# rrab_client

rrab_client, nets reached from selected ports:
Scale: 4 px per um.
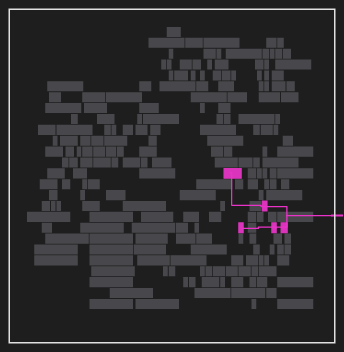

## src/rtl/rrab_pkg.sv

```systemverilog
// Shared definitions for the 2-way round-robin arbiter and its requester agents.
package rrab_pkg;

  localparam int unsigned RRAB_NUM_REQ = 2;

  typedef enum logic [1:0] {
    IDLE = 2'd0,
    REQ  = 2'd1,
    XFER = 2'd2,
    REL  = 2'd3
  } rrab_state_e;

endpackage

```

## src/rtl/rrab_client_fifo.sv

```systemverilog
// Job-length FIFO: registered pointers, head visible combinationally one cycle after push.
// Pushes are ignored when full and pops when empty; no push-through on a full FIFO.
module rrab_client_fifo #(
  parameter int W     = 4,
  parameter int DEPTH = 4
) (
  input  logic         clk,
  input  logic         reset,
  input  logic         push_i,
  input  logic [W-1:0] din_i,
  input  logic         pop_i,
  output logic [W-1:0] dout_o,
  output logic         full_o,
  output logic         empty_o
);

  localparam int AW = $clog2(DEPTH);

  logic [AW:0]  wr_ptr_q, rd_ptr_q;
  logic [W-1:0] mem_q [DEPTH];
  logic         do_push, do_pop;

  // Extra pointer MSB distinguishes full from empty when the index bits match.
  assign full_o  = (wr_ptr_q[AW] != rd_ptr_q[AW]) &&
                   (wr_ptr_q[AW-1:0] == rd_ptr_q[AW-1:0]);
  assign empty_o = (wr_ptr_q == rd_ptr_q);
  assign do_push = push_i && !full_o;
  assign do_pop  = pop_i && !empty_o;
  assign dout_o  = mem_q[rd_ptr_q[AW-1:0]];

  always_ff @(posedge clk or posedge reset) begin
    if (reset) begin
      wr_ptr_q <= '0;
      rd_ptr_q <= '0;
    end else begin
      if (do_push) wr_ptr_q <= wr_ptr_q + 1'b1;
      if (do_pop)  rd_ptr_q <= rd_ptr_q + 1'b1;
    end
  end

  always_ff @(posedge clk) begin
    if (do_push) mem_q[wr_ptr_q[AW-1:0]] <= din_i;
  end

endmodule

```

## src/rtl/rrab_client.sv

```systemverilog
// Requester agent: queues bursts, requests the arbiter, streams beats while granted (grant->beat 1 cycle).
// job_ready is !full; beats pause while grant is low; request drops one cycle after each burst.
module rrab_client
  import rrab_pkg::*;
#(
  parameter int LEN_W      = 4,
  parameter int DEPTH      = 4,
  parameter int STARVE_LIM = 16
) (
  input  logic             clk,
  input  logic             reset,
  input  logic             job_valid,
  input  logic [LEN_W-1:0] job_len,
  output logic             job_ready,
  output logic             request,
  input  logic             grant,
  output logic             beat_valid,
  output logic             beat_last,
  output logic [LEN_W-1:0] beat_idx,
  output logic             busy,
  output logic             starve
);

  localparam logic [7:0] LIM = 8'(STARVE_LIM);

  rrab_state_e      state_q, state_d;
  logic             req_q, req_d;
  logic             busy_q, busy_d;
  logic             starve_q, starve_d;
  logic [7:0]       wait_q, wait_d;
  logic [LEN_W-1:0] idx_q, idx_d;
  logic [LEN_W-1:0] cur_len_q, cur_len_d;
  logic [LEN_W-1:0] last_idx;
  logic [LEN_W-1:0] fifo_dout;
  logic             fifo_full, fifo_empty, fifo_push, fifo_pop;

  // Zero-length jobs are acknowledged but never stored.
  assign job_ready  = !fifo_full;
  assign fifo_push  = job_valid && job_ready && (job_len != '0);
  assign last_idx   = cur_len_q - 1'b1;
  assign beat_valid = (state_q == XFER) && grant;
  assign beat_last  = beat_valid && (idx_q == last_idx);
  assign beat_idx   = idx_q;
  assign request    = req_q;
  assign busy       = busy_q;
  assign starve     = starve_q;

  rrab_client_fifo #(
    .W     (LEN_W),
    .DEPTH (DEPTH)
  ) u_fifo (
    .clk     (clk),
    .reset   (reset),
    .push_i  (fifo_push),
    .din_i   (job_len),
    .pop_i   (fifo_pop),
    .dout_o  (fifo_dout),
    .full_o  (fifo_full),
    .empty_o (fifo_empty)
  );

  always_comb begin
    state_d   = state_q;
    req_d     = req_q;
    idx_d     = idx_q;
    cur_len_d = cur_len_q;
    wait_d    = wait_q;
    starve_d  = starve_q;
    fifo_pop  = 1'b0;
    case (state_q)
      IDLE: begin
        if (!fifo_empty) begin
          state_d = REQ;
          req_d   = 1'b1;
          wait_d  = '0;
        end
      end
      REQ: begin
        if (grant) begin
          fifo_pop  = 1'b1;
          cur_len_d = fifo_dout;
          idx_d     = '0;
          state_d   = XFER;
        end else begin
          if (wait_q != 8'hFF) wait_d = wait_q + 8'd1;
          if (wait_d >= LIM) starve_d = 1'b1;
        end
      end
      XFER: begin
        if (grant) begin
          if (idx_q == last_idx) begin
            state_d = REL;
            req_d   = 1'b0;
            idx_d   = '0;
          end else begin
            idx_d = idx_q + 1'b1;
          end
        end
      end
      REL: begin
        state_d = IDLE;
        req_d   = 1'b0;
      end
      default: begin
        state_d = IDLE;
        req_d   = 1'b0;
      end
    endcase
    busy_d = (state_d != IDLE);
  end

  always_ff @(posedge clk or posedge reset) begin
    if (reset) begin
      state_q   <= IDLE;
      req_q     <= 1'b0;
      busy_q    <= 1'b0;
      starve_q  <= 1'b0;
      wait_q    <= '0;
      idx_q     <= '0;
      cur_len_q <= '0;
    end else begin
      state_q   <= state_d;
      req_q     <= req_d;
      busy_q    <= busy_d;
      starve_q  <= starve_d;
      wait_q    <= wait_d;
      idx_q     <= idx_d;
      cur_len_q <= cur_len_d;
    end
  end

endmodule

```

## config.mk

```make
export PLATFORM = sky130hd
export DESIGN_NAME = rrab_client
export DESIGN_NICKNAME = d
export VERILOG_FILES = /design/src/rtl/rrab_pkg.sv /design/src/rtl/rrab_client_fifo.sv /design/src/rtl/rrab_client.sv
export SDC_FILE = /design/constraint.sdc
export NUM_CORES = 1
export LEC_CHECK = 0
export CAP_MARGIN = 20
export CORE_AREA = 3 3 78 80
export DETAILED_ROUTE_END_ITERATION = 6
export DIE_AREA = 0 0 81 83
export DONT_BUFFER_PORTS = 1
export PLACE_DENSITY_LB_ADDON = 0.08
export SLEW_MARGIN = 15
export SYNTH_ARGS = -nofsm -noshare
export SYNTH_HDL_FRONTEND = slang
export SYNTH_HIERARCHICAL = 1
export SYNTH_SLANG_ARGS = --single-unit
export TNS_END_PERCENT = 20
```

## constraint.sdc

```tcl
create_clock -name clk -period 2.5 [get_ports clk]
set_input_delay 0.5 -clock clk [delete_from_list [all_inputs] [get_ports clk]]
set_output_delay 0.5 -clock clk [all_outputs]
set_load 0.005 [all_outputs]
```

# rf_wb_arbiter

==> config.mk <==
export PLATFORM = sky130hd
export DESIGN_NAME = rf_wb_arbiter
export DESIGN_NICKNAME = d
export VERILOG_FILES = /design/src/rtl/rf_wb_arbiter.sv
export SDC_FILE = /design/constraint.sdc
export NUM_CORES = 1
export LEC_CHECK = 0
export ABC_AREA = 1
export ABC_CLOCK_PERIOD_IN_PS = 3600
export CAP_MARGIN = 0
export CORE_ASPECT_RATIO = 0.5
export CORE_MARGIN = 2
export CORE_UTILIZATION = 54
export DETAILED_ROUTE_END_ITERATION = 10
export DONT_BUFFER_PORTS = 1
export GPL_ROUTABILITY_DRIVEN = 0
export PLACE_DENSITY_LB_ADDON = 0.2
export SLEW_MARGIN = 40
export SYNTH_ARGS = -nofsm -noshare
export SYNTH_HDL_FRONTEND = slang
export SYNTH_SLANG_ARGS = --single-unit
==> constraint.sdc <==
create_clock -name clk -period 3.6 [get_ports clk]
set_input_delay 0.54 -clock clk [delete_from_list [all_inputs] [get_ports clk]]
set_output_delay 0.54 -clock clk [all_outputs]
set_load 0.02 [all_outputs]
==> src/rtl/rf_wb_arbiter.sv <==
// Register-file writeback arbiter: round-robin between ALU and load
// writebacks, with per-register pending counters for hazard detection.
module rf_wb_arbiter #(
    parameter int DW   = 24,
    parameter int AW   = 6,
    parameter int NREG = 8,
    parameter int CW   = 2
) (
    input  logic          clk,
    input  logic          rst_n,
    input  logic          alu_valid,
    output logic          alu_ready,
    input  logic [AW-1:0] alu_rd,
    input  logic [DW-1:0] alu_data,
    input  logic          mem_valid,
    output logic          mem_ready,
    input  logic [AW-1:0] mem_rd,
    input  logic [DW-1:0] mem_data,
    input  logic          iss_valid,
    output logic          iss_ready,
    input  logic [AW-1:0] iss_rd,
    input  logic [AW-1:0] rs1,
    input  logic [AW-1:0] rs2,
    output logic          hz1,
    output logic          hz2,
    output logic          rf_we,
    output logic [AW-1:0] rf_rd,
    output logic [DW-1:0] rf_wdata,
    output logic          bad_rd
);

    localparam int IW = (NREG > 1) ? $clog2(NREG) : 1;
    localparam logic [AW-1:0] NREG_A = AW'(NREG);
    localparam logic [CW-1:0] CMAX = {CW{1'b1}};

    // rr_q: 0 favours ALU, 1 favours MEM when both are valid
    logic          rr_q, rr_d;
    logic          rf_we_q, rf_we_d;
    logic [AW-1:0] rf_rd_q, rf_rd_d;
    logic [DW-1:0] rf_wdata_q, rf_wdata_d;
    logic          bad_rd_q, bad_rd_d;
    logic [CW-1:0] cnt_q [NREG];
    logic [CW-1:0] cnt_d [NREG];

    logic          alu_fire, mem_fire, wr_fire, iss_fire;
    logic [AW-1:0] wr_rd;
    logic [DW-1:0] wr_data;
    logic          wr_live, wr_oob, iss_live, iss_oob;
    logic [IW-1:0] wr_idx, iss_idx, rs1_idx, rs2_idx;
    logic          underflow;

    // Handshakes: ready depends only on the valids, pointer and reset
    always_comb begin
        alu_ready = rst_n & (~mem_valid | ~rr_q);
        mem_ready = rst_n & (~alu_valid | rr_q);
        alu_fire  = alu_valid & alu_ready;
        mem_fire  = mem_valid & mem_ready;
        wr_fire   = alu_fire | mem_fire;
        wr_rd     = alu_fire ? alu_rd : mem_rd;
        wr_data   = alu_fire ? alu_data : mem_data;
        wr_live   = (wr_rd != '0) && (wr_rd < NREG_A);
        wr_oob    = wr_rd >= NREG_A;
        wr_idx    = wr_rd[IW-1:0];
        iss_idx   = iss_rd[IW-1:0];
        iss_live  = (iss_rd != '0) && (iss_rd < NREG_A);
        iss_oob   = iss_rd >= NREG_A;
        iss_ready = rst_n & ~(iss_live && (cnt_q[iss_idx] == CMAX));
        iss_fire  = iss_valid & iss_ready;
    end

    // Hazard lookup against the current pending counters
    always_comb begin
        rs1_idx = rs1[IW-1:0];
        rs2_idx = rs2[IW-1:0];
        hz1 = (rs1 != '0) && (rs1 < NREG_A) && (cnt_q[rs1_idx] != '0);
        hz2 = (rs2 != '0) && (rs2 < NREG_A) && (cnt_q[rs2_idx] != '0);
    end

    // Next-state: pointer, write port, pending counters, sticky error
    always_comb begin
        rr_d       = rr_q;
        rf_we_d    = 1'b0;
        rf_rd_d    = rf_rd_q;
        rf_wdata_d = rf_wdata_q;
        underflow  = 1'b0;
        cnt_d      = cnt_q;
        if (alu_fire) rr_d = 1'b1;
        if (mem_fire) rr_d = 1'b0;
        if (wr_fire && wr_live) begin
            rf_we_d    = 1'b1;
            rf_rd_d    = wr_rd;
            rf_wdata_d = wr_data;
        end
        cnt_d[0] = '0;
        for (int i = 1; i < NREG; i++) begin
            if (iss_fire && iss_live && iss_idx == IW'(i)) begin
                if (!(wr_fire && wr_live && wr_idx == IW'(i)))
                    cnt_d[i] = cnt_q[i] + 1'b1;
            end else if (wr_fire && wr_live && wr_idx == IW'(i)) begin
                if (cnt_q[i] == '0) underflow = 1'b1;
                else cnt_d[i] = cnt_q[i] - 1'b1;
            end
        end
        bad_rd_d = bad_rd_q | (wr_fire & wr_oob) | (iss_fire & iss_oob) | underflow;
    end

    // State registers, cleared asynchronously
    always_ff @(posedge clk or negedge rst_n) begin
        if (!rst_n) begin
            rr_q       <= 1'b0;
            rf_we_q    <= 1'b0;
            rf_rd_q    <= '0;
            rf_wdata_q <= '0;
            bad_rd_q   <= 1'b0;
            for (int i = 0; i < NREG; i++) cnt_q[i] <= '0;
        end else begin
            rr_q       <= rr_d;
            rf_we_q    <= rf_we_d;
            rf_rd_q    <= rf_rd_d;
            rf_wdata_q <= rf_wdata_d;
            bad_rd_q   <= bad_rd_d;
            for (int i = 0; i < NREG; i++) cnt_q[i] <= cnt_d[i];
        end
    end

    assign rf_we    = rf_we_q;
    assign rf_rd    = rf_rd_q;
    assign rf_wdata = rf_wdata_q;
    assign bad_rd   = bad_rd_q;

endmodule

rrab_client, routing congestion map:
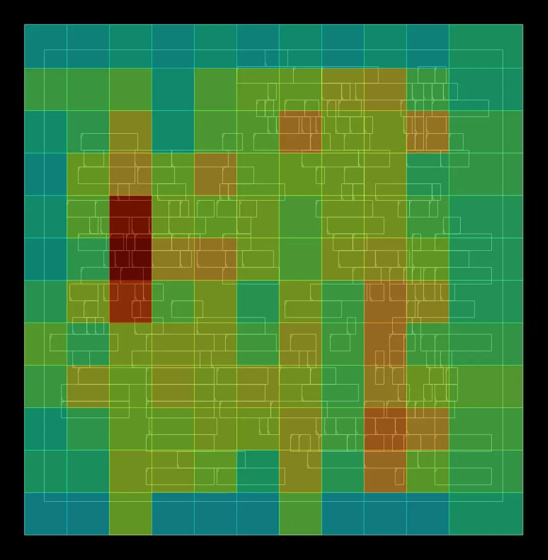
GR peak layer: met2
overall global routing resource usage: 13.4%

rrab_client, pin map:
Scale: 3 px per um. Pins as bars across the die edge, other pins in gray.
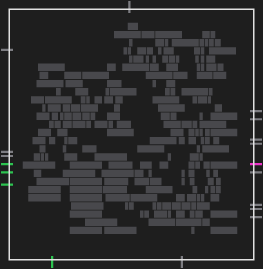
Key: job_len = green [pins 4, direction input, edge 3 left, 1 bottom]; grant = magenta [pins 1, direction input, edge right]
All pins by edge: 9 right, 6 left, 2 bottom, 1 top.
chip width: 81 um
DIE HEIGHT: 83 um
port buffer count: 0

## Picture notes: 'nets reached from selected ports' of rrab_client
Key: grant = magenta [bits 1, direction input, edge right, end cells 5, buffers 0, wire 50.9 um]

==> GITHUB_STEP_SUMMARY, rrab_client <==
### Flow metrics

| Metric | Value |
|---|---|
| Pwr per Cell Area | `1190 mW/mm2` |
| Post-synth top area share | `28.9%` |
| Fp util | `42.7%` |
| Grt total ovfl | `0` |
| Metal3 WL | `176 um` |
| RSZ-0062 raised after global routing | `no` |
| P_seq | `1210 uW` |
| Setup crit end | `beat_last` |
| Worst-path cell chain | `inv_1 -> ha_1 -> xor2_1 -> xnor2_1 -> nand4b_4 -> nor3_2` |
| Final Hold Viols | `0` |
| Clock-cell share of area | `3.78%` |
| MI comb area | `0.00110 mm2` |
| Number of antenna violations at the first check in global routing | `0` |
| Psw | `1240 uW` |
| # IOs | `18` |
| Avg WL per Cell | `14.3 um` |
| Syn_area_per_cell | `11.5 um2` |
| Largest net degree at the start of global routing | `22` |
| EDFF count, synth | `16` |
| Core Rows | `27` |
| Post-layout util | `45.9%` |
| Run status | `complete, no violations` |
| Data buffer area share | `0.697%` |
| Slew @ Worst Pin | `0.807 ns` |
| Placed Cells incl. Taps | `272` |
| Placed Area | `0.00241 mm2` |
| Top cell types by occurrence after synthesis | `dfrtp_1 (27), nand2_1 (18), edfxtp_1 (16)` |
| CP delay by family, top | `simple AND/OR/NAND/NOR gates` |
| Post-CTS Hold Buffers | `0` |
| Die area | `0.00672 mm2` |
| Worst r2r path cells | `7` |
| Maximum clock path buffer count | `2` |
| Taps Inserted | `72` |
| Worst Path Required | `2.00 ns` |
| Antenna-violating nets left | `0` |
| Clock network power share | `15.3%` |
rf_wb_arbiter, sequential cells colored by netlist name:
Scale: 3 px per um.
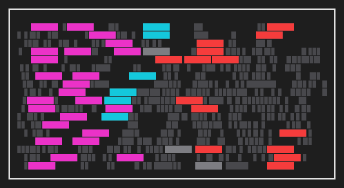
Key: cnt_q = red [sequential cells 14]; rf_wdata = magenta [sequential cells 24]; rf_rd = cyan [sequential cells 6]
Another 3 sequential cells are not colored.

==> GITHUB_STEP_SUMMARY, rf_wb_arbiter <==
### Flow metrics

| Metric | Value |
|---|---|
| Top logic family | `simple AND/OR/NAND/NOR gates` |
| Slack of the worst reg-to-reg path | `0.97 ns` |
| Core ar. | `0.00507 mm2` |
| Multi-input combinational area share | `48.3%` |
| Final nets | `495` |
| DP Worst Slack | `0.817 ns` |
| Worst Hold Slack | `0.0752 ns` |
| CP most frequent cell | `inv_2` |
| Max reg flops | `24` |
| Placed Cells incl. Taps | `474` |
| Internal power | `939 uW` |
| Worst-path cell chain | `nand2_2 -> nand3_4 -> inv_2 -> nand2_1 -> a21boi_2 -> nand2_4 -> inv_2 -> buf_4 -> nor2_1 -> a31oi_1` |
| Adder share | `0%` |
| Combinational gate count | `308` |
| Die area | `0.00605 mm2` |
| CTS tree | `done` |
| Grt met2 use | `40.3%` |
| Startpoint types | `register` |
| Post-synthesis register bit count | `47` |
| Layout filler cell count | `472` |
| Taps Inserted | `70` |
| Run status | `complete, no violations` |
| Flop pwr share | `58.5%` |
| Final wirelength | `6950 um` |
| Placed Area | `0.00292 mm2` |
| Number of global-route vias before repair | `2490` |
| 1st-pass router iterations | `4` |
| DIE HEIGHT | `56.0 um` |
| Max Freq | `380 MHz` |
| Reg2Reg Launch Point | `rr_q` |
| Worst r2r path cells | `10` |
| Via count | `2633` |
| Port buffer count | `0` |
| Crit. path cell count | `10` |
| Pleak | `0.00150 uW` |
| Top cell types by occurrence after synthesis | `nand2_1 (124), nor2_1 (61), dfrtp_1 (47)` |
| Grt total ovfl | `0` |
| Htree depth | `2` |
| Top power group | `registers` |

# intreq_nmi_iff

intreq_nmi_iff, metal 2:
Scale: 6 px per um.
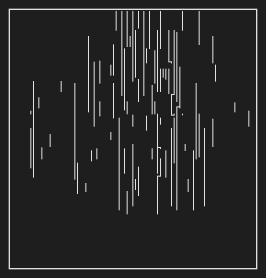

[src/rtl/intreq_nmi_iff.sv]
// Interrupt request front end: pin synchronisers, NMI edge latch (TNMI), IFF1/IFF2 with EI shadow, TINT.
// Latency: /NMI to TNMI is SYNC_STAGES+1 edges, strobes act on the edge ending their cycle; no backpressure.
module intreq_nmi_iff #(
   parameter int SYNC_STAGES = 2
) (
   input  logic CLK,
   input  logic not_RESET,
   input  logic not_NMI,
   input  logic not_INT,
   input  logic M1_END,
   input  logic P2_Reset_TNMI,
   input  logic P2_EvacuateIFF,
   input  logic P2_Reset_IFF1,
   input  logic P2_Reset_TINT,
   input  logic Exec_EI,
   input  logic Exec_DI,
   input  logic Exec_RETN,
   output logic TNMI,
   output logic TINT,
   output logic IFF1,
   output logic IFF2
);

   logic [SYNC_STAGES-1:0] nmi_sr;
   logic [SYNC_STAGES-1:0] int_sr;
   logic [SYNC_STAGES-1:0] fill_sr;
   logic                   nmi_sync;
   logic                   int_sync;
   logic                   chain_valid;
   logic                   nmi_prev;
   logic                   nmi_armed;
   logic                   nmi_edge;
   logic                   shadow;
   logic                   block;
   logic                   int_take;
   logic                   iff1_nxt;
   logic                   iff2_nxt;
   logic                   shadow_nxt;

   // fill_sr marks when the synchroniser holds real pin samples rather than reset ones
   always_ff @(posedge CLK or negedge not_RESET) begin
      if (!not_RESET) begin
         nmi_sr  <= '1;
         int_sr  <= '1;
         fill_sr <= '0;
      end else begin
         nmi_sr  <= {nmi_sr[SYNC_STAGES-2:0], not_NMI};
         int_sr  <= {int_sr[SYNC_STAGES-2:0], not_INT};
         fill_sr <= {fill_sr[SYNC_STAGES-2:0], 1'b1};
      end
   end

   assign nmi_sync    = nmi_sr[SYNC_STAGES-1];
   assign int_sync    = int_sr[SYNC_STAGES-1];
   assign chain_valid = fill_sr[SYNC_STAGES-1];

   // An edge only counts once /NMI has been seen high after reset, so a pin held low
   // through reset stays silent until it has gone high and low again.
   always_ff @(posedge CLK or negedge not_RESET) begin
      if (!not_RESET) begin
         nmi_prev  <= 1'b1;
         nmi_armed <= 1'b0;
      end else begin
         nmi_prev  <= nmi_sync;
         nmi_armed <= nmi_armed | (chain_valid & nmi_sync);
      end
   end

   assign nmi_edge = nmi_prev & ~nmi_sync & nmi_armed;

   always_ff @(posedge CLK or negedge not_RESET) begin
      if (!not_RESET) begin
         TNMI <= 1'b0;
      end else if (nmi_edge) begin
         TNMI <= 1'b1;
      end else if (P2_Reset_TNMI) begin
         TNMI <= 1'b0;
      end
   end

   assign block    = shadow | Exec_EI;
   assign int_take = M1_END & IFF1 & ~int_sync & ~block & ~TNMI & ~nmi_edge;

   always_comb begin
      iff1_nxt   = IFF1;
      iff2_nxt   = IFF2;
      shadow_nxt = shadow;
      if (P2_EvacuateIFF) begin
         iff2_nxt = IFF1;
         iff1_nxt = 1'b0;
      end else if (P2_Reset_TINT || P2_Reset_IFF1) begin
         iff1_nxt = 1'b0;
         if (P2_Reset_TINT) begin
            iff2_nxt = 1'b0;
         end
      end else if (Exec_DI) begin
         iff1_nxt = 1'b0;
         iff2_nxt = 1'b0;
      end else if (Exec_EI) begin
         iff1_nxt   = 1'b1;
         iff2_nxt   = 1'b1;
         shadow_nxt = 1'b1;
      end else if (Exec_RETN) begin
         iff1_nxt = IFF2;
      end
      // The boundary that ends the EI instruction consumes the shadow, even when EI is on that cycle.
      if (M1_END && block) begin
         shadow_nxt = 1'b0;
      end
   end

   always_ff @(posedge CLK or negedge not_RESET) begin
      if (!not_RESET) begin
         IFF1   <= 1'b0;
         IFF2   <= 1'b0;
         shadow <= 1'b0;
      end else begin
         IFF1   <= iff1_nxt;
         IFF2   <= iff2_nxt;
         shadow <= shadow_nxt;
      end
   end

   always_ff @(posedge CLK or negedge not_RESET) begin
      if (!not_RESET) begin
         TINT <= 1'b0;
      end else if (P2_Reset_TINT) begin
         TINT <= 1'b0;
      end else if (int_take) begin
         TINT <= 1'b1;
      end
   end

endmodule

[config.mk]
export PLATFORM = sky130hd
export DESIGN_NAME = intreq_nmi_iff
export DESIGN_NICKNAME = d
export VERILOG_FILES = /design/src/rtl/intreq_nmi_iff.sv
export SDC_FILE = /design/constraint.sdc
export NUM_CORES = 1
export LEC_CHECK = 0
export CAP_MARGIN = 20
export CORE_AREA = 2 2 39 41
export DETAILED_ROUTE_END_ITERATION = 7
export DIE_AREA = 0 0 41 43
export PLACE_DENSITY = 0.74
export SLEW_MARGIN = 20
export SYNTH_ARGS = -nofsm -noshare
export SYNTH_HDL_FRONTEND = slang
export SYNTH_SLANG_ARGS = --single-unit
[constraint.sdc]
create_clock -name CLK -period 1.25 [get_ports CLK]
set_clock_uncertainty 0.1 [all_clocks]
set_input_delay 0.125 -clock CLK [delete_from_list [all_inputs] [get_ports CLK]]
set_output_delay 0.125 -clock CLK [all_outputs]
set_load 0.1 [all_outputs]
# layer_controller

==> config.mk <==
export PLATFORM = sky130hd
export DESIGN_NAME = layer_controller
export DESIGN_NICKNAME = d
export VERILOG_FILES = /design/src/rtl/ann_pkg.sv /design/src/rtl/mod_counter.sv /design/src/rtl/layer_controller.sv
export SDC_FILE = /design/constraint.sdc
export NUM_CORES = 1
export LEC_CHECK = 0
export CAP_MARGIN = 20
export CORE_UTILIZATION = 25
export CTS_CLUSTER_DIAMETER = 150
export CTS_CLUSTER_SIZE = 24
export DETAILED_ROUTE_END_ITERATION = 7
export PLACE_DENSITY_LB_ADDON = 0.08
export SYNTH_ARGS = -nofsm -noshare
export SYNTH_HDL_FRONTEND = slang
export SYNTH_SLANG_ARGS = --single-unit
==> constraint.sdc <==
create_clock -name clk -period 2.01 [get_ports clk]
set_input_delay 0.402 -clock clk [delete_from_list [all_inputs] [get_ports clk]]
set_output_delay 0.402 -clock clk [all_outputs]
set_load 0.02 [all_outputs]
==> src/rtl/ann_pkg.sv <==
// Shared ANN definitions: layer sequencer state encoding and default layer dimensions.
// Also used by the neuron controller's testbench.
package ann_pkg;

  localparam int unsigned N_INPUTS_DEF  = 4;
  localparam int unsigned N_NEURONS_DEF = 3;

  localparam logic [3:0] S_IDLE   = 4'd0;
  localparam logic [3:0] S_CLR    = 4'd1;
  localparam logic [3:0] S_CLR_LO = 4'd2;
  localparam logic [3:0] S_CLR_HI = 4'd3;
  localparam logic [3:0] S_ISSUE  = 4'd4;
  localparam logic [3:0] S_MAC_LO = 4'd5;
  localparam logic [3:0] S_MAC_HI = 4'd6;
  localparam logic [3:0] S_WRITE  = 4'd7;
  localparam logic [3:0] S_DONE   = 4'd8;

  typedef enum logic [3:0] {
    StIdle  = S_IDLE,
    StClr   = S_CLR,
    StClrLo = S_CLR_LO,
    StClrHi = S_CLR_HI,
    StIssue = S_ISSUE,
    StMacLo = S_MAC_LO,
    StMacHi = S_MAC_HI,
    StWrite = S_WRITE,
    StDone  = S_DONE
  } layer_state_e;

endpackage

==> src/rtl/mod_counter.sv <==
// Index counter with synchronous clear and increment; flags when it sits at MAX.
// It never wraps on its own: the owner clears it explicitly.
module mod_counter #(
  parameter int unsigned WIDTH = 2,
  parameter int unsigned MAX   = 3
) (
  input  logic             clk,
  input  logic             rst,
  input  logic             clr,
  input  logic             inc,
  output logic [WIDTH-1:0] q,
  output logic             last
);

  logic [WIDTH-1:0] cnt_q, cnt_d;

  always_comb begin
    cnt_d = cnt_q;
    if (clr) begin
      cnt_d = '0;
    end else if (inc) begin
      cnt_d = cnt_q + WIDTH'(1);
    end
  end

  always_ff @(posedge clk or posedge rst) begin
    if (rst) begin
      cnt_q <= '0;
    end else begin
      cnt_q <= cnt_d;
    end
  end

  assign q    = cnt_q;
  assign last = (cnt_q == WIDTH'(MAX));

endmodule

==> src/rtl/layer_controller.sv <==
// Layer sequencer: walks every neuron through one MAC per input, handshaking with the
// neuron controller's finish flag, then strobes the result into the layer output buffer.
module layer_controller
  import ann_pkg::*;
#(
  parameter int unsigned N_INPUTS  = N_INPUTS_DEF,
  parameter int unsigned N_NEURONS = N_NEURONS_DEF,
  parameter int unsigned IW        = 2,
  parameter int unsigned NW        = 2,
  parameter int unsigned WW        = 4
) (
  input  logic          clk,
  input  logic          rst,
  input  logic          start,
  input  logic          neuron_finish,
  output logic          neuron_start,
  output logic          neuron_clr,
  output logic [IW-1:0] in_idx,
  output logic [NW-1:0] neuron_idx,
  output logic [WW-1:0] w_addr,
  output logic          out_we,
  output logic          busy,
  output logic          done
);

  layer_state_e state_q, state_d;

  logic in_clr, in_inc, in_last;
  logic nrn_clr, nrn_inc, nrn_last;

  mod_counter #(
    .WIDTH (IW),
    .MAX   (N_INPUTS - 1)
  ) u_in_cnt (
    .clk  (clk),
    .rst  (rst),
    .clr  (in_clr),
    .inc  (in_inc),
    .q    (in_idx),
    .last (in_last)
  );

  mod_counter #(
    .WIDTH (NW),
    .MAX   (N_NEURONS - 1)
  ) u_nrn_cnt (
    .clk  (clk),
    .rst  (rst),
    .clr  (nrn_clr),
    .inc  (nrn_inc),
    .q    (neuron_idx),
    .last (nrn_last)
  );

  always_ff @(posedge clk or posedge rst) begin
    if (rst) begin
      state_q <= StIdle;
    end else begin
      state_q <= state_d;
    end
  end

  // The LO/HI pairs wait for the neuron to drop and then restore finish, so a slow
  // neuron simply stretches the handshake.
  always_comb begin
    state_d      = state_q;
    neuron_start = 1'b0;
    neuron_clr   = 1'b0;
    out_we       = 1'b0;
    done         = 1'b0;
    busy         = 1'b1;
    in_clr       = 1'b0;
    in_inc       = 1'b0;
    nrn_clr      = 1'b0;
    nrn_inc      = 1'b0;
    unique case (state_q)
      StIdle: begin
        busy = 1'b0;
        if (start) state_d = StClr;
      end
      StClr: begin
        neuron_clr = 1'b1;
        state_d    = StClrLo;
      end
      StClrLo: begin
        if (!neuron_finish) state_d = StClrHi;
      end
      StClrHi: begin
        if (neuron_finish) state_d = StIssue;
      end
      StIssue: begin
        neuron_start = 1'b1;
        state_d      = StMacLo;
      end
      StMacLo: begin
        if (!neuron_finish) state_d = StMacHi;
      end
      StMacHi: begin
        if (neuron_finish) begin
          if (in_last) begin
            state_d = StWrite;
          end else begin
            in_inc  = 1'b1;
            state_d = StIssue;
          end
        end
      end
      StWrite: begin
        // neuron_idx still addresses the neuron just finished while out_we is high.
        out_we = 1'b1;
        in_clr = 1'b1;
        if (nrn_last) begin
          state_d = StDone;
        end else begin
          nrn_inc = 1'b1;
          state_d = StClr;
        end
      end
      StDone: begin
        done    = 1'b1;
        nrn_clr = 1'b1;
        state_d = StIdle;
      end
      default: begin
        busy    = 1'b0;
        state_d = StIdle;
      end
    endcase
  end

  assign w_addr = WW'(WW'(neuron_idx) * WW'(N_INPUTS) + WW'(in_idx));

endmodule

# float_addsub

**src/rtl/float_addsub.sv**
```systemverilog
// float_addsub: multi-cycle IEEE-754-style adder/subtractor with valid/ready handshake.
// One pipeline step per FSM state; result held in DONE until the consumer takes it.
module float_addsub #(
  parameter int EXP_W = 8,
  parameter int MAN_W = 23
) (
  input  logic                 clk,
  input  logic                 rst,
  input  logic                 in_valid,
  output logic                 in_ready,
  input  logic                 op,
  input  logic [EXP_W+MAN_W:0] x,
  input  logic [EXP_W+MAN_W:0] y,
  output logic                 out_valid,
  input  logic                 out_ready,
  output logic [EXP_W+MAN_W:0] z,
  output logic [1:0]           overflow
);
  localparam int W  = 1 + EXP_W + MAN_W;
  localparam int F  = MAN_W + 4;
  localparam int XW = (EXP_W + 1 > $clog2(F + 1)) ? EXP_W + 1 : $clog2(F + 1);
  localparam logic [EXP_W-1:0] EMAX = '1;
  localparam logic [W-1:0] QNAN = {1'b0, EMAX, 1'b1, {(MAN_W-1){1'b0}}};
  typedef enum logic [2:0] {IDLE, UNPACK, ALIGN, ADD, NORM, ROUND, DONE} state_t;
  state_t r_state, w_next;
  logic [W-1:0] r_x, r_y, r_z, r_spec_z;
  logic r_op, r_sa, r_sb, r_sign, r_spec;
  logic [1:0] r_ov;
  logic [EXP_W-1:0] r_ea, r_eb;
  logic [MAN_W:0] r_ma, r_mb;
  logic [F-1:0] r_fa, r_fb, r_m;
  logic [F:0] r_sum;
  logic [XW-1:0] r_exp;
  logic [EXP_W-1:0] w_ex, w_ey, w_eex, w_eey, w_d, w_ef;
  logic [MAN_W-1:0] w_fx, w_fy;
  logic [MAN_W:0] w_mx, w_my, w_mant;
  logic w_sy, w_nan, w_inf_x, w_inf_y, w_xbig, w_stk, w_up, w_ovf;
  logic [F-1:0] w_ext, w_sh, w_nm;
  logic [F:0] w_sum;
  logic [XW-1:0] w_lz, w_lim, w_shift, w_rexp;
  logic [MAN_W+1:0] w_rm;
  always_ff @(posedge clk) begin
    if (rst) r_state <= IDLE;
    else r_state <= w_next;
  end
  always_comb begin
    w_next = r_state == IDLE ? (in_valid ? UNPACK : IDLE) :
             r_state == DONE ? (out_ready ? IDLE : DONE) : state_t'(r_state + 3'd1);
  end
  always_comb begin
    in_ready  = r_state == IDLE;
    out_valid = r_state == DONE;
  end
  assign w_ex    = r_x[W-2:MAN_W];
  assign w_ey    = r_y[W-2:MAN_W];
  assign w_fx    = r_x[MAN_W-1:0];
  assign w_fy    = r_y[MAN_W-1:0];
  assign w_sy    = r_y[W-1] ^ r_op;
  assign w_eex   = (w_ex == '0) ? EXP_W'(1) : w_ex;
  assign w_eey   = (w_ey == '0) ? EXP_W'(1) : w_ey;
  assign w_mx    = {w_ex != '0, w_fx};
  assign w_my    = {w_ey != '0, w_fy};
  assign w_inf_x = (w_ex == EMAX) && (w_fx == '0);
  assign w_inf_y = (w_ey == EMAX) && (w_fy == '0);
  assign w_nan   = ((w_ex == EMAX) && (w_fx != '0)) || ((w_ey == EMAX) && (w_fy != '0)) ||
                   (w_inf_x && w_inf_y && (r_x[W-1] != w_sy));
  assign w_xbig  = {w_eex, w_mx} >= {w_eey, w_my};
  // Bits shifted out below the sticky position collapse into sticky.
  assign w_d     = r_ea - r_eb;
  assign w_ext   = {r_mb, 3'b000};
  assign w_sh    = w_ext >> w_d;
  assign w_stk   = |(w_ext & ~({F{1'b1}} << w_d));
  assign w_sum   = (r_sa == r_sb) ? {1'b0, r_fa} + {1'b0, r_fb} : {1'b0, r_fa} - {1'b0, r_fb};
  always_comb begin
    w_lz = XW'(F);
    for (int i = 0; i < F; i++) if (r_sum[i]) w_lz = XW'(F - 1 - i);
  end
  assign w_lim   = r_exp - XW'(1);
  assign w_shift = r_sum[F] ? '0 : (w_lz < w_lim) ? w_lz : w_lim;
  assign w_nm    = r_sum[F] ? {r_sum[F:2], |r_sum[1:0]} : r_sum[F-1:0] << w_shift;
  assign w_up    = r_m[2] & (r_m[1] | r_m[0] | r_m[3]);
  assign w_rm    = {1'b0, r_m[F-1:3]} + (MAN_W+2)'(w_up);
  assign w_mant  = w_rm[MAN_W+1] ? w_rm[MAN_W+1:1] : w_rm[MAN_W:0];
  assign w_rexp  = r_exp + XW'(w_rm[MAN_W+1]);
  assign w_ovf   = w_rexp >= XW'(EMAX);
  assign w_ef    = w_mant[MAN_W] ? w_rexp[EXP_W-1:0] : '0;
  always_ff @(posedge clk) begin
    if (rst) begin
      r_z  <= '0;
      r_ov <= 2'b00;
    end else begin
      if (r_state == IDLE && in_valid) begin
        r_x  <= x;
        r_y  <= y;
        r_op <= op;
      end
      if (r_state == UNPACK) begin
        r_sa     <= w_xbig ? r_x[W-1] : w_sy;
        r_sb     <= w_xbig ? w_sy : r_x[W-1];
        r_ea     <= w_xbig ? w_eex : w_eey;
        r_eb     <= w_xbig ? w_eey : w_eex;
        r_ma     <= w_xbig ? w_mx : w_my;
        r_mb     <= w_xbig ? w_my : w_mx;
        r_spec   <= w_nan | w_inf_x | w_inf_y;
        r_spec_z <= w_nan ? QNAN : {w_inf_x ? r_x[W-1] : w_sy, EMAX, {MAN_W{1'b0}}};
      end
      if (r_state == ALIGN) begin
        r_fa <= {r_ma, 3'b000};
        r_fb <= {w_sh[F-1:1], w_sh[0] | w_stk};
      end
      if (r_state == ADD) begin
        r_sum  <= w_sum;
        r_sign <= (r_sa != r_sb && w_sum == '0) ? 1'b0 : r_sa;
        r_exp  <= XW'(r_ea);
      end
      if (r_state == NORM) begin
        r_m   <= w_nm;
        r_exp <= r_sum[F] ? r_exp + XW'(1) : r_exp - w_shift;
      end
      if (r_state == ROUND) begin
        r_z  <= r_spec ? r_spec_z : w_ovf ? {r_sign, EMAX, {MAN_W{1'b0}}} :
                {r_sign, w_ef, w_mant[MAN_W-1:0]};
        r_ov <= r_spec ? 2'b11 : w_ovf ? 2'b01 : (w_ef == '0 && w_mant != '0) ? 2'b10 : 2'b00;
      end
    end
  end
  assign z        = r_z;
  assign overflow = r_ov;
endmodule

```
**config.mk**
```make
export PLATFORM = sky130hd
export DESIGN_NAME = float_addsub
export DESIGN_NICKNAME = d
export VERILOG_FILES = /design/src/rtl/float_addsub.sv
export SDC_FILE = /design/constraint.sdc
export NUM_CORES = 1
export LEC_CHECK = 0
export ABC_AREA = 1
export CAP_MARGIN = 20
export CORE_MARGIN = 1
export CORE_UTILIZATION = 60
export CTS_CLUSTER_SIZE = 16
export DETAILED_ROUTE_END_ITERATION = 8
export PLACE_DENSITY = 0.77
export SLEW_MARGIN = 5
export SYNTH_ARGS = -nofsm -noshare
export SYNTH_HDL_FRONTEND = slang
export SYNTH_SLANG_ARGS = --single-unit
```
**constraint.sdc**
```tcl
create_clock -name clk -period 15.6 [get_ports clk]
set_input_delay 1.56 -clock clk [delete_from_list [all_inputs] [get_ports clk]]
set_output_delay 1.56 -clock clk [all_outputs]
set_load 0.03 [all_outputs]
```
# data_mem_arbiter

**config.mk**
```make
export PLATFORM = sky130hd
export DESIGN_NAME = data_mem_arbiter
export DESIGN_NICKNAME = d
export VERILOG_FILES = /design/src/rtl/data_mem_arbiter.sv
export SDC_FILE = /design/constraint.sdc
export NUM_CORES = 1
export LEC_CHECK = 0
export CORE_AREA = 2 2 112 114
export DETAILED_ROUTE_END_ITERATION = 10
export DIE_AREA = 0 0 114 116
export GPL_TIMING_DRIVEN = 0
export PLACE_DENSITY = 0.57
export SYNTH_ARGS = -nofsm -noshare
export SYNTH_HDL_FRONTEND = slang
export SYNTH_SLANG_ARGS = --single-unit
export TNS_END_PERCENT = 50
```
**constraint.sdc**
```tcl
create_clock -name clk_i -period 3.5 [get_ports clk_i]
set_input_delay 0.7 -clock clk_i [delete_from_list [all_inputs] [get_ports clk_i]]
set_output_delay 0.7 -clock clk_i [all_outputs]
set_load 0.03 [all_outputs]
```
**src/rtl/data_mem_arbiter.sv**
```systemverilog
// rtl/data_mem_arbiter.sv - round-robin arbiter sharing the data memory between the LSU (port 0) and the debug loader (port 1)
// Define DATA_MEM_ARB_BOUNDS_CHECK_EN to add out-of-range detection on err0_o/err1_o.
module data_mem_arbiter #(
  parameter  int unsigned MEM_SIZE_BYTES = 2048,
  localparam int unsigned MEM_SIZE_WORDS = MEM_SIZE_BYTES / 4,
  localparam int unsigned IDX_W          = $clog2(MEM_SIZE_WORDS)
) (
  input  logic             clk_i,
  input  logic             rst_i,
  input  logic             req0_i,
  input  logic             we0_i,
  input  logic [31:0]      addr0_i,
  input  logic [3:0]       be0_i,
  input  logic [31:0]      wdata0_i,
  input  logic             req1_i,
  input  logic             we1_i,
  input  logic [31:0]      addr1_i,
  input  logic [3:0]       be1_i,
  input  logic [31:0]      wdata1_i,
  output logic             gnt0_o,
  output logic             gnt1_o,
  output logic             rvalid0_o,
  output logic             rvalid1_o,
  output logic [31:0]      rdata0_o,
  output logic [31:0]      rdata1_o,
  output logic             mem_req_o,
  output logic             mem_we_o,
  output logic [IDX_W-1:0] mem_addr_o,
  output logic [3:0]       mem_be_o,
  output logic [31:0]      mem_wdata_o,
`ifdef DATA_MEM_ARB_BOUNDS_CHECK_EN
  output logic             err0_o,
  output logic             err1_o,
`endif
  input  logic [31:0]      mem_rdata_i
);

  localparam int unsigned OFS_W = $clog2(MEM_SIZE_BYTES);

  // last_grant = 1 means port 1 was served last, so port 0 has priority
  logic        last_grant;
  logic        resp_valid;
  logic        resp_owner;
  logic        resp_read;
  logic        resp_err;

  logic        any_gnt;
  logic        sel1;
  logic        sel_we;
  logic [31:0] sel_addr;
  logic [3:0]  sel_be;
  logic [31:0] sel_wdata;
  logic        oob;
  logic        unused_addr_bits;

  always_comb begin
    gnt0_o = 1'b0;
    gnt1_o = 1'b0;
    if (!rst_i) begin
      if (req0_i && req1_i) begin
        gnt0_o = last_grant;
        gnt1_o = !last_grant;
      end else begin
        gnt0_o = req0_i;
        gnt1_o = req1_i;
      end
    end
  end

  assign any_gnt   = gnt0_o | gnt1_o;
  assign sel1      = gnt1_o;
  assign sel_we    = sel1 ? we1_i    : we0_i;
  assign sel_addr  = sel1 ? addr1_i  : addr0_i;
  assign sel_be    = sel1 ? be1_i    : be0_i;
  assign sel_wdata = sel1 ? wdata1_i : wdata0_i;

  // Byte-lane bits and bits above the memory size only matter to the bounds check
  assign unused_addr_bits = ^{sel_addr[1:0], sel_addr[31:IDX_W+2]};

`ifdef DATA_MEM_ARB_BOUNDS_CHECK_EN
  assign oob = any_gnt && (sel_addr[31:OFS_W] != '0);
`else
  assign oob = 1'b0;
`endif

  always_comb begin
    mem_req_o   = any_gnt && !oob;
    mem_we_o    = mem_req_o && sel_we;
    mem_addr_o  = any_gnt ? sel_addr[IDX_W+1:2] : '0;
    mem_be_o    = mem_we_o ? sel_be : 4'b0000;
    mem_wdata_o = any_gnt ? sel_wdata : 32'h0;
  end

  always_ff @(posedge clk_i) begin
    if (rst_i) begin
      last_grant <= 1'b1;
      resp_valid <= 1'b0;
      resp_owner <= 1'b0;
      resp_read  <= 1'b0;
      resp_err   <= 1'b0;
    end else begin
      resp_valid <= any_gnt;
      if (any_gnt) begin
        last_grant <= sel1;
        resp_owner <= sel1;
        resp_read  <= !sel_we;
        resp_err   <= oob;
      end
    end
  end

  // A response still in flight while reset is held is dropped rather than delivered
  always_comb begin
    rvalid0_o = resp_valid && !resp_owner && !rst_i;
    rvalid1_o = resp_valid &&  resp_owner && !rst_i;
    rdata0_o  = (rvalid0_o && resp_read && !resp_err) ? mem_rdata_i : 32'h0;
    rdata1_o  = (rvalid1_o && resp_read && !resp_err) ? mem_rdata_i : 32'h0;
  end

`ifdef DATA_MEM_ARB_BOUNDS_CHECK_EN
  assign err0_o = rvalid0_o && resp_err;
  assign err1_o = rvalid1_o && resp_err;
`endif

endmodule

```
# ram_sync_param

===== src/rtl/ram_sync_param.sv =====
// Single-port word RAM with registered address and write inputs, and a background clear sweep.
// Define RAM_SYNC_AUTOCLEAR_EN to make reset start a full clear sweep instead of idling.
module ram_sync_param #(
  parameter int                 ADDR_W = 5,
  parameter int                 DATA_W = 4,
  parameter logic [DATA_W-1:0]  FILL   = '0
) (
  input  logic              clk,
  input  logic              resetn,
  input  logic [ADDR_W-1:0] address,
  input  logic [DATA_W-1:0] data_in,
  input  logic              write,
  input  logic              clear_req,
  output logic [DATA_W-1:0] data_out,
  output logic              busy,
  output logic              done
);

  localparam int DEPTH = 2 ** ADDR_W;

  typedef enum logic {
    IDLE  = 1'b0,
    CLEAR = 1'b1
  } state_t;

`ifdef RAM_SYNC_AUTOCLEAR_EN
  localparam state_t RESET_STATE = CLEAR;
`else
  localparam state_t RESET_STATE = IDLE;
`endif

  state_t              state_reg, state_next;
  logic [ADDR_W-1:0]   cnt_reg, cnt_next;
  logic                done_reg, done_next;
  logic [ADDR_W-1:0]   reg_addr;
  logic [DATA_W-1:0]   reg_data;
  logic                reg_wr;
  logic                wr_sample;
  logic                last_word;

  logic [DATA_W-1:0]   mem [DEPTH];

  assign last_word = (cnt_reg == {ADDR_W{1'b1}});

  // A write is only captured in IDLE without a competing clear; anything seen while sweeping is dropped.
  assign wr_sample = write && (state_reg == IDLE) && !clear_req;

  always_comb begin
    state_next = state_reg;
    cnt_next   = cnt_reg;
    done_next  = 1'b0;
    case (state_reg)
      IDLE: begin
        if (clear_req) begin
          state_next = CLEAR;
          cnt_next   = '0;
        end
      end
      CLEAR: begin
        cnt_next = cnt_reg + 1'b1;
        if (last_word) begin
          state_next = IDLE;
          done_next  = 1'b1;
        end
      end
      default: state_next = IDLE;
    endcase
  end

  always_ff @(posedge clk or negedge resetn) begin
    if (!resetn) begin
      state_reg <= RESET_STATE;
      cnt_reg   <= '0;
      done_reg  <= 1'b0;
      reg_addr  <= '0;
      reg_data  <= '0;
      reg_wr    <= 1'b0;
    end else begin
      state_reg <= state_next;
      cnt_reg   <= cnt_next;
      done_reg  <= done_next;
      reg_addr  <= address;
      reg_data  <= data_in;
      reg_wr    <= wr_sample;
    end
  end

  // Memory is never reset; a commit due on the edge entering CLEAR still lands (state is IDLE then).
  always_ff @(posedge clk) begin
    if (state_reg == CLEAR) begin
      mem[cnt_reg] <= FILL;
    end else if (reg_wr) begin
      mem[reg_addr] <= reg_data;
    end
  end

  assign data_out = mem[reg_addr];
  assign busy     = (state_reg == CLEAR);
  assign done     = done_reg;

endmodule

===== config.mk =====
export PLATFORM = sky130hd
export DESIGN_NAME = ram_sync_param
export DESIGN_NICKNAME = d
export VERILOG_FILES = /design/src/rtl/ram_sync_param.sv
export SDC_FILE = /design/constraint.sdc
export NUM_CORES = 1
export LEC_CHECK = 0
export CORE_MARGIN = 4
export CORE_UTILIZATION = 40
export DETAILED_ROUTE_END_ITERATION = 16
export GPL_ROUTABILITY_DRIVEN = 0
export GPL_TIMING_DRIVEN = 0
export SYNTH_ARGS = -nofsm -noshare
export SYNTH_HDL_FRONTEND = slang
export SYNTH_SLANG_ARGS = --single-unit

===== constraint.sdc =====
create_clock -name clk -period 3.1 [get_ports clk]
set_clock_uncertainty 0.2 [all_clocks]
set_input_delay 0.62 -clock clk [delete_from_list [all_inputs] [get_ports clk]]
set_output_delay 0.62 -clock clk [all_outputs]
set_load 0.005 [all_outputs]

float_addsub, pin map:
Scale: 1.5 px per um. Pins as bars across the die edge, other pins in gray.
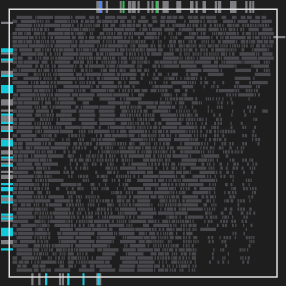
Key: overflow = green [pins 2, direction output, edge top]; out_ready = blue [pins 1, direction input, edge top]; y = cyan [pins 32, direction input, edge 28 left, 4 bottom]
All pins by edge: 56 left, 38 top, 10 bottom, 1 right.

==> GITHUB_STEP_SUMMARY, float_addsub <==
### Flow metrics

| Metric | Value |
|---|---|
| Run status | `complete, no violations` |
| Internal power | `1430 uW` |
| Pleak | `0.00889 uW` |
| Yosys stat area | `0.0185 mm2` |
| R2r endpoint | `r_exp[8]` |
| Synth area leader | `edfxtp_1` |
| Max Cap Viol | `0` |
| 1st-pass router iterations | `6` |
| Flop share of the area | `39.6%` |
| Syn_area_per_cell | `8.17 um2` |
| Die area | `0.0315 mm2` |
| Sink Count | `287` |
| Overall global routing resource usage | `32.8%` |
| Grt met2 use | `57.9%` |
| Worst-path clk slew | `0.06 ns` |
| Layout Cells excl Fill | `2731` |
| Ys cells | `2264` |
| N_diodes | `0` |
| Placed Area | `0.0198 mm2` |
| Grt total ovfl | `0` |
| Metal3 WL | `2790 um` |
| Switch share | `29.4%` |
| Sequential share of the synthesized area | `44.6%` |
| Core ar. | `0.0300 mm2` |
| Post-synth net total | `2447` |
| Layout filler cell count | `2297` |
| Worst path max stage delay | `0.63 ns` |
| CP delay by family, top | `simple AND/OR/NAND/NOR gates` |
| WHS Endpoint | `r_fa[4]` |
| Register area | `0.00825 mm2` |
| Max VDD drop | `0.0000998 V` |
| Via-per-instance ratio | `5.98` |
| Asr flop ratio synth | `0%` |
| Worst hold path type | `reg -> reg` |
| Crit. path cell count | `39` |
| Pwr per Cell Area | `97.3 mW/mm2` |
| Critical-path top delay cell | `inv_2` |
| Largest net degree at the start of global routing | `70` |
| Core Rows | `63` |
| Clock network power share | `36.2%` |
| Worst Path Required | `15.93 ns` |
| CP startpoint | `r_sum[1]` |
| Setup crit end | `r_exp[8]` |
| Post-CTS Hold Buffers | `0` |
| Mapped Cells | `2264` |
| P_seq | `909 uW` |
| Ys Warns | `0` |
| Post-synthesis register bit count | `287` |
| Basic Gates by Area | `22.8%` |
| Tmin final | `6.49 ns` |
| Most instantiated logic cells after routing | `nand2_1 (505), inv_1 (276), edfxtp_1 (250)` |
| HP Start | `r_ma[1]` |
| MI comb area | `0.00878 mm2` |
| Design Power | `2030 uW` |
| Final nets | `2499` |
| Slew @ Worst Pin | `1.10 ns` |
| Clock buffers | `40` |
| Clock network power | `734 uW` |
| RD Place Congestion | `1.05` |
| Final setup margin | `9.11 ns` |
| Signal buffers | `120` |
| Htree depth | `1` |
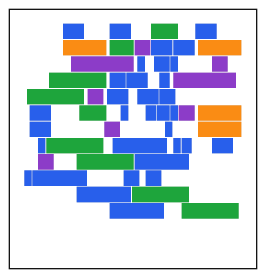
intreq_nmi_iff: sizing map
Scale: 6 px per um.
Key: drive 6 and up = orange [cells 4, share 7.4%, most used buf_12]; drive 1 or less = blue [cells 33, share 61%, most used clkdlybuf4s50_1]; drive 3 to 4 = purple [cells 8, share 15%]; drive 2 = green [cells 9, share 17%, most used dfstp_2]
Signal buffers: 18
final setup margin: 0.0610 ns
design area: 721 um2
Area Growth Syn to Fin: 59.1%

## Picture notes: 'metal 2' of intreq_nmi_iff
The longest straight run is 17.2 um. 59 nets have wire on it. The layer holds 53% of the routed length. The layer carries 444 um of wire. The wires run mostly vertical.

==> GITHUB_STEP_SUMMARY, intreq_nmi_iff <==
### Flow metrics

| Metric | Value |
|---|---|
| Aoi share | `11.3%` |
| Area-dominant class | `sequential cells` |
| Top power group | `registers` |
| Tmin final | `1.19 ns` |
| Top cell types by occurrence after synthesis | `dfrtp_1 (8), dfstp_2 (5), nor2_1 (3)` |
| Max Freq | `841 MHz` |
| DP Worst Slack | `-0.0507 ns` |
| Clock-cell share of area | `3.65%` |
| Combinational gate count | `17` |
| Most numerous logic cell after layout | `clkdlybuf4s50_1` |
| XOR Share, Synth | `0%` |
| Core Rows | `14` |
| Layout filler cell count | `125` |
| Largest regs | `fill_sr x2, int_sr x2, nmi_sr x2` |
| Adder share | `0%` |
| Asr flop ratio synth | `100%` |
| Fin Setup TNS | `0 ns` |
| N_diodes | `0` |
| DIE HEIGHT | `43 um` |
| Final Hold Viols | `0` |
| Register area | `340 um2` |
| Run status | `complete, no violations` |
| Kind of critical path | `reg -> out` |
| Worst Path Required | `1.02 ns` |
| Largest net degree at the start of global routing | `14` |
| MI comb area | `114 um2` |
| Clock network power | `253 uW` |
| Placed Cells incl. Taps | `66` |
| CP startpoint | `IFF1` |
| Mapped Cells | `32` |
| Routed length on met1 | `337 um` |
| Grt total ovfl | `0` |
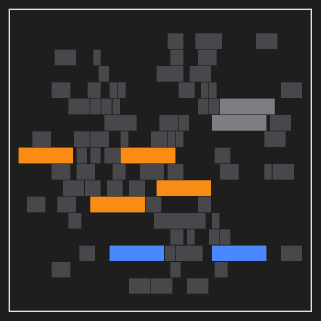
layer_controller: sequential cells colored by netlist name
Scale: 6 px per um.
Key: u_nrn_cnt.q = blue [sequential cells 2]; state_q = orange [sequential cells 4]
post-layout util: 36.0%
flop share of the area: 25.4%

==> GITHUB_STEP_SUMMARY, layer_controller <==
### Flow metrics

| Metric | Value |
|---|---|
| Run status | `complete, no violations` |
| Worst hold path type | `in -> async` |
| Synth area leader | `dfrtp_1` |
| Final tally of max-slew violations | `0` |
| Basic Gates by Area | `27.1%` |
| Post-CTS Hold Buffers | `0` |
| Fin Setup TNS | `0 ns` |
| DRC viols | `0` |
| Adder share | `4.33%` |
| Clock network power share | `10.4%` |
| Most instantiated logic cells after routing | `clkdlybuf4s50_1 (11), dfrtp_1 (8), nand2_1 (7), buf_4 (7)` |
| Design area | `788 um2` |
| Slack of the worst reg-to-reg path | `0.54 ns` |
| Largest net degree at the start of global routing | `13` |
| Internal power | `671 uW` |
| Final setup margin | `0.183 ns` |
| Maximum clock path buffer count | `2` |
| Final wirelength | `1320 um` |
| Routed length on met1 | `703 um` |
| Overall global routing resource usage | `12.3%` |
| Flip-flops | `8` |
| XOR Share, Synth | `1.52%` |
| Max reg flops | `4` |
| Top_reg_cell synth | `dfrtp_1` |
| Via-per-instance ratio | `4.75` |
| Max VDD drop | `0.000622 V` |
| Final Hold Viols | `0` |
| Worst r2r path cells | `5` |
| Arrival time of the worst setup path | `1.42 ns` |
| EDFF count, synth | `0` |
| Top logic family | `simple AND/OR/NAND/NOR gates` |
| HPWL after DPL | `975 um` |
| Sequential share of the synthesized area | `34.6%` |
| Worst skew pair latency | `0.26 ns` |
| Asr flop ratio synth | `100%` |
| Design Power | `1220 uW` |
| # setup viols final | `0` |
| Unique cell types | `27` |
| Post-synth net total | `69` |
| Post-synthesis register bit count | `8` |
| Fin crit share | `90.9%` |
| Grt met2 use | `15.1%` |
| RSZ-0062 raised after global routing | `no` |
| First-pass GRT wire length | `2270 um` |
| # IOs | `17` |
| Max Freq | `547 MHz` |
| Worst-path cell chain | `buf_4 -> nand4b_4 -> inv_1 -> dlygate4sd2_1` |
| Switch share | `44.9%` |
| Area-dominant class | `combinational gates` |
| Grt total ovfl | `0` |
| Core Rows | `17` |
| CTS resizes | `6` |
| Port buffer count | `16` |
| Met3 usage | `4.94%` |
| Buf+Inv Stages, Crit Path | `3` |
data_mem_arbiter, routing congestion map:
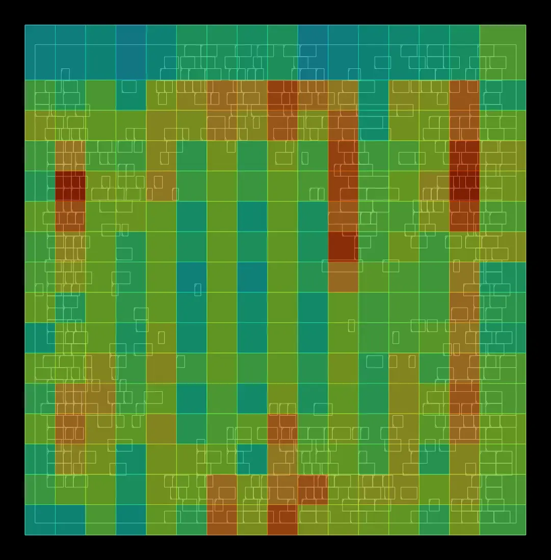
GR peak layer: met2
Avg WL per Cell: 16.9 um

data_mem_arbiter, metal 2:
Scale: 2 px per um.
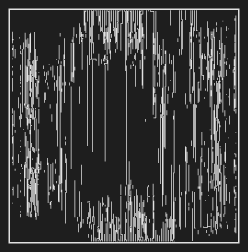
The layer holds 50% of the routed length. The longest straight run is 59.5 um.
via count: 2965
grt met2 use: 30.3%
final wirelength: 11000 um

==> GITHUB_STEP_SUMMARY, data_mem_arbiter <==
### Flow metrics

| Metric | Value |
|---|---|
| Sequential share of the synthesized area | `5.29%` |
| Crit. path cell count | `7` |
| Ys Warns | `0` |
| Post-CTS Hold Buffers | `0` |
| Max Freq | `296 MHz` |
| Worst hold path type | `reg -> reg` |
| Overall global routing resource usage | `15.4%` |
| Synth area leader | `and3_1` |
| DIE HEIGHT | `116 um` |
| RSZ-0062 raised after global routing | `no` |
| N_diodes | `0` |
| Taps Inserted | `147` |
| # IOs | `289` |
| Worst-path clk slew | `0.03 ns` |
| Tmin final | `3.38 ns` |
| Pleak | `0.00187 uW` |
| Worst-path cell chain | `clkdlybuf4s50_1 -> a21bo_1 -> buf_4 -> buf_6 -> o21ai_0 -> a21oi_1 -> dlygate4sd2_1` |
| Post-synth net total | `432` |
| # setup viols final | `0` |
| Slack of the worst reg-to-reg path | `2.28 ns` |
| Routed length on met1 | `4170 um` |
| Fin crit share | `96.5%` |
| Arrival time of the worst setup path | `2.68 ns` |
| Core ar. | `0.0119 mm2` |
| Final setup margin | `0.123 ns` |
| Run status | `complete, no violations` |
| Grt total ovfl | `0` |
| Most instantiated logic cells after routing | `clkdlybuf4s50_1 (196), and3_1 (66), nand3_1 (45)` |
| Post-synthesis register bit count | `4` |
| Worst path max stage delay | `0.69 ns` |
| HPWL after DPL | `8990 um` |
| Flop share of the area | `1.92%` |
| Top logic family | `simple AND/OR/NAND/NOR gates` |
| Yosys stat area | `0.00151 mm2` |
| Max Cap Viol | `0` |
| RD Place Congestion | `0.840` |
| Layout cells sized above 1 | `5.36%` |
| Slew @ Worst Pin | `0.619 ns` |
| CTS resizes | `45` |
| Number of global-route vias before repair | `3069` |
| Top power group | `combinational cells` |
| Final nets | `680` |
| Multi-input combinational area share | `29.4%` |
| Signal buffers | `280` |
| Clock network power share | `26.2%` |
| Design Power | `694 uW` |
| CP delay by family, top | `buffers and inverters` |
| Clock Skew | `0.00144 ns` |
| P_seq | `52.0 uW` |
| Largest net degree at the start of global routing | `11` |
| Slew HR | `58.8%` |
| Post-Syn Area | `0.00151 mm2` |
| Basic Gates by Area | `44.4%` |
ram_sync_param, nets reached from selected ports:
Scale: 3 px per um.
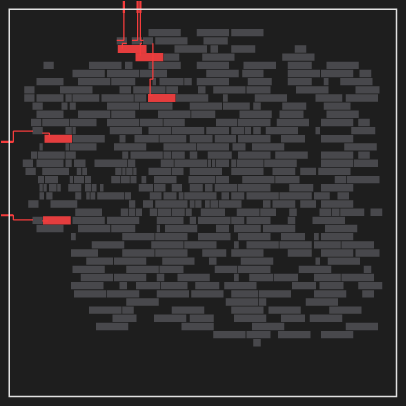
Key: address = red [bits 5, direction input, edge 3 top, 2 left, end cells 5, buffers 5, wire 85.7 um]
port buffer count: 18
# IOs: 19

ram_sync_param, wiring by layer:
Scale: 3 px per um.
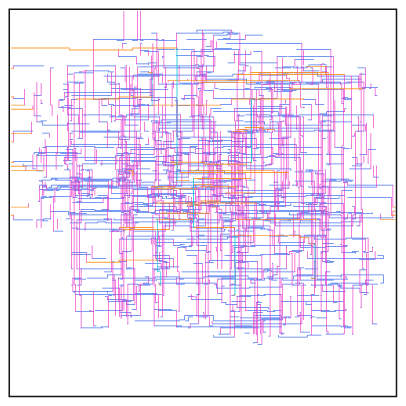
Key: met4 = cyan [wire length 146 um]; met2 = magenta [wire length 5870 um]; met3 = orange [wire length 714 um]; met1 = blue [wire length 5370 um]
via count: 3046
Avg WL per Cell: 22.4 um
overall global routing resource usage: 15.6%
final wirelength: 12100 um

==> GITHUB_STEP_SUMMARY, ram_sync_param <==
### Flow metrics

| Metric | Value |
|---|---|
| Clock network power | `1980 uW` |
| Asr flop ratio synth | `11.7%` |
| Number of antenna violations at the first check in global routing | `0` |
| Run status | `finished with violations` |
| Clock buffers | `17` |
| RSZ-0062 raised after global routing | `yes` |
| Post-CTS Repair Setup Buffers | `23` |
| HP Start | `cnt_reg[3]` |
| MI comb area | `0.00173 mm2` |
| Grt total ovfl | `0` |
| Signal buffers | `63` |
| OpenROAD warnings | `28` |
| XOR Share, Synth | `0%` |
| Sequential share of the synthesized area | `73.4%` |
| Worst Path Required | `2.28 ns` |
| Flop share of the area | `57.8%` |
| Clock network power share | `34.8%` |
| GR peak layer | `met2` |
| Slew HR | `-6.92%` |
| Layout Cells excl Fill | `540` |
| Top routing layer in use | `met4` |
| Max FO, Critical Path | `8` |
| Fp util | `41.4%` |
| Violated checks | `slew limit, setup timing` |
| Slew @ Worst Pin | `1.60 ns` |
| Syn_area_per_cell | `20.5 um2` |
| Adder share | `0.430%` |
| Fin crit share | `111%` |
| Via-per-instance ratio | `5.64` |
| Final setup margin | `-0.335 ns` |
| Number of global-route vias before repair | `3120` |
| Worst path max stage delay | `0.53 ns` |
| Fin Setup TNS | `-1.78 ns` |
| Pleak | `0.00241 uW` |
| Flip-flops | `145` |
| # setup viols final | `20` |
| CP delay by family, top | `multiplexers` |
| Final Hold Viols | `0` |
| HPWL after DPL | `7590 um` |
| Die area | `0.0165 mm2` |
| CP startpoint | `reg_addr[0]` |
| Core Rows | `43` |
| Comb group | `1230 uW` |
| Post-CTS Hold Buffers | `0` |
| Mapped Cells | `284` |
| R2r endpoint | `mem[29][1]` |
| DP Worst Slack | `-0.719 ns` |
| Final tally of max-slew violations | `16` |
| Num CTS Buffers | `17` |
| Tmin final | `3.43 ns` |
| Design Power | `5700 uW` |
| Worst Hold Slack | `0.375 ns` |

# vga_theme_sel

File: src/rtl/vga_theme_sel.sv
// VGA colour-theme selector: debounced next/prev buttons plus a direct-select
// strobe update a pending target theme, which is committed to the pixel
// pipeline only on a frame boundary so a frame never mixes two themes.

// Per-button path: 2-flop synchroniser, debounce, rising-edge press event.
module vga_theme_btn #(
  parameter int DEBOUNCE_CYC = 1000000,
  parameter int CNT_W        = 20
) (
  input  logic clk,
  input  logic rst,
  input  logic raw,
  output logic press
);
  localparam logic [CNT_W-1:0] CNT_LAST = CNT_W'(DEBOUNCE_CYC - 1);

  logic             sync1, sync2;
  logic             stable, stable_q;
  logic [CNT_W-1:0] cnt;

  // Synchronise, then accept a new level only after it has differed from the
  // accepted level for DEBOUNCE_CYC consecutive cycles; any return clears it.
  always_ff @(posedge clk) begin
    if (rst) begin
      sync1    <= 1'b0;
      sync2    <= 1'b0;
      stable   <= 1'b0;
      stable_q <= 1'b0;
      cnt      <= '0;
    end else begin
      sync1    <= raw;
      sync2    <= sync1;
      stable_q <= stable;
      if (sync2 == stable) begin
        cnt <= '0;
      end else if (cnt == CNT_LAST) begin
        stable <= sync2;
        cnt    <= '0;
      end else begin
        cnt <= cnt + 1'b1;
      end
    end
  end

  // Press only; releases produce nothing.
  assign press = stable & ~stable_q;
endmodule

module vga_theme_sel #(
  parameter int N_THEMES     = 3,
  parameter int IDX_W        = 4,
  parameter int DEBOUNCE_CYC = 1000000,
  parameter int CNT_W        = 20,
  parameter int RESET_THEME  = 0,
  parameter int FRAME_SYNC   = 1
) (
  input  logic             clk,
  input  logic             rst,
  input  logic             btn_next,
  input  logic             btn_prev,
  input  logic             sel_valid,
  input  logic [IDX_W-1:0] sel_idx,
  input  logic             lock,
  input  logic             frame_start,
  output logic [IDX_W-1:0] theme,
  output logic [IDX_W-1:0] theme_tgt,
  output logic             theme_pending,
  output logic             theme_chg
);
  localparam logic [IDX_W-1:0] LAST    = IDX_W'(N_THEMES - 1);
  localparam logic [IDX_W-1:0] RST_IDX = IDX_W'(RESET_THEME);
  localparam logic [IDX_W:0]   N_EXT   = (IDX_W+1)'(N_THEMES);

  // [0] = next, [1] = prev
  logic [1:0]       press;
  logic [IDX_W-1:0] tgt_nxt;
  logic             sel_ok;
  logic             commit;

  vga_theme_btn #(
    .DEBOUNCE_CYC(DEBOUNCE_CYC),
    .CNT_W       (CNT_W)
  ) u_btn [1:0] (
    .clk  (clk),
    .rst  (rst),
    .raw  ({btn_prev, btn_next}),
    .press(press)
  );

  // Widened compare so N_THEMES == 2**IDX_W still works.
  assign sel_ok = sel_valid && ({1'b0, sel_idx} < N_EXT);

  // Request resolution: valid direct select wins and drops button events;
  // simultaneous next+prev cancel; lock drops everything.
  always_comb begin
    tgt_nxt = theme_tgt;
    if (!lock) begin
      if (sel_ok)
        tgt_nxt = sel_idx;
      else if (press[0] && !press[1])
        tgt_nxt = (theme_tgt == LAST) ? '0 : theme_tgt + 1'b1;
      else if (press[1] && !press[0])
        tgt_nxt = (theme_tgt == '0) ? LAST : theme_tgt - 1'b1;
    end
  end

  // Commit samples the pre-request target; lock does not gate it.
  assign commit = ((FRAME_SYNC == 0) || frame_start) && (theme_tgt != theme);

  // Target / committed theme registers and the change pulse.
  always_ff @(posedge clk) begin
    if (rst) begin
      theme_tgt <= RST_IDX;
      theme     <= RST_IDX;
      theme_chg <= 1'b0;
    end else begin
      theme_tgt <= tgt_nxt;
      theme_chg <= commit;
      if (commit) theme <= theme_tgt;
    end
  end

  assign theme_pending = (theme_tgt != theme);
endmodule

File: config.mk
export PLATFORM = sky130hd
export DESIGN_NAME = vga_theme_sel
export DESIGN_NICKNAME = d
export VERILOG_FILES = /design/src/rtl/vga_theme_sel.sv
export SDC_FILE = /design/constraint.sdc
export NUM_CORES = 1
export LEC_CHECK = 0
export CAP_MARGIN = 20
export CORE_UTILIZATION = 35
export DETAILED_ROUTE_END_ITERATION = 6
export PLACE_DENSITY = 0.54
export SYNTH_ARGS = -nofsm -noshare
export SYNTH_HDL_FRONTEND = slang
export SYNTH_SLANG_ARGS = --single-unit
File: constraint.sdc
create_clock -name clk -period 1.9 [get_ports clk]
set_input_delay 0.285 -clock clk [delete_from_list [all_inputs] [get_ports clk]]
set_output_delay 0.285 -clock clk [all_outputs]
set_load 0.02 [all_outputs]
# compare_serial_flat

<file path="config.mk">
export PLATFORM = sky130hd
export DESIGN_NAME = compare_serial_flat
export DESIGN_NICKNAME = d
export VERILOG_FILES = /design/src/rtl/compare_serial_if.sv /design/src/rtl/compare_serial.sv /design/src/flat_wrapper.sv
export SDC_FILE = /design/constraint.sdc
export NUM_CORES = 1
export LEC_CHECK = 0
export CAP_MARGIN = 25
export CORE_ASPECT_RATIO = 1.5
export CORE_UTILIZATION = 25
export CTS_BUF_LIST = sky130_fd_sc_hd__clkbuf_2 sky130_fd_sc_hd__clkbuf_4 sky130_fd_sc_hd__clkbuf_8
export DETAILED_ROUTE_END_ITERATION = 6
export GPL_TIMING_DRIVEN = 0
export PLACE_DENSITY_LB_ADDON = 0.3
export SYNTH_ARGS = -nofsm -noshare
export SYNTH_HDL_FRONTEND = slang
export SYNTH_SLANG_ARGS = --single-unit
export TNS_END_PERCENT = 5
</file>
<file path="constraint.sdc">
create_clock -name clk -period 1.8 [get_ports clk]
set_clock_uncertainty 0.15 [all_clocks]
set_input_delay 0.36 -clock clk [delete_from_list [all_inputs] [get_ports clk]]
set_output_delay 0.36 -clock clk [all_outputs]
set_load 0.1 [all_outputs]
</file>
<file path="src/rtl/compare_serial_if.sv">
`default_nettype none
// ============================================================================
//  Module      : compare_serial_if
//  Description : Request/response bundle for the serial magnitude comparator.
//                The master issues start with operands and signedness; the
//                slave returns busy/done and the eq/lt/gt result flags.
//  Ports       : start, signed_mode, a[WIDTH-1:0], b[WIDTH-1:0]  (master->slave)
//                busy, done, eq, lt, gt                          (slave->master)
//  Revision    : 1.0 - initial release
// ============================================================================
interface compare_serial_if #(
    parameter int WIDTH = 8
);
    logic             start;
    logic             signed_mode;
    logic [WIDTH-1:0] a;
    logic [WIDTH-1:0] b;
    logic             busy;
    logic             done;
    logic             eq;
    logic             lt;
    logic             gt;

    modport master (
        output start, signed_mode, a, b,
        input  busy, done, eq, lt, gt
    );

    modport slave (
        input  start, signed_mode, a, b,
        output busy, done, eq, lt, gt
    );
endinterface
`default_nettype wire

</file>
<file path="src/rtl/compare_serial.sv">
`default_nettype none
// ============================================================================
//  Module      : compare_serial
//  Description : Sequential WIDTH-bit comparator producing eq/lt/gt for
//                signed or unsigned operands. Operands are walked MSB-first,
//                STEP bits per clock, stopping at the first differing chunk.
//  Ports       : clk    - clock, rising-edge active
//                reset  - asynchronous active-high reset
//                bus    - compare_serial_if.slave
//                         start/signed_mode/a/b in, busy/done/eq/lt/gt out
//  Revision    : 1.0 - initial release
// ============================================================================
module compare_serial #(
    parameter int WIDTH = 8,
    parameter int STEP  = 1
) (
    input  wire              clk,
    input  wire              reset,
    compare_serial_if.slave  bus
);

    // ------------------------------------------------------------------------
    // Parameter sanity
    // ------------------------------------------------------------------------
    if (WIDTH < 2 || STEP < 1 || (WIDTH % STEP) != 0) begin : g_bad_params
        $error("compare_serial: WIDTH must be >= 2 and a multiple of STEP");
    end

    localparam int c_NCHUNK = WIDTH / STEP;
    localparam int c_IDX_W  = (c_NCHUNK > 1) ? $clog2(c_NCHUNK) : 1;

    // Inverting the sign bit maps two's-complement onto offset binary, so a
    // plain unsigned chunk walk yields the signed ordering.
    localparam logic [WIDTH-1:0] c_MSB_MASK = {1'b1, {(WIDTH-1){1'b0}}};
    localparam logic [c_IDX_W-1:0] c_LAST_IDX = c_IDX_W'(c_NCHUNK - 1);

    typedef enum logic [1:0] {
        S_IDLE = 2'd0,
        S_RUN  = 2'd1,
        S_DONE = 2'd2
    } state_t;

    state_t             r_state;
    state_t             w_state_nxt;

    logic [WIDTH-1:0]   r_a;
    logic [WIDTH-1:0]   r_b;
    logic [c_IDX_W-1:0] r_idx;
    logic               r_busy;
    logic               r_done;
    logic               r_eq;
    logic               r_lt;
    logic               r_gt;

    logic               w_accept;
    logic [STEP-1:0]    w_chunk_a;
    logic [STEP-1:0]    w_chunk_b;
    logic               w_differ;
    logic               w_last;
    logic [WIDTH-1:0]   w_flip;

    // ------------------------------------------------------------------------
    // Datapath decode
    // ------------------------------------------------------------------------
    // The latched operands are shifted left after every equal chunk, so the
    // chunk under test always sits in the top STEP bits.
    assign w_chunk_a = r_a[WIDTH-1 -: STEP];
    assign w_chunk_b = r_b[WIDTH-1 -: STEP];
    assign w_differ  = (w_chunk_a != w_chunk_b);
    assign w_last    = (r_idx == c_LAST_IDX);
    assign w_flip    = bus.signed_mode ? c_MSB_MASK : '0;

    // A start is honoured only when no comparison is in flight.
    assign w_accept  = bus.start && ((r_state == S_IDLE) || (r_state == S_DONE));

    // ------------------------------------------------------------------------
    // FSM: state register
    // ------------------------------------------------------------------------
    always_ff @(posedge clk or posedge reset) begin
        if (reset) begin
            r_state <= S_IDLE;
            r_busy  <= 1'b0;
            r_done  <= 1'b0;
        end else begin
            r_state <= w_state_nxt;
            r_busy  <= (w_state_nxt == S_RUN);
            r_done  <= (w_state_nxt == S_DONE);
        end
    end

    // ------------------------------------------------------------------------
    // FSM: next-state logic
    // ------------------------------------------------------------------------
    always_comb begin
        w_state_nxt = r_state;
        case (r_state)
            S_IDLE: begin
                if (w_accept) begin
                    w_state_nxt = S_RUN;
                end
            end
            S_RUN: begin
                if (w_differ || w_last) begin
                    w_state_nxt = S_DONE;
                end
            end
            S_DONE: begin
                // A start on the done edge chains straight into a new run.
                if (w_accept) begin
                    w_state_nxt = S_RUN;
                end else begin
                    w_state_nxt = S_IDLE;
                end
            end
            default: begin
                w_state_nxt = S_IDLE;
            end
        endcase
    end

    // ------------------------------------------------------------------------
    // Operand, index and result registers
    // ------------------------------------------------------------------------
    always_ff @(posedge clk or posedge reset) begin
        if (reset) begin
            r_a   <= '0;
            r_b   <= '0;
            r_idx <= '0;
            r_eq  <= 1'b0;
            r_lt  <= 1'b0;
            r_gt  <= 1'b0;
        end else if (w_accept) begin
            r_a   <= bus.a ^ w_flip;
            r_b   <= bus.b ^ w_flip;
            r_idx <= '0;
            r_eq  <= 1'b0;
            r_lt  <= 1'b0;
            r_gt  <= 1'b0;
        end else if (r_state == S_RUN) begin
            if (w_differ) begin
                // First differing chunk decides the ordering outright.
                r_gt <= (w_chunk_a > w_chunk_b);
                r_lt <= (w_chunk_a < w_chunk_b);
            end else if (w_last) begin
                r_eq <= 1'b1;
            end else begin
                r_idx <= r_idx + c_IDX_W'(1);
                r_a   <= r_a << STEP;
                r_b   <= r_b << STEP;
            end
        end
    end

    // ------------------------------------------------------------------------
    // Outputs (all driven straight from flops)
    // ------------------------------------------------------------------------
    assign bus.busy = r_busy;
    assign bus.done = r_done;
    assign bus.eq   = r_eq;
    assign bus.lt   = r_lt;
    assign bus.gt   = r_gt;

endmodule
`default_nettype wire

</file>
<file path="src/flat_wrapper.sv">
// flat-port wrapper written by rule: the top's interface ports become plain ports
module compare_serial_flat 
#(
    parameter int WIDTH = 8,
    parameter int STEP  = 1
)
  (clk, reset, bus_start, bus_signed_mode, bus_a, bus_b, bus_busy, bus_done, bus_eq, bus_lt, bus_gt);
  compare_serial_if #(.WIDTH(WIDTH)) bus_i ();
  input  wire clk;
  input  wire reset;
  input wire logic [$bits(bus_i.start)-1:0] bus_start;
  input wire logic [$bits(bus_i.signed_mode)-1:0] bus_signed_mode;
  input wire logic [$bits(bus_i.a)-1:0] bus_a;
  input wire logic [$bits(bus_i.b)-1:0] bus_b;
  output wire logic [$bits(bus_i.busy)-1:0] bus_busy;
  output wire logic [$bits(bus_i.done)-1:0] bus_done;
  output wire logic [$bits(bus_i.eq)-1:0] bus_eq;
  output wire logic [$bits(bus_i.lt)-1:0] bus_lt;
  output wire logic [$bits(bus_i.gt)-1:0] bus_gt;
  assign bus_i.start = bus_start;
  assign bus_i.signed_mode = bus_signed_mode;
  assign bus_i.a = bus_a;
  assign bus_i.b = bus_b;
  assign bus_busy = bus_i.busy;
  assign bus_done = bus_i.done;
  assign bus_eq = bus_i.eq;
  assign bus_lt = bus_i.lt;
  assign bus_gt = bus_i.gt;
  compare_serial #(.WIDTH(WIDTH), .STEP(STEP)) u_core (.clk(clk), .reset(reset), .bus(bus_i));
endmodule
</file>
# imu_spi_master

<file path="config.mk">
export PLATFORM = sky130hd
export DESIGN_NAME = imu_spi_master
export DESIGN_NICKNAME = d
export VERILOG_FILES = /design/src/rtl/imu_spi_master.sv
export SDC_FILE = /design/constraint.sdc
export NUM_CORES = 1
export LEC_CHECK = 0
export CAP_MARGIN = 10
export CORE_MARGIN = 8
export CORE_UTILIZATION = 55
export CTS_CLUSTER_SIZE = 30
export DETAILED_ROUTE_END_ITERATION = 6
export PLACE_DENSITY = 0.89
export SLEW_MARGIN = 20
export SYNTH_ARGS = -nofsm -noshare
export SYNTH_HDL_FRONTEND = slang
export SYNTH_SLANG_ARGS = --single-unit
</file>
<file path="constraint.sdc">
create_clock -name clock -period 20.1 [get_ports clock]
set_clock_uncertainty 0.05 [all_clocks]
set_input_delay 4.02 -clock clock [delete_from_list [all_inputs] [get_ports clock]]
set_output_delay 4.02 -clock clock [all_outputs]
set_load 0.01 [all_outputs]
</file>
<file path="src/rtl/imu_spi_master.sv">
`timescale 1ns/1ps
// imu_spi_master: broadcast mode-0 SPI master for an IMU array. One command byte
// goes out on a shared MOSI, then rd_len data bytes are clocked in from every IMU's
// MISO in parallel; each completed byte column is presented on rd_data.
module imu_spi_master #(
  parameter int N_IMU   = 32,
  parameter int CLK_DIV = 4,
  parameter int MAX_RD  = 16
) (
  input  logic                                           clock,
  input  logic                                           rst,
  input  logic                                           start,
  input  logic [7:0]                                     cmd,
  input  logic [$clog2(MAX_RD+1)-1:0]                    rd_len,
  output logic                                           busy,
  output logic                                           done,
  output logic                                           cs_n,
  output logic                                           sclk,
  output logic                                           mosi,
  input  logic [N_IMU-1:0]                               miso,
  output logic                                           byte_valid,
  output logic [((MAX_RD > 1) ? $clog2(MAX_RD) : 1)-1:0] byte_idx,
  output logic [8*N_IMU-1:0]                             rd_data
);

  localparam int LW  = $clog2(MAX_RD + 1);
  localparam int BIW = (MAX_RD > 1) ? $clog2(MAX_RD) : 1;
  localparam int DW  = (CLK_DIV > 1) ? $clog2(CLK_DIV) : 1;
  // Bit counter must reach 8 * (MAX_RD + 1), the bit total of the longest transfer.
  localparam int BCW = $clog2(8 * (MAX_RD + 1) + 1);
  localparam int BYW = BCW - 3;

  typedef enum logic [2:0] {S_IDLE, S_SETUP, S_HIGH, S_LOW, S_GAP} state_e;

  state_e                  state_q, state_d;
  logic [DW-1:0]           div_q, div_d;
  logic [7:0]              tx_q, tx_d;
  logic [LW-1:0]           len_q, len_d;
  logic [BCW-1:0]          bit_q, bit_d;
  logic [N_IMU-1:0][7:0]   rx_q, rx_d, rx_shift;
  logic [8*N_IMU-1:0]      rd_data_q, rd_data_d;
  logic                    byte_valid_q, byte_valid_d;
  logic [BIW-1:0]          byte_idx_q, byte_idx_d;

  logic                    div_last;
  logic                    accept;
  logic                    sample;
  logic                    col_done;
  logic [BYW-1:0]          byte_num;
  logic [BCW-1:0]          total_bits;

  // Every non-idle state lasts exactly CLK_DIV cycles, timed by div_q.
  assign div_last   = (div_q == DW'(CLK_DIV - 1));
  assign accept     = (state_q == S_IDLE) && start;
  assign sample     = (state_q == S_HIGH) && div_last;
  assign byte_num   = bit_q[BCW-1:3];
  // Byte 0 is the command: its MISO bits are shifted but never presented.
  assign col_done   = sample && (bit_q[2:0] == 3'd7) && (byte_num != '0);
  assign total_bits = BCW'((int'(len_q) + 1) * 8);

  // State register.
  // NOTE: sequential state uses non-blocking (<=) so every flop samples pre-edge values.
  always_ff @(posedge clock or posedge rst) begin
    if (rst) state_q <= S_IDLE;
    else     state_q <= state_d;
  end

  // Next-state logic: IDLE -> SETUP -> HIGH <-> LOW -> GAP -> IDLE.
  // NOTE: every always_comb output gets a default first so no latch is inferred.
  always_comb begin
    state_d = state_q;
    unique case (state_q)
      S_IDLE:  if (accept)   state_d = S_SETUP;
      S_SETUP: if (div_last) state_d = S_HIGH;
      S_HIGH:  if (div_last) state_d = S_LOW;
      S_LOW:   if (div_last) state_d = (bit_q == total_bits) ? S_GAP : S_HIGH;
      S_GAP:   if (div_last) state_d = S_IDLE;
      default:               state_d = S_IDLE;
    endcase
  end

  // Output decode: bus pins are pure functions of state so reset clears them at once.
  always_comb begin
    busy = (state_q != S_IDLE);
    done = (state_q == S_GAP) && div_last;
    cs_n = 1'b1;
    mosi = 1'b0;
    sclk = (state_q == S_HIGH);
    if (state_q inside {S_SETUP, S_HIGH, S_LOW}) begin
      cs_n = 1'b0;
      mosi = tx_q[7];
    end
  end

  // Datapath next values: divider, command shifter, bit count and byte capture.
  always_comb begin
    div_d        = (state_q != S_IDLE && !div_last) ? div_q + DW'(1) : '0;
    tx_d         = tx_q;
    len_d        = len_q;
    bit_d        = bit_q;
    rx_d         = rx_q;
    rd_data_d    = rd_data_q;
    byte_valid_d = 1'b0;
    byte_idx_d   = byte_idx_q;
    for (int i = 0; i < N_IMU; i++) rx_shift[i] = {rx_q[i][6:0], miso[i]};

    if (accept) begin
      tx_d  = cmd;
      len_d = (rd_len > LW'(MAX_RD)) ? LW'(MAX_RD) : rd_len;
      bit_d = '0;
    end
    // The shift at the end of HIGH makes the next bit appear on the first LOW cycle;
    // zeros shifted in keep MOSI low through the data bytes.
    if (sample) begin
      tx_d  = {tx_q[6:0], 1'b0};
      bit_d = bit_q + BCW'(1);
      rx_d  = rx_shift;
    end
    if (col_done) begin
      byte_valid_d = 1'b1;
      byte_idx_d   = BIW'(byte_num - BYW'(1));
      for (int i = 0; i < N_IMU; i++) rd_data_d[8*i +: 8] = rx_shift[i];
    end
  end

  // Control and output registers.
  always_ff @(posedge clock or posedge rst) begin
    if (rst) begin
      div_q        <= '0;
      tx_q         <= '0;
      len_q        <= '0;
      bit_q        <= '0;
      rd_data_q    <= '0;
      byte_valid_q <= 1'b0;
      byte_idx_q   <= '0;
    end else begin
      div_q        <= div_d;
      tx_q         <= tx_d;
      len_q        <= len_d;
      bit_q        <= bit_d;
      rd_data_q    <= rd_data_d;
      byte_valid_q <= byte_valid_d;
      byte_idx_q   <= byte_idx_d;
    end
  end

  // Per-IMU MISO shift registers.
  // NOTE: no reset here: stale bits are fully shifted out before any column is presented.
  always_ff @(posedge clock) begin
    rx_q <= rx_d;
  end

  assign rd_data    = rd_data_q;
  assign byte_valid = byte_valid_q;
  assign byte_idx   = byte_idx_q;

endmodule
</file>
vga_theme_sel, sequential cells colored by netlist name:
Scale: 3 px per um.
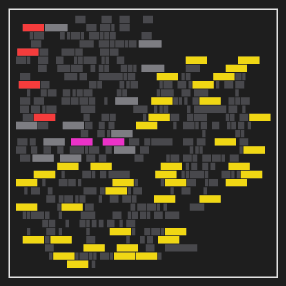
Key: u_btn.stable = magenta [sequential cells 2]; theme = red [sequential cells 4, where upper left]; u_btn.cnt = yellow [sequential cells 40, where all over the die]
Another 11 sequential cells are not colored.

vga_theme_sel, nets reached from selected ports:
Scale: 4 px per um.
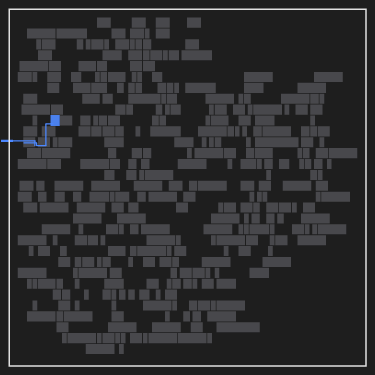
Key: theme_pending = blue [bits 1, direction output, edge left, end cells 1, buffers 1, wire 20.4 um]

==> GITHUB_STEP_SUMMARY, vga_theme_sel <==
### Flow metrics

| Metric | Value |
|---|---|
| Run status | `complete, no violations` |
| XOR Share, Synth | `13.9%` |
| Post-CTS Repair Setup Buffers | `0` |
| Top cell types by occurrence after synthesis | `nor2_1 (59), dfxtp_1 (57), xor2_1 (24)` |
| Design Power | `2550 uW` |
| Ys Warns | `0` |
| MI comb area | `0.00140 mm2` |
| Comb group | `90.2 uW` |
| Flip-flops | `57` |
| Worst path max stage delay | `0.60 ns` |
| Routed length on met1 | `2510 um` |
| Fp util | `36.4%` |
| Worst r2r path cells | `7` |
| P_seq | `1210 uW` |
| Worst Path Required | `1.62 ns` |
| Post-Syn Area | `0.00264 mm2` |
| Worst hold path type | `reg -> reg` |
| Placed Cells incl. Taps | `419` |
| Worst Hold Slack | `0.441 ns` |
| Top cells, area | `dfxtp_1 (43%), nor2_1 (8.4%), xor2_1 (8.0%), xnor2_1 (6.0%), nand2_1 (3.3%)` |
| OpenROAD warnings | `29` |
| Chip width | `88.8 um` |
| DRT iter0 DRCs | `59` |
| Basic Gates by Area | `27.7%` |
| Clock network power share | `49.2%` |
| Post-CTS Hold Buffers | `0` |
| Via count | `2024` |
| Top logic family | `simple AND/OR/NAND/NOR gates` |
| Adder share | `2.84%` |
| Pwr per Cell Area | `789 mW/mm2` |
| Top power group | `clock` |
| Syn_area_per_cell | `8.91 um2` |
| Met2 wire length | `2140 um` |
| Worst skew pair latency | `0.33 ns` |
| DP Worst Slack | `0.103 ns` |
| Setup crit end | `theme_tgt[3]` |
| Worst-path cell chain | `buf_4 -> clkdlybuf4s50_1` |
| Clock network power | `1260 uW` |
| CTS tree | `done` |
| RSZ-0062 raised after global routing | `no` |
| Metal3 WL | `147 um` |
| Sink Count | `57` |
| CP startpoint | `theme_tgt[3]` |
compare_serial_flat, wiring by layer:
Scale: 4 px per um.
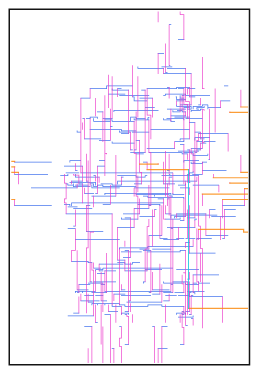
Key: met4 = cyan [wire length 34.7 um]; met3 = orange [wire length 84.9 um]; met2 = magenta [wire length 1280 um]; met1 = blue [wire length 1060 um]
final wirelength: 2460 um
via count: 903
overall global routing resource usage: 10.5%

==> GITHUB_STEP_SUMMARY, compare_serial_flat <==
### Flow metrics

| Metric | Value |
|---|---|
| Run status | `finished with violations` |
| Violated checks | `setup timing` |
| Final setup margin | `-0.0268 ns` |
| DRT iter0 DRCs | `34` |
| Ys Warns | `0` |
| Clock network power share | `13.2%` |
| Comb group | `1460 uW` |
| Post-Syn Area | `0.00125 mm2` |
| Most instantiated logic cells after routing | `dfrtp_1 (26), nand2_1 (19), clkdlybuf4s50_1 (19)` |
| Pwr per Cell Area | `1620 mW/mm2` |
| Post-synth net total | `140` |
| Synth area leader | `dfrtp_1` |
| CTS tree | `done` |
| R2r endpoint | `u_core.r_b[4]` |
| Worst skew pair latency | `0.26 ns` |
| Ys cells | `116` |
| Number of global-route vias before repair | `924` |
| Flop share of the area | `38.0%` |
| Multi-input combinational area share | `31.4%` |
| Asr flop ratio synth | `100%` |
| Core Rows | `31` |
| EDFF count, synth | `0` |
| Internal power | `1690 uW` |
| Met2 wire length | `1280 um` |
| Syn_area_per_cell | `10.8 um2` |
| Maximum clock path buffer count | `2` |
| Worst r2r path cells | `7` |
| Final tally of max-slew violations | `0` |
| Number of antenna violations at the first check in global routing | `0` |
| Psw | `1090 uW` |
| Worst Hold Slack | `0.148 ns` |
| Largest net degree at the start of global routing | `27` |
| Via-per-instance ratio | `4.24` |
| Chip width | `59.7 um` |
| Grt met2 use | `17.9%` |
| Port buffer count | `24` |
| Final Hold Viols | `0` |
| # setup viols final | `8` |
| # IOs | `25` |
| Setup crit end | `u_core.r_b[4]` |
| Layout Cells excl Fill | `213` |
| Clock buffers | `4` |
| Buf+Inv Stages, Crit Path | `2` |
| Clock-cell share of area | `3.22%` |
| Crit. path cell count | `7` |
| Basic Gates by Area | `12.8%` |
| Max Freq | `547 MHz` |
| Post-layout util | `35.6%` |
| Grt total ovfl | `0` |
| Worst Path Required | `1.80 ns` |
| Mapped Cells | `116` |
| P_seq | `959 uW` |
| Design Power | `2780 uW` |
| Combinational gate count | `77` |
| Max FO, Critical Path | `10` |
| Slack of the worst reg-to-reg path | `-0.03 ns` |
| DP Worst Slack | `-0.204 ns` |
| Post-synth top area share | `52.2%` |
| Data buffer area share | `21.4%` |
| Layout cells sized above 1 | `18.4%` |
imu_spi_master, routing congestion map:
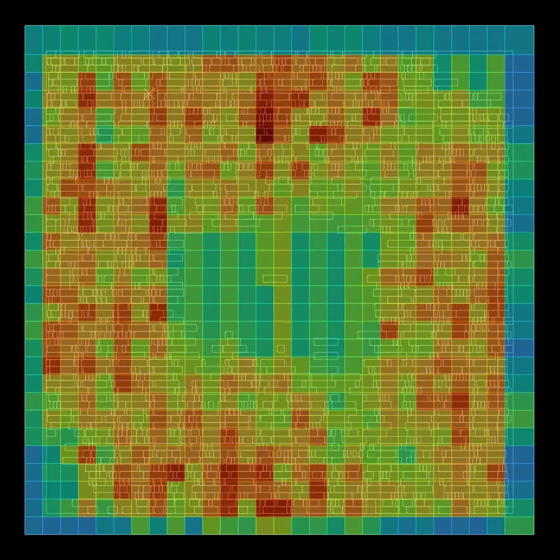
met1 GRT Util: 25.9%
Avg WL per Cell: 18.8 um
overall global routing resource usage: 21.2%

imu_spi_master, pin map:
Scale: 1.5 px per um. Pins as bars across the die edge, other pins in gray.
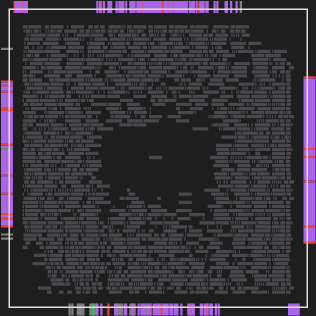
Key: cs_n = green [pins 1, direction output, edge bottom]; rd_data = purple [pins 256, direction output, edge 76 right, 72 top, 60 left, 48 bottom]; miso = red [pins 32, direction input, edge 11 left, 9 top, 6 right, 6 bottom]

==> GITHUB_STEP_SUMMARY, imu_spi_master <==
### Flow metrics

| Metric | Value |
|---|---|
| Multi-input combinational area share | `15.9%` |
| Ys Warns | `0` |
| Sequential share of the synthesized area | `76.7%` |
| Antenna-violating nets left | `0` |
| First-pass GRT wire length | `66000 um` |
| Area Growth Syn to Fin | `27.1%` |
| Post-CTS Repair Setup Buffers | `0` |
| Fp util | `55.8%` |
| Met3 usage | `6.59%` |
| Pwr per Cell Area | `103 mW/mm2` |
| Run status | `finished with violations` |
| Max reg flops | `256` |
| Arrival time of the worst setup path | `2.11 ns` |
| Max VDD drop | `0.0000707 V` |
| Fin Setup TNS | `0 ns` |
| R2r endpoint | `rd_data[232]` |
| XOR Share, Synth | `0.434%` |
| Taps Inserted | `442` |
| Max Freq | `162 MHz` |
| P_seq | `1270 uW` |
| Final tally of max-slew violations | `0` |
| Post-synth net total | `1525` |
| Slew @ Worst Pin | `1.06 ns` |
| Worst-path cell chain | `nor2_1 -> or2_2 -> nor2_1 -> clkdlybuf4s50_1` |
| Metal3 WL | `3910 um` |
| Final Hold Viols | `0` |
| Layout filler cell count | `2079` |
| Comb group | `167 uW` |
| Slew HR | `29.5%` |
| Layout Cells excl Fill | `2259` |
| Clock root cell | `clkbuf_16` |
| Asr flop ratio synth | `56.2%` |
| DRC viols | `2` |
| Violated checks | `DRC` |
| Largest net degree at the start of global routing | `162` |
| Clock buffers | `78` |
| WHS Endpoint | `rx_q[41]` |
| Hold path depth | `0` |

# sipo_128

sipo_128, wiring by layer:
Scale: 3 px per um.
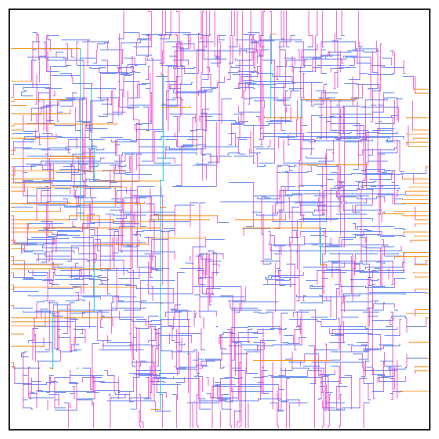

===== config.mk =====
export PLATFORM = sky130hd
export DESIGN_NAME = sipo_128
export DESIGN_NICKNAME = d
export VERILOG_FILES = /design/src/rtl/aes_uart_pkg.sv /design/src/rtl/sipo_128.sv
export SDC_FILE = /design/constraint.sdc
export NUM_CORES = 1
export LEC_CHECK = 0
export CELL_PAD_IN_SITES_DETAIL_PLACEMENT = 0
export CELL_PAD_IN_SITES_GLOBAL_PLACEMENT = 1
export CORE_MARGIN = 4
export CORE_UTILIZATION = 49
export CTS_CLUSTER_SIZE = 25
export DETAILED_ROUTE_END_ITERATION = 6
export PLACE_DENSITY_LB_ADDON = 0.1
export SKIP_CTS_REPAIR_TIMING = 1
export SLEW_MARGIN = 20
export SYNTH_ARGS = -nofsm -noshare
export SYNTH_HDL_FRONTEND = slang
export SYNTH_SLANG_ARGS = --single-unit

===== constraint.sdc =====
create_clock -name clk -period 4.89 [get_ports clk]
set_clock_uncertainty 0.1 [all_clocks]
set_input_delay 0.978 -clock clk [delete_from_list [all_inputs] [get_ports clk]]
set_output_delay 0.978 -clock clk [all_outputs]
set_load 0.1 [all_outputs]

===== src/rtl/aes_uart_pkg.sv =====
// -----------------------------------------------------------------------------
// aes_uart_pkg
// Shared constants for the AES-over-UART datapath. The UART side moves bytes,
// the AES core consumes 128-bit blocks; every block-boundary module takes its
// default widths from here so the two sides stay consistent.
// -----------------------------------------------------------------------------
package aes_uart_pkg;

    localparam int BYTE_W          = 8;
    localparam int BLOCK_W         = 128;
    localparam int BYTES_PER_BLOCK = BLOCK_W / BYTE_W;

endpackage : aes_uart_pkg


===== src/rtl/sipo_128.sv =====
// -----------------------------------------------------------------------------
// sipo_128
// Word-serial to block-parallel assembler on the UART receive path. One
// IN_W-bit word is captured on every rising edge (no valid qualifier). After
// NUM_WORDS = OUT_W/IN_W words the assembled block is loaded into
// parallel_out and full strobes for one cycle. The first word of a block lands
// in the MSBs, the last word in the LSBs. Blocks follow back to back with no
// idle cycle.
//
// Ports
//   clk          in   rising-edge clock
//   reset        in   asynchronous active-low reset (0 = reset)
//   serial_in    in   [IN_W-1:0]  word sampled every edge out of reset
//   parallel_out out  [OUT_W-1:0] last completed block, stable between strobes
//   full         out  one-cycle strobe: parallel_out was just loaded
//
// No backpressure: the consumer must take parallel_out within NUM_WORDS
// cycles of the strobe, before the next block overwrites it.
// -----------------------------------------------------------------------------
module sipo_128
    import aes_uart_pkg::*;
#(
    parameter int IN_W  = BYTE_W,
    parameter int OUT_W = BLOCK_W
) (
    input  logic             clk,
    input  logic             reset,
    input  logic [IN_W-1:0]  serial_in,
    output logic [OUT_W-1:0] parallel_out,
    output logic             full
);

    localparam int NUM_WORDS = OUT_W / IN_W;
    // Keep the counter at least one bit wide so a single-word block still
    // elaborates cleanly.
    localparam int CNT_W = (NUM_WORDS > 1) ? $clog2(NUM_WORDS) : 1;
    localparam logic [CNT_W-1:0] LAST_IDX = CNT_W'(NUM_WORDS - 1);

    // A block must be a whole number of words.
    generate
        if ((OUT_W % IN_W) != 0) begin : g_bad_width
            $error("sipo_128: OUT_W (%0d) must be a multiple of IN_W (%0d)", OUT_W, IN_W);
        end
    endgenerate

    logic [OUT_W-1:0] shreg;
    logic [CNT_W-1:0] cnt;
    logic [OUT_W-1:0] next_block;
    logic             last_word;

    // Shift register contents after this edge's word is appended. The
    // degenerate single-word case has no older words to keep.
    generate
        if (OUT_W == IN_W) begin : g_one_word
            assign next_block = serial_in;
        end else begin : g_multi_word
            assign next_block = {shreg[OUT_W-IN_W-1:0], serial_in};
        end
    endgenerate

    assign last_word = (cnt == LAST_IDX);

    // NOTE: state registers use non-blocking assignments so every register in
    // this block samples pre-edge values; blocking here would let parallel_out
    // see an already-shifted shreg.
    always_ff @(posedge clk or negedge reset) begin
        if (!reset) begin
            // NOTE: the wide shift register is reset too, not just the
            // counter: a partial block must never leak into a later block.
            shreg        <= '0;
            cnt          <= '0;
            parallel_out <= '0;
            full         <= 1'b0;
        end else begin
            shreg <= next_block;
            if (last_word) begin
                // Capture includes the word arriving on this very edge.
                parallel_out <= next_block;
                full         <= 1'b1;
                cnt          <= '0;
            end else begin
                full <= 1'b0;
                cnt  <= cnt + CNT_W'(1);
            end
        end
    end

endmodule : sipo_128


# gamma_sequencer

<file path="src/rtl/gamma_sequencer.sv">
// Gamma-window sequencer: clears the column datapath, runs a fixed-length window,
// captures the first (lowest-index) spike and reports it with a valid/ready handshake.
//
// state  | meaning
// IDLE   | datapath held in reset, waiting for start
// CLEAR  | datapath held in reset for RST_CYCLES, capture registers cleared
// RUN    | window running, t counts 0..GAMMA_LEN-1, first spike captured
// REPORT | result presented until win_valid & win_ready
module gamma_sequencer #(
  parameter int NEURONS    = 8,
  parameter int GAMMA_LEN  = 16,
  parameter int RST_CYCLES = 1,
  localparam int IW  = (NEURONS > 1) ? $clog2(NEURONS) : 1,
  localparam int TW  = (GAMMA_LEN > 1) ? $clog2(GAMMA_LEN) : 1,
  localparam int RCW = $clog2(RST_CYCLES + 1)
) (
  input  logic               clk,
  input  logic               rst,
  input  logic               start,
  input  logic               cont,
  input  logic [NEURONS-1:0] in_spikes,
  output logic               gamma_rst,
  output logic               busy,
  output logic               win_valid,
  input  logic               win_ready,
  output logic [IW-1:0]      win_idx,
  output logic [TW-1:0]      win_time,
  output logic               win_tie,
  output logic               win_none,
  output logic [15:0]        gamma_cnt
);

  typedef enum logic [1:0] {IDLE, CLEAR, RUN, REPORT} state_t;

  state_t             state_q, state_d;
  logic [TW-1:0]      t_q, t_d;
  logic [RCW-1:0]     rc_q, rc_d;
  logic               captured_q, captured_d;
  logic [IW-1:0]      win_idx_q, win_idx_d;
  logic [TW-1:0]      win_time_q, win_time_d;
  logic               win_tie_q, win_tie_d;
  logic               win_none_q, win_none_d;
  logic [15:0]        gamma_cnt_q, gamma_cnt_d;
  logic               gamma_rst_q, gamma_rst_d;
  logic               busy_q, busy_d;
  logic               win_valid_q, win_valid_d;

  logic [NEURONS-1:0] hit;
  logic               hit_any;
  logic               hit_multi;
  logic [IW-1:0]      first_idx;

  always_comb begin
    hit       = ~in_spikes;
    hit_any   = |hit;
    // clearing the lowest set bit leaves something only if two or more lines fired
    hit_multi = (hit & (hit - NEURONS'(1))) != '0;
    first_idx = '0;
    for (int i = NEURONS - 1; i >= 0; i--) begin
      if (hit[i]) first_idx = IW'(i);
    end
  end

  always_comb begin
    state_d     = state_q;
    t_d         = t_q;
    rc_d        = rc_q;
    captured_d  = captured_q;
    win_idx_d   = win_idx_q;
    win_time_d  = win_time_q;
    win_tie_d   = win_tie_q;
    win_none_d  = win_none_q;
    gamma_cnt_d = gamma_cnt_q;

    case (state_q)
      IDLE: begin
        if (start) begin
          state_d = CLEAR;
          rc_d    = RCW'(RST_CYCLES - 1);
        end
      end
      CLEAR: begin
        captured_d = 1'b0;
        win_idx_d  = '0;
        win_time_d = '0;
        win_tie_d  = 1'b0;
        win_none_d = 1'b0;
        t_d        = '0;
        if (rc_q == '0) state_d = RUN;
        else            rc_d    = rc_q - RCW'(1);
      end
      RUN: begin
        if (!captured_q && hit_any) begin
          captured_d = 1'b1;
          win_idx_d  = first_idx;
          win_time_d = t_q;
          win_tie_d  = hit_multi;
        end
        if (t_q == TW'(GAMMA_LEN - 1)) begin
          state_d    = REPORT;
          win_none_d = !(captured_q || hit_any);
        end else begin
          t_d = t_q + TW'(1);
        end
      end
      REPORT: begin
        if (win_ready) begin
          gamma_cnt_d = gamma_cnt_q + 16'd1;
          if (cont) begin
            state_d = CLEAR;
            rc_d    = RCW'(RST_CYCLES - 1);
          end else begin
            state_d = IDLE;
          end
        end
      end
      default: state_d = IDLE;
    endcase

    gamma_rst_d = (state_d == IDLE) || (state_d == CLEAR);
    busy_d      = (state_d != IDLE);
    win_valid_d = (state_d == REPORT);
  end

  always_ff @(posedge clk) begin
    if (rst) begin
      state_q     <= IDLE;
      t_q         <= '0;
      rc_q        <= '0;
      captured_q  <= 1'b0;
      win_idx_q   <= '0;
      win_time_q  <= '0;
      win_tie_q   <= 1'b0;
      win_none_q  <= 1'b0;
      gamma_cnt_q <= '0;
      gamma_rst_q <= 1'b1;
      busy_q      <= 1'b0;
      win_valid_q <= 1'b0;
    end else begin
      state_q     <= state_d;
      t_q         <= t_d;
      rc_q        <= rc_d;
      captured_q  <= captured_d;
      win_idx_q   <= win_idx_d;
      win_time_q  <= win_time_d;
      win_tie_q   <= win_tie_d;
      win_none_q  <= win_none_d;
      gamma_cnt_q <= gamma_cnt_d;
      gamma_rst_q <= gamma_rst_d;
      busy_q      <= busy_d;
      win_valid_q <= win_valid_d;
    end
  end

  assign gamma_rst = gamma_rst_q;
  assign busy      = busy_q;
  assign win_valid = win_valid_q;
  assign win_idx   = win_idx_q;
  assign win_time  = win_time_q;
  assign win_tie   = win_tie_q;
  assign win_none  = win_none_q;
  assign gamma_cnt = gamma_cnt_q;

endmodule

</file>
<file path="config.mk">
export PLATFORM = sky130hd
export DESIGN_NAME = gamma_sequencer
export DESIGN_NICKNAME = d
export VERILOG_FILES = /design/src/rtl/gamma_sequencer.sv
export SDC_FILE = /design/constraint.sdc
export NUM_CORES = 1
export LEC_CHECK = 0
export CAP_MARGIN = 10
export CORE_UTILIZATION = 51
export CTS_CLUSTER_DIAMETER = 60
export DETAILED_ROUTE_END_ITERATION = 8
export GPL_ROUTABILITY_DRIVEN = 0
export PLACE_DENSITY_LB_ADDON = 0.12
export SLEW_MARGIN = 10
export SYNTH_ARGS = -nofsm -noshare
export SYNTH_HDL_FRONTEND = slang
export SYNTH_SLANG_ARGS = --single-unit
</file>
<file path="constraint.sdc">
create_clock -name clk -period 3.5 [get_ports clk]
set_clock_uncertainty 0.1 [all_clocks]
set_input_delay 0.875 -clock clk [delete_from_list [all_inputs] [get_ports clk]]
set_output_delay 0.875 -clock clk [all_outputs]
set_load 0.005 [all_outputs]
</file>
# seq_detector_param

==> config.mk <==
export PLATFORM = sky130hd
export DESIGN_NAME = seq_detector_param
export DESIGN_NICKNAME = d
export VERILOG_FILES = /design/src/rtl/seq_det_pkg.sv /design/src/rtl/seq_detector_param_sat_counter.sv /design/src/rtl/seq_detector_param.sv
export SDC_FILE = /design/constraint.sdc
export NUM_CORES = 1
export LEC_CHECK = 0
export CORE_UTILIZATION = 53
export CTS_BUF_LIST = sky130_fd_sc_hd__clkbuf_4 sky130_fd_sc_hd__clkbuf_8 sky130_fd_sc_hd__clkbuf_16
export CTS_CLUSTER_SIZE = 30
export DETAILED_ROUTE_END_ITERATION = 12
export PLACE_DENSITY = 0.82
export SYNTH_ARGS = -nofsm -noshare
export SYNTH_HDL_FRONTEND = slang
export SYNTH_HIERARCHICAL = 1
export SYNTH_SLANG_ARGS = --single-unit
export TNS_END_PERCENT = 20
==> constraint.sdc <==
create_clock -name clk -period 5.15 [get_ports clk]
set_input_delay 0.515 -clock clk [delete_from_list [all_inputs] [get_ports clk]]
set_output_delay 0.515 -clock clk [all_outputs]
set_load 0.01 [all_outputs]
==> src/rtl/seq_det_pkg.sv <==
// Shared constants and helpers for the parameterised sequence detector.
// Holds default geometry, the reset pattern and the fill-width function.
package seq_det_pkg;

    localparam int DEF_N = 4;
    localparam int DEF_CW = 8;
    localparam logic [DEF_N-1:0] DEF_RESET_PAT = 4'b1010;

    // Bits needed to hold a fill count in the range 0..n.
    function automatic int fill_width(input int n);
        return $clog2(n + 1);
    endfunction

endpackage

==> src/rtl/seq_detector_param_sat_counter.sv <==
// Saturating up-counter with synchronous clear.
// A clear coinciding with an increment leaves the count at one.
module sat_counter
    import seq_det_pkg::*;
#(
    parameter int CW = DEF_CW
) (
    input  logic          clk,
    input  logic          rst,
    input  logic          inc,
    input  logic          clr,
    output logic [CW-1:0] cnt
);

    localparam logic [CW-1:0] MAX = '1;

    // Count events, stick at all-ones, clear on request.
    always_ff @(posedge clk or negedge rst) begin
        if (!rst) begin
            cnt <= '0;
        end else if (clr) begin
            cnt <= inc ? CW'(1) : '0;
        end else if (inc && cnt != MAX) begin
            cnt <= cnt + 1'b1;
        end
    end

endmodule

==> src/rtl/seq_detector_param.sv <==
// Serial pattern detector with a loadable N-bit pattern, overlap control,
// registered match flag and a saturating match counter.
module seq_detector_param
    import seq_det_pkg::*;
#(
    parameter int             N         = DEF_N,
    parameter logic [N-1:0]   RESET_PAT = N'(DEF_RESET_PAT),
    parameter int             CW        = DEF_CW
) (
    input  logic          clk,
    input  logic          rst,
    input  logic          en,
    input  logic          digit,
    input  logic          pat_load,
    input  logic [N-1:0]  pat_in,
    input  logic          overlap,
    input  logic          clr_cnt,
    output logic          y,
    output logic [CW-1:0] match_cnt,
    output logic          armed
);

    localparam int FW = fill_width(N);
    localparam logic [FW-1:0] FULL = FW'(N);

    logic [N-1:0]  pat;
    logic [N-1:0]  hist;
    logic [FW-1:0] fill;

    logic [N-1:0]  hist_nx;
    logic [FW-1:0] fill_nx;
    logic          hit;

    // Next history/fill for an enabled sample and the resulting match.
    always_comb begin
        hist_nx = {hist[N-2:0], digit};
        fill_nx = (fill == FULL) ? FULL : fill + 1'b1;
        hit     = en && !pat_load
                  && (fill_nx == FULL)
                  && (hist_nx == pat);
    end

    // Pattern, history, fill and match flag; load wins over sampling.
    always_ff @(posedge clk or negedge rst) begin
        if (!rst) begin
            pat  <= RESET_PAT;
            hist <= '0;
            fill <= '0;
            y    <= 1'b0;
        end else if (pat_load) begin
            pat  <= pat_in;
            hist <= '0;
            fill <= '0;
            y    <= 1'b0;
        end else if (en) begin
            hist <= hist_nx;
            fill <= (hit && !overlap) ? '0 : fill_nx;
            y    <= hit;
        end else begin
            y    <= 1'b0;
        end
    end

    sat_counter #(
        .CW (CW)
    ) u_cnt (
        .clk (clk),
        .rst (rst),
        .inc (hit),
        .clr (clr_cnt),
        .cnt (match_cnt)
    );

    assign armed = (fill == FULL);

endmodule

gamma_sequencer, pin map:
Scale: 4 px per um. Pins as bars across the die edge, other pins in gray.
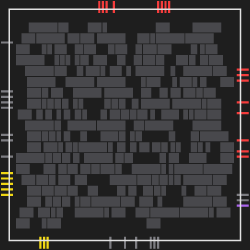
Key: gamma_cnt = red [pins 16, direction output, edge 8 right, 8 top]; in_spikes = yellow [pins 8, direction input, edge 5 left, 3 bottom]; gamma_rst = purple [pins 1, direction output, edge right]
All pins by edge: 13 left, 11 right, 9 bottom, 8 top.

gamma_sequencer, wiring by layer:
Scale: 6 px per um.
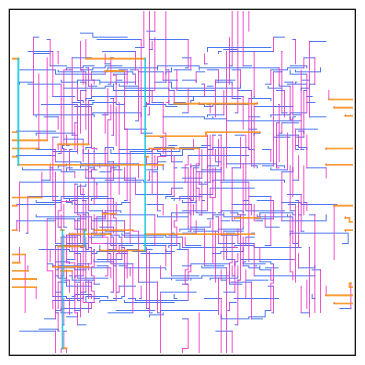
Key: met1 = blue [wire length 1500 um]; met2 = magenta [wire length 1740 um]; met4 = cyan [wire length 72.1 um]; met3 = orange [wire length 207 um]
overall global routing resource usage: 23.6%
Avg WL per Cell: 13.7 um
final wirelength: 3520 um
via count: 1476

==> GITHUB_STEP_SUMMARY, gamma_sequencer <==
### Flow metrics

| Metric | Value |
|---|---|
| First-pass GRT wire length | `5870 um` |
| Worst r2r path cells | `5` |
| Max Cap Viol | `0` |
| DP Worst Slack | `0.904 ns` |
| Area-dominant class | `combinational gates` |
| XOR Share, Synth | `8.39%` |
| DRC viols | `2` |
| Max Freq | `434 MHz` |
| Arrival time of the worst setup path | `1.33 ns` |
| Met3 usage | `6.80%` |
| Top_reg_cell synth | `dfxtp_1` |
| Adder share | `1.60%` |
| Post-synthesis register bit count | `35` |
| Max VDD drop | `0.000217 V` |
| Core Rows | `19` |
| Synth area leader | `dfxtp_1` |
| Run status | `finished with violations` |
| Inverters excl. clock | `4` |
| Antenna-violating nets left | `0` |
| Chip width | `57.4 um` |
| Clock-cell share of area | `2.46%` |
| Syn_area_per_cell | `8.51 um2` |
| Post-CTS Hold Buffers | `0` |
| Psw | `189 uW` |
| OpenROAD warnings | `26` |
| Design area | `0.00203 mm2` |
| Asr flop ratio synth | `0%` |
| P_seq | `425 uW` |
| Slew @ Worst Pin | `0.464 ns` |
| CP delay by family, top | `buffers and inverters` |
| Fp util | `55.4%` |
| Final setup margin | `1.20 ns` |
| Placed Cells incl. Taps | `249` |
| Signal buffers | `41` |
| Crit. path cell count | `1` |
| Violated checks | `DRC` |
| Post-synth net total | `199` |
| Flop pwr share | `58.7%` |
| Internal power | `535 uW` |
| Clock buffers | `7` |
| Most instantiated logic cells after routing | `clkdlybuf4s50_1 (40), dfxtp_1 (35), nor2_1 (23)` |
| MUX share of area | `0.639%` |
| Crit. End Element | `output pin` |
| Slack of the worst reg-to-reg path | `1.74 ns` |
| Pwr per Cell Area | `356 mW/mm2` |
| Sink Count | `35` |
| Design Power | `724 uW` |
| Clock network power share | `28.7%` |
| Layout filler cell count | `238` |
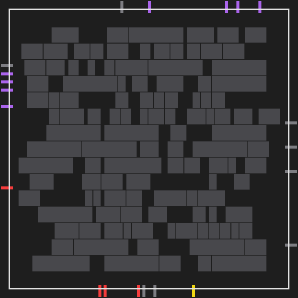
seq_detector_param: pin map
Scale: 6 px per um. Pins as bars across the die edge, other pins in gray.
Key: pat_in = red [pins 4, direction input, edge 3 bottom, 1 left]; match_cnt = purple [pins 8, direction output, edge 4 top, 4 left]; armed = yellow [pins 1, direction output, edge bottom]
All pins by edge: 6 bottom, 6 left, 5 top, 4 right.
port buffer count: 20
DIE HEIGHT: 46.3 um
chip width: 46.3 um

==> GITHUB_STEP_SUMMARY, seq_detector_param <==
### Flow metrics

| Metric | Value |
|---|---|
| Top power group | `registers` |
| Final setup margin | `2.38 ns` |
| Pleak | `0.000534 uW` |
| Grt met2 use | `30.6%` |
| Layout filler cell count | `133` |
| Fin crit share | `53.8%` |
| Placed Cells incl. Taps | `137` |
| Run status | `complete, no violations` |
| Worst-path clk slew | `0.10 ns` |
| Top cells, area | `dfrtp_1 (41%), dfstp_2 (5.0%), mux2_2 (4.3%), nand2b_1 (4.2%), mux2i_1 (3.8%)` |
| Most numerous logic cell after layout | `clkdlybuf4s50_1` |
| Max reg flops | `8` |
| Placed Area | `0.00124 mm2` |
| Kind of critical path | `reg -> reg` |
| Num CTS Buffers | `3` |
| Die area | `0.00215 mm2` |
| # setup viols final | `0` |
| Metal3 WL | `74 um` |
| Basic Gates by Area | `19.6%` |
| Slew @ Worst Pin | `0.834 ns` |
| Post-synthesis register bit count | `19` |
| Worst r2r path cells | `8` |
| Top cell types by occurrence after synthesis | `dfrtp_1 (17), a21oi_1 (7), nand2b_1 (7)` |
| Area Growth Syn to Fin | `22.2%` |
| Fin Setup TNS | `0 ns` |
| Critical-path top delay cell | `nor3b_1` |
| Sequential share of the synthesized area | `45.9%` |
| Worst-path cell chain | `inv_1 -> ha_1 -> nand2b_1 -> a2111oi_2 -> nor3b_1 -> and3_1 -> a21oi_1 -> a311oi_1` |
| Met3 usage | `5.10%` |
| Signal buffers | `20` |
| Startpoint types | `register` |
| Top routing layer in use | `met4` |
| Largest net degree at the start of global routing | `20` |
| XOR Share, Synth | `3.37%` |
| R2r endpoint | `u_cnt/cnt[4]` |
| Synth area leader | `dfrtp_1` |
| Sink Count | `19` |
| Max Cap Viol | `0` |
| Leading cell type by number of instances after synthesis | `dfrtp_1` |
| Setup crit end | `u_cnt/cnt[4]` |
| Reg2Reg Launch Point | `fill[0]` |
| Part of the power in combinational logic | `11.5%` |
| Design area | `0.00127 mm2` |
| Adder share | `3.61%` |
| Syn_area_per_cell | `10.8 um2` |
| Max FO, Critical Path | `5` |
| Combinational gate count | `67` |
| Final Hold Viols | `0` |
| Clock buffers | `3` |
| Most instantiated logic cells after routing | `clkdlybuf4s50_1 (20), dfrtp_1 (17), nand2b_1 (7), a21oi_1 (7), inv_1 (6)` |
| Final wirelength | `1980 um` |
| Flop pwr share | `60.1%` |
| MI comb area | `513 um2` |
| Design Power | `265 uW` |
| Slew HR | `44.2%` |
| Mapped Cells | `96` |
| WHS Endpoint | `pat[2]` |
| Post-Syn Area | `0.00104 mm2` |
| Yosys stat area | `0.00104 mm2` |
| Fp util | `58.4%` |
| Crit. path cell count | `8` |
| Maximum clock path buffer count | `2` |
| DP Worst Slack | `2.25 ns` |
| EDFF count, synth | `0` |
| Reg with most FFs | `u_cnt/cnt` |
| Unique cell types | `37` |
| Hold path depth | `1` |
| Largest regs | `u_cnt/cnt x8, pat x4` |
sipo_128, nets reached from selected ports:
Scale: 3 px per um.
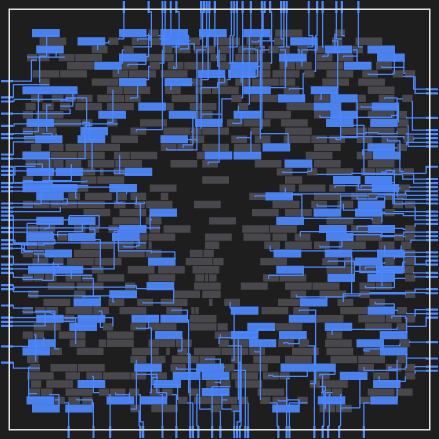
Key: parallel_out = blue [bits 128, direction output, edge 38 right, 37 left, 28 top, 25 bottom, end cells 128, buffers 128, wire 4580 um]

sipo_128, sequential cells colored by netlist name:
Scale: 2 px per um.
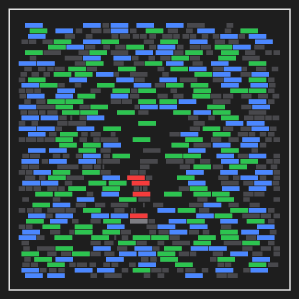
Key: parallel_out = blue [sequential cells 128, where all over the die]; shreg = green [sequential cells 120, where all over the die]; cnt = red [sequential cells 4]
Another 1 sequential cells are not colored.

## Picture notes: 'wiring by layer' of sipo_128
Key: met3 = orange [wire length 1140 um]; met1 = blue [wire length 6280 um]; met4 = cyan [wire length 284 um]; met2 = magenta [wire length 6340 um]

==> GITHUB_STEP_SUMMARY, sipo_128 <==
### Flow metrics

| Metric | Value |
|---|---|
| Placed Area | `0.00999 mm2` |
| Worst-path cell chain | `clkdlybuf4s50_1` |
| Layout filler cell count | `1184` |
| Run status | `complete, no violations` |
| Routed length on met1 | `6280 um` |
| Reg with most FFs | `parallel_out` |
| Worst r2r path cells | `4` |
| Largest regs | `parallel_out x128, shreg x120, cnt x4` |
| Top power group | `registers` |
| Clock network power | `1860 uW` |
| Chip width | `140 um` |
| Core Rows | `47` |
| OpenROAD warnings | `28` |
| Fin crit share | `64.1%` |
| Number of antenna violations at the first check in global routing | `0` |
| Asr flop ratio synth | `100%` |
| Internal power | `3490 uW` |
| Slew HR | `30.1%` |
| Top cell types by occurrence after synthesis | `dfrtp_1 (253), mux2_4 (109), mux2_2 (19)` |
| Comb group | `648 uW` |
| Unique cell types | `16` |
| Flip-flops | `253` |
| Antenna-violating nets left | `0` |
| Ys cells | `405` |
| Met2 wire length | `6340 um` |
| Worst path max stage delay | `1.18 ns` |
| DP Worst Slack | `2.29 ns` |
| EDFF count, synth | `0` |
| Top logic family | `multiplexers` |
| CP delay by family, top | `buffers and inverters` |
| Slack of the worst reg-to-reg path | `2.32 ns` |
| Arrival time of the worst setup path | `2.06 ns` |
| Flop pwr share | `47.4%` |
| Kind of critical path | `reg -> out` |
| Placed Cells incl. Taps | `756` |
| Fp util | `50.7%` |
| Part of the power in combinational logic | `13.6%` |


==> notes/layouts.md <==
Pictures saved along the way, in no particular order.

Wiring by layer.
panel A
Scale: 8 px per um.
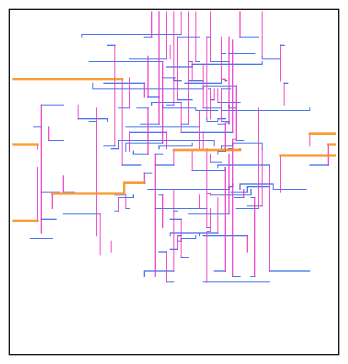
panel B
Scale: 4 px per um.
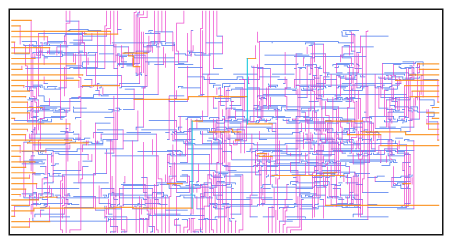
panel C
Scale: 2 px per um.
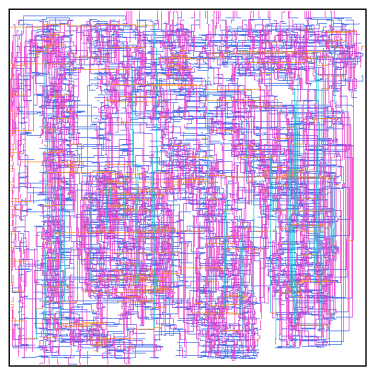
panel D
Scale: 3 px per um.
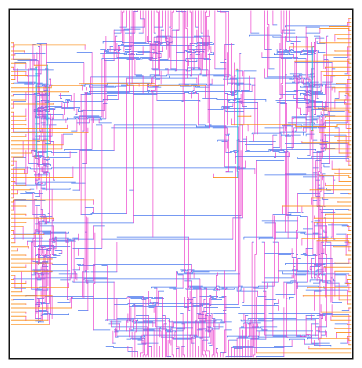
panel E
Scale: 8 px per um.
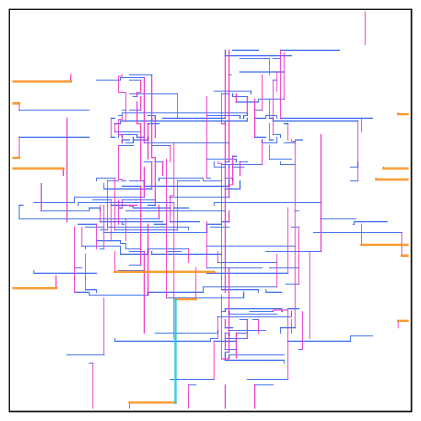
panel F
Scale: 2 px per um.
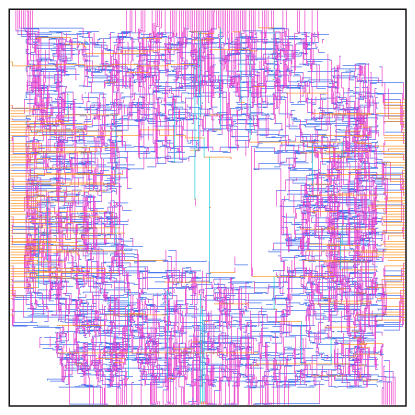
The one with the least wire is panel A.
The one with the most wire is panel C.
| picture | from |
|---|---|
| panel F | imu_spi_master |
| panel D | data_mem_arbiter |
| panel C | float_addsub |
| panel B | rf_wb_arbiter |
| panel A | intreq_nmi_iff |
| panel E | layer_controller |

Key to panel B:
Key: met2 = magenta [wire length 3250 um]; met3 = orange [wire length 565 um]; met1 = blue [wire length 3090 um]; met4 = cyan [wire length 38.1 um]


## Gallery

Routing congestion map.
(a)
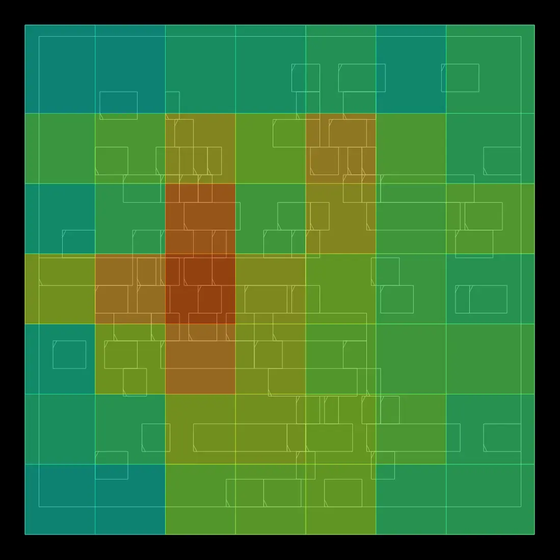
(b)
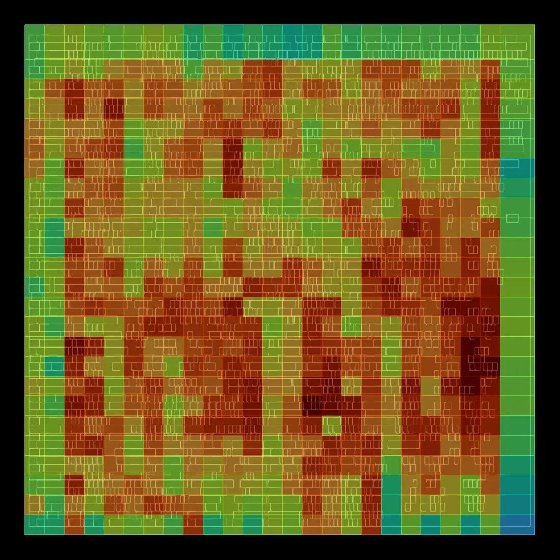
(c)
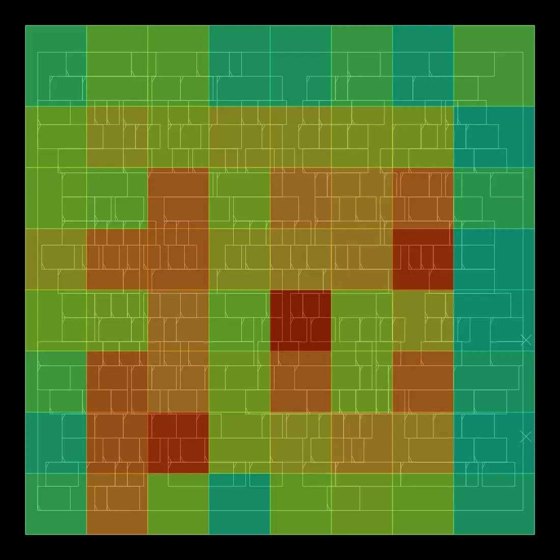
(d)
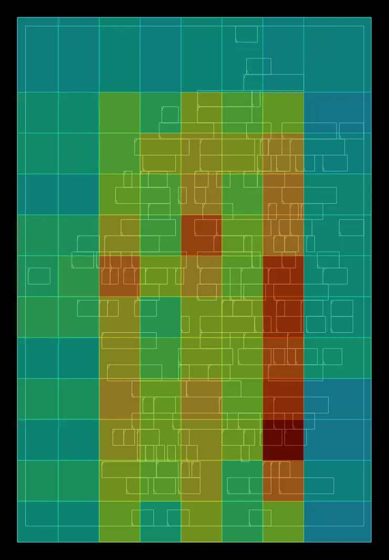
(e)
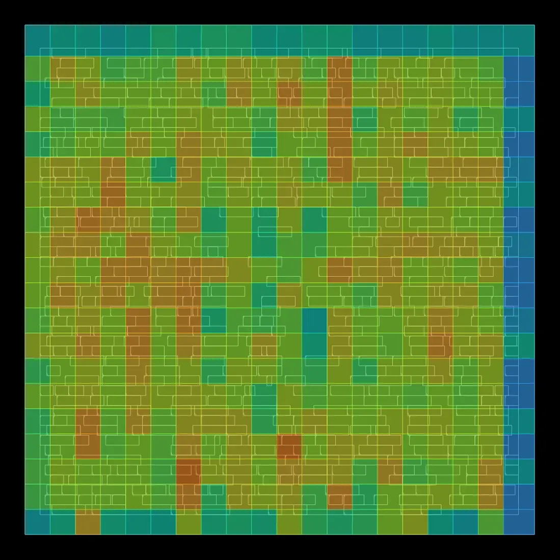
(f)
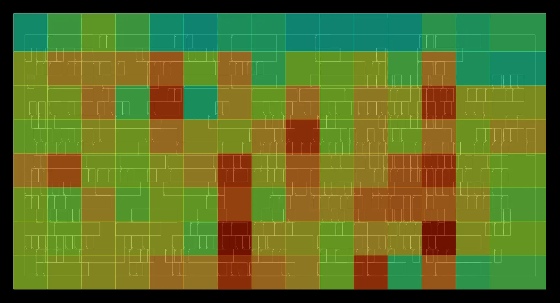
| picture | from |
|---|---|
| (f) | rf_wb_arbiter |
| (d) | compare_serial_flat |
| (e) | sipo_128 |
| (a) | layer_controller |
| (c) | gamma_sequencer |
| (b) | float_addsub |
- lowest track usage: (d)
- highest track usage: (b)

No activity file was given, so power comes from the tool's default toggle rates.
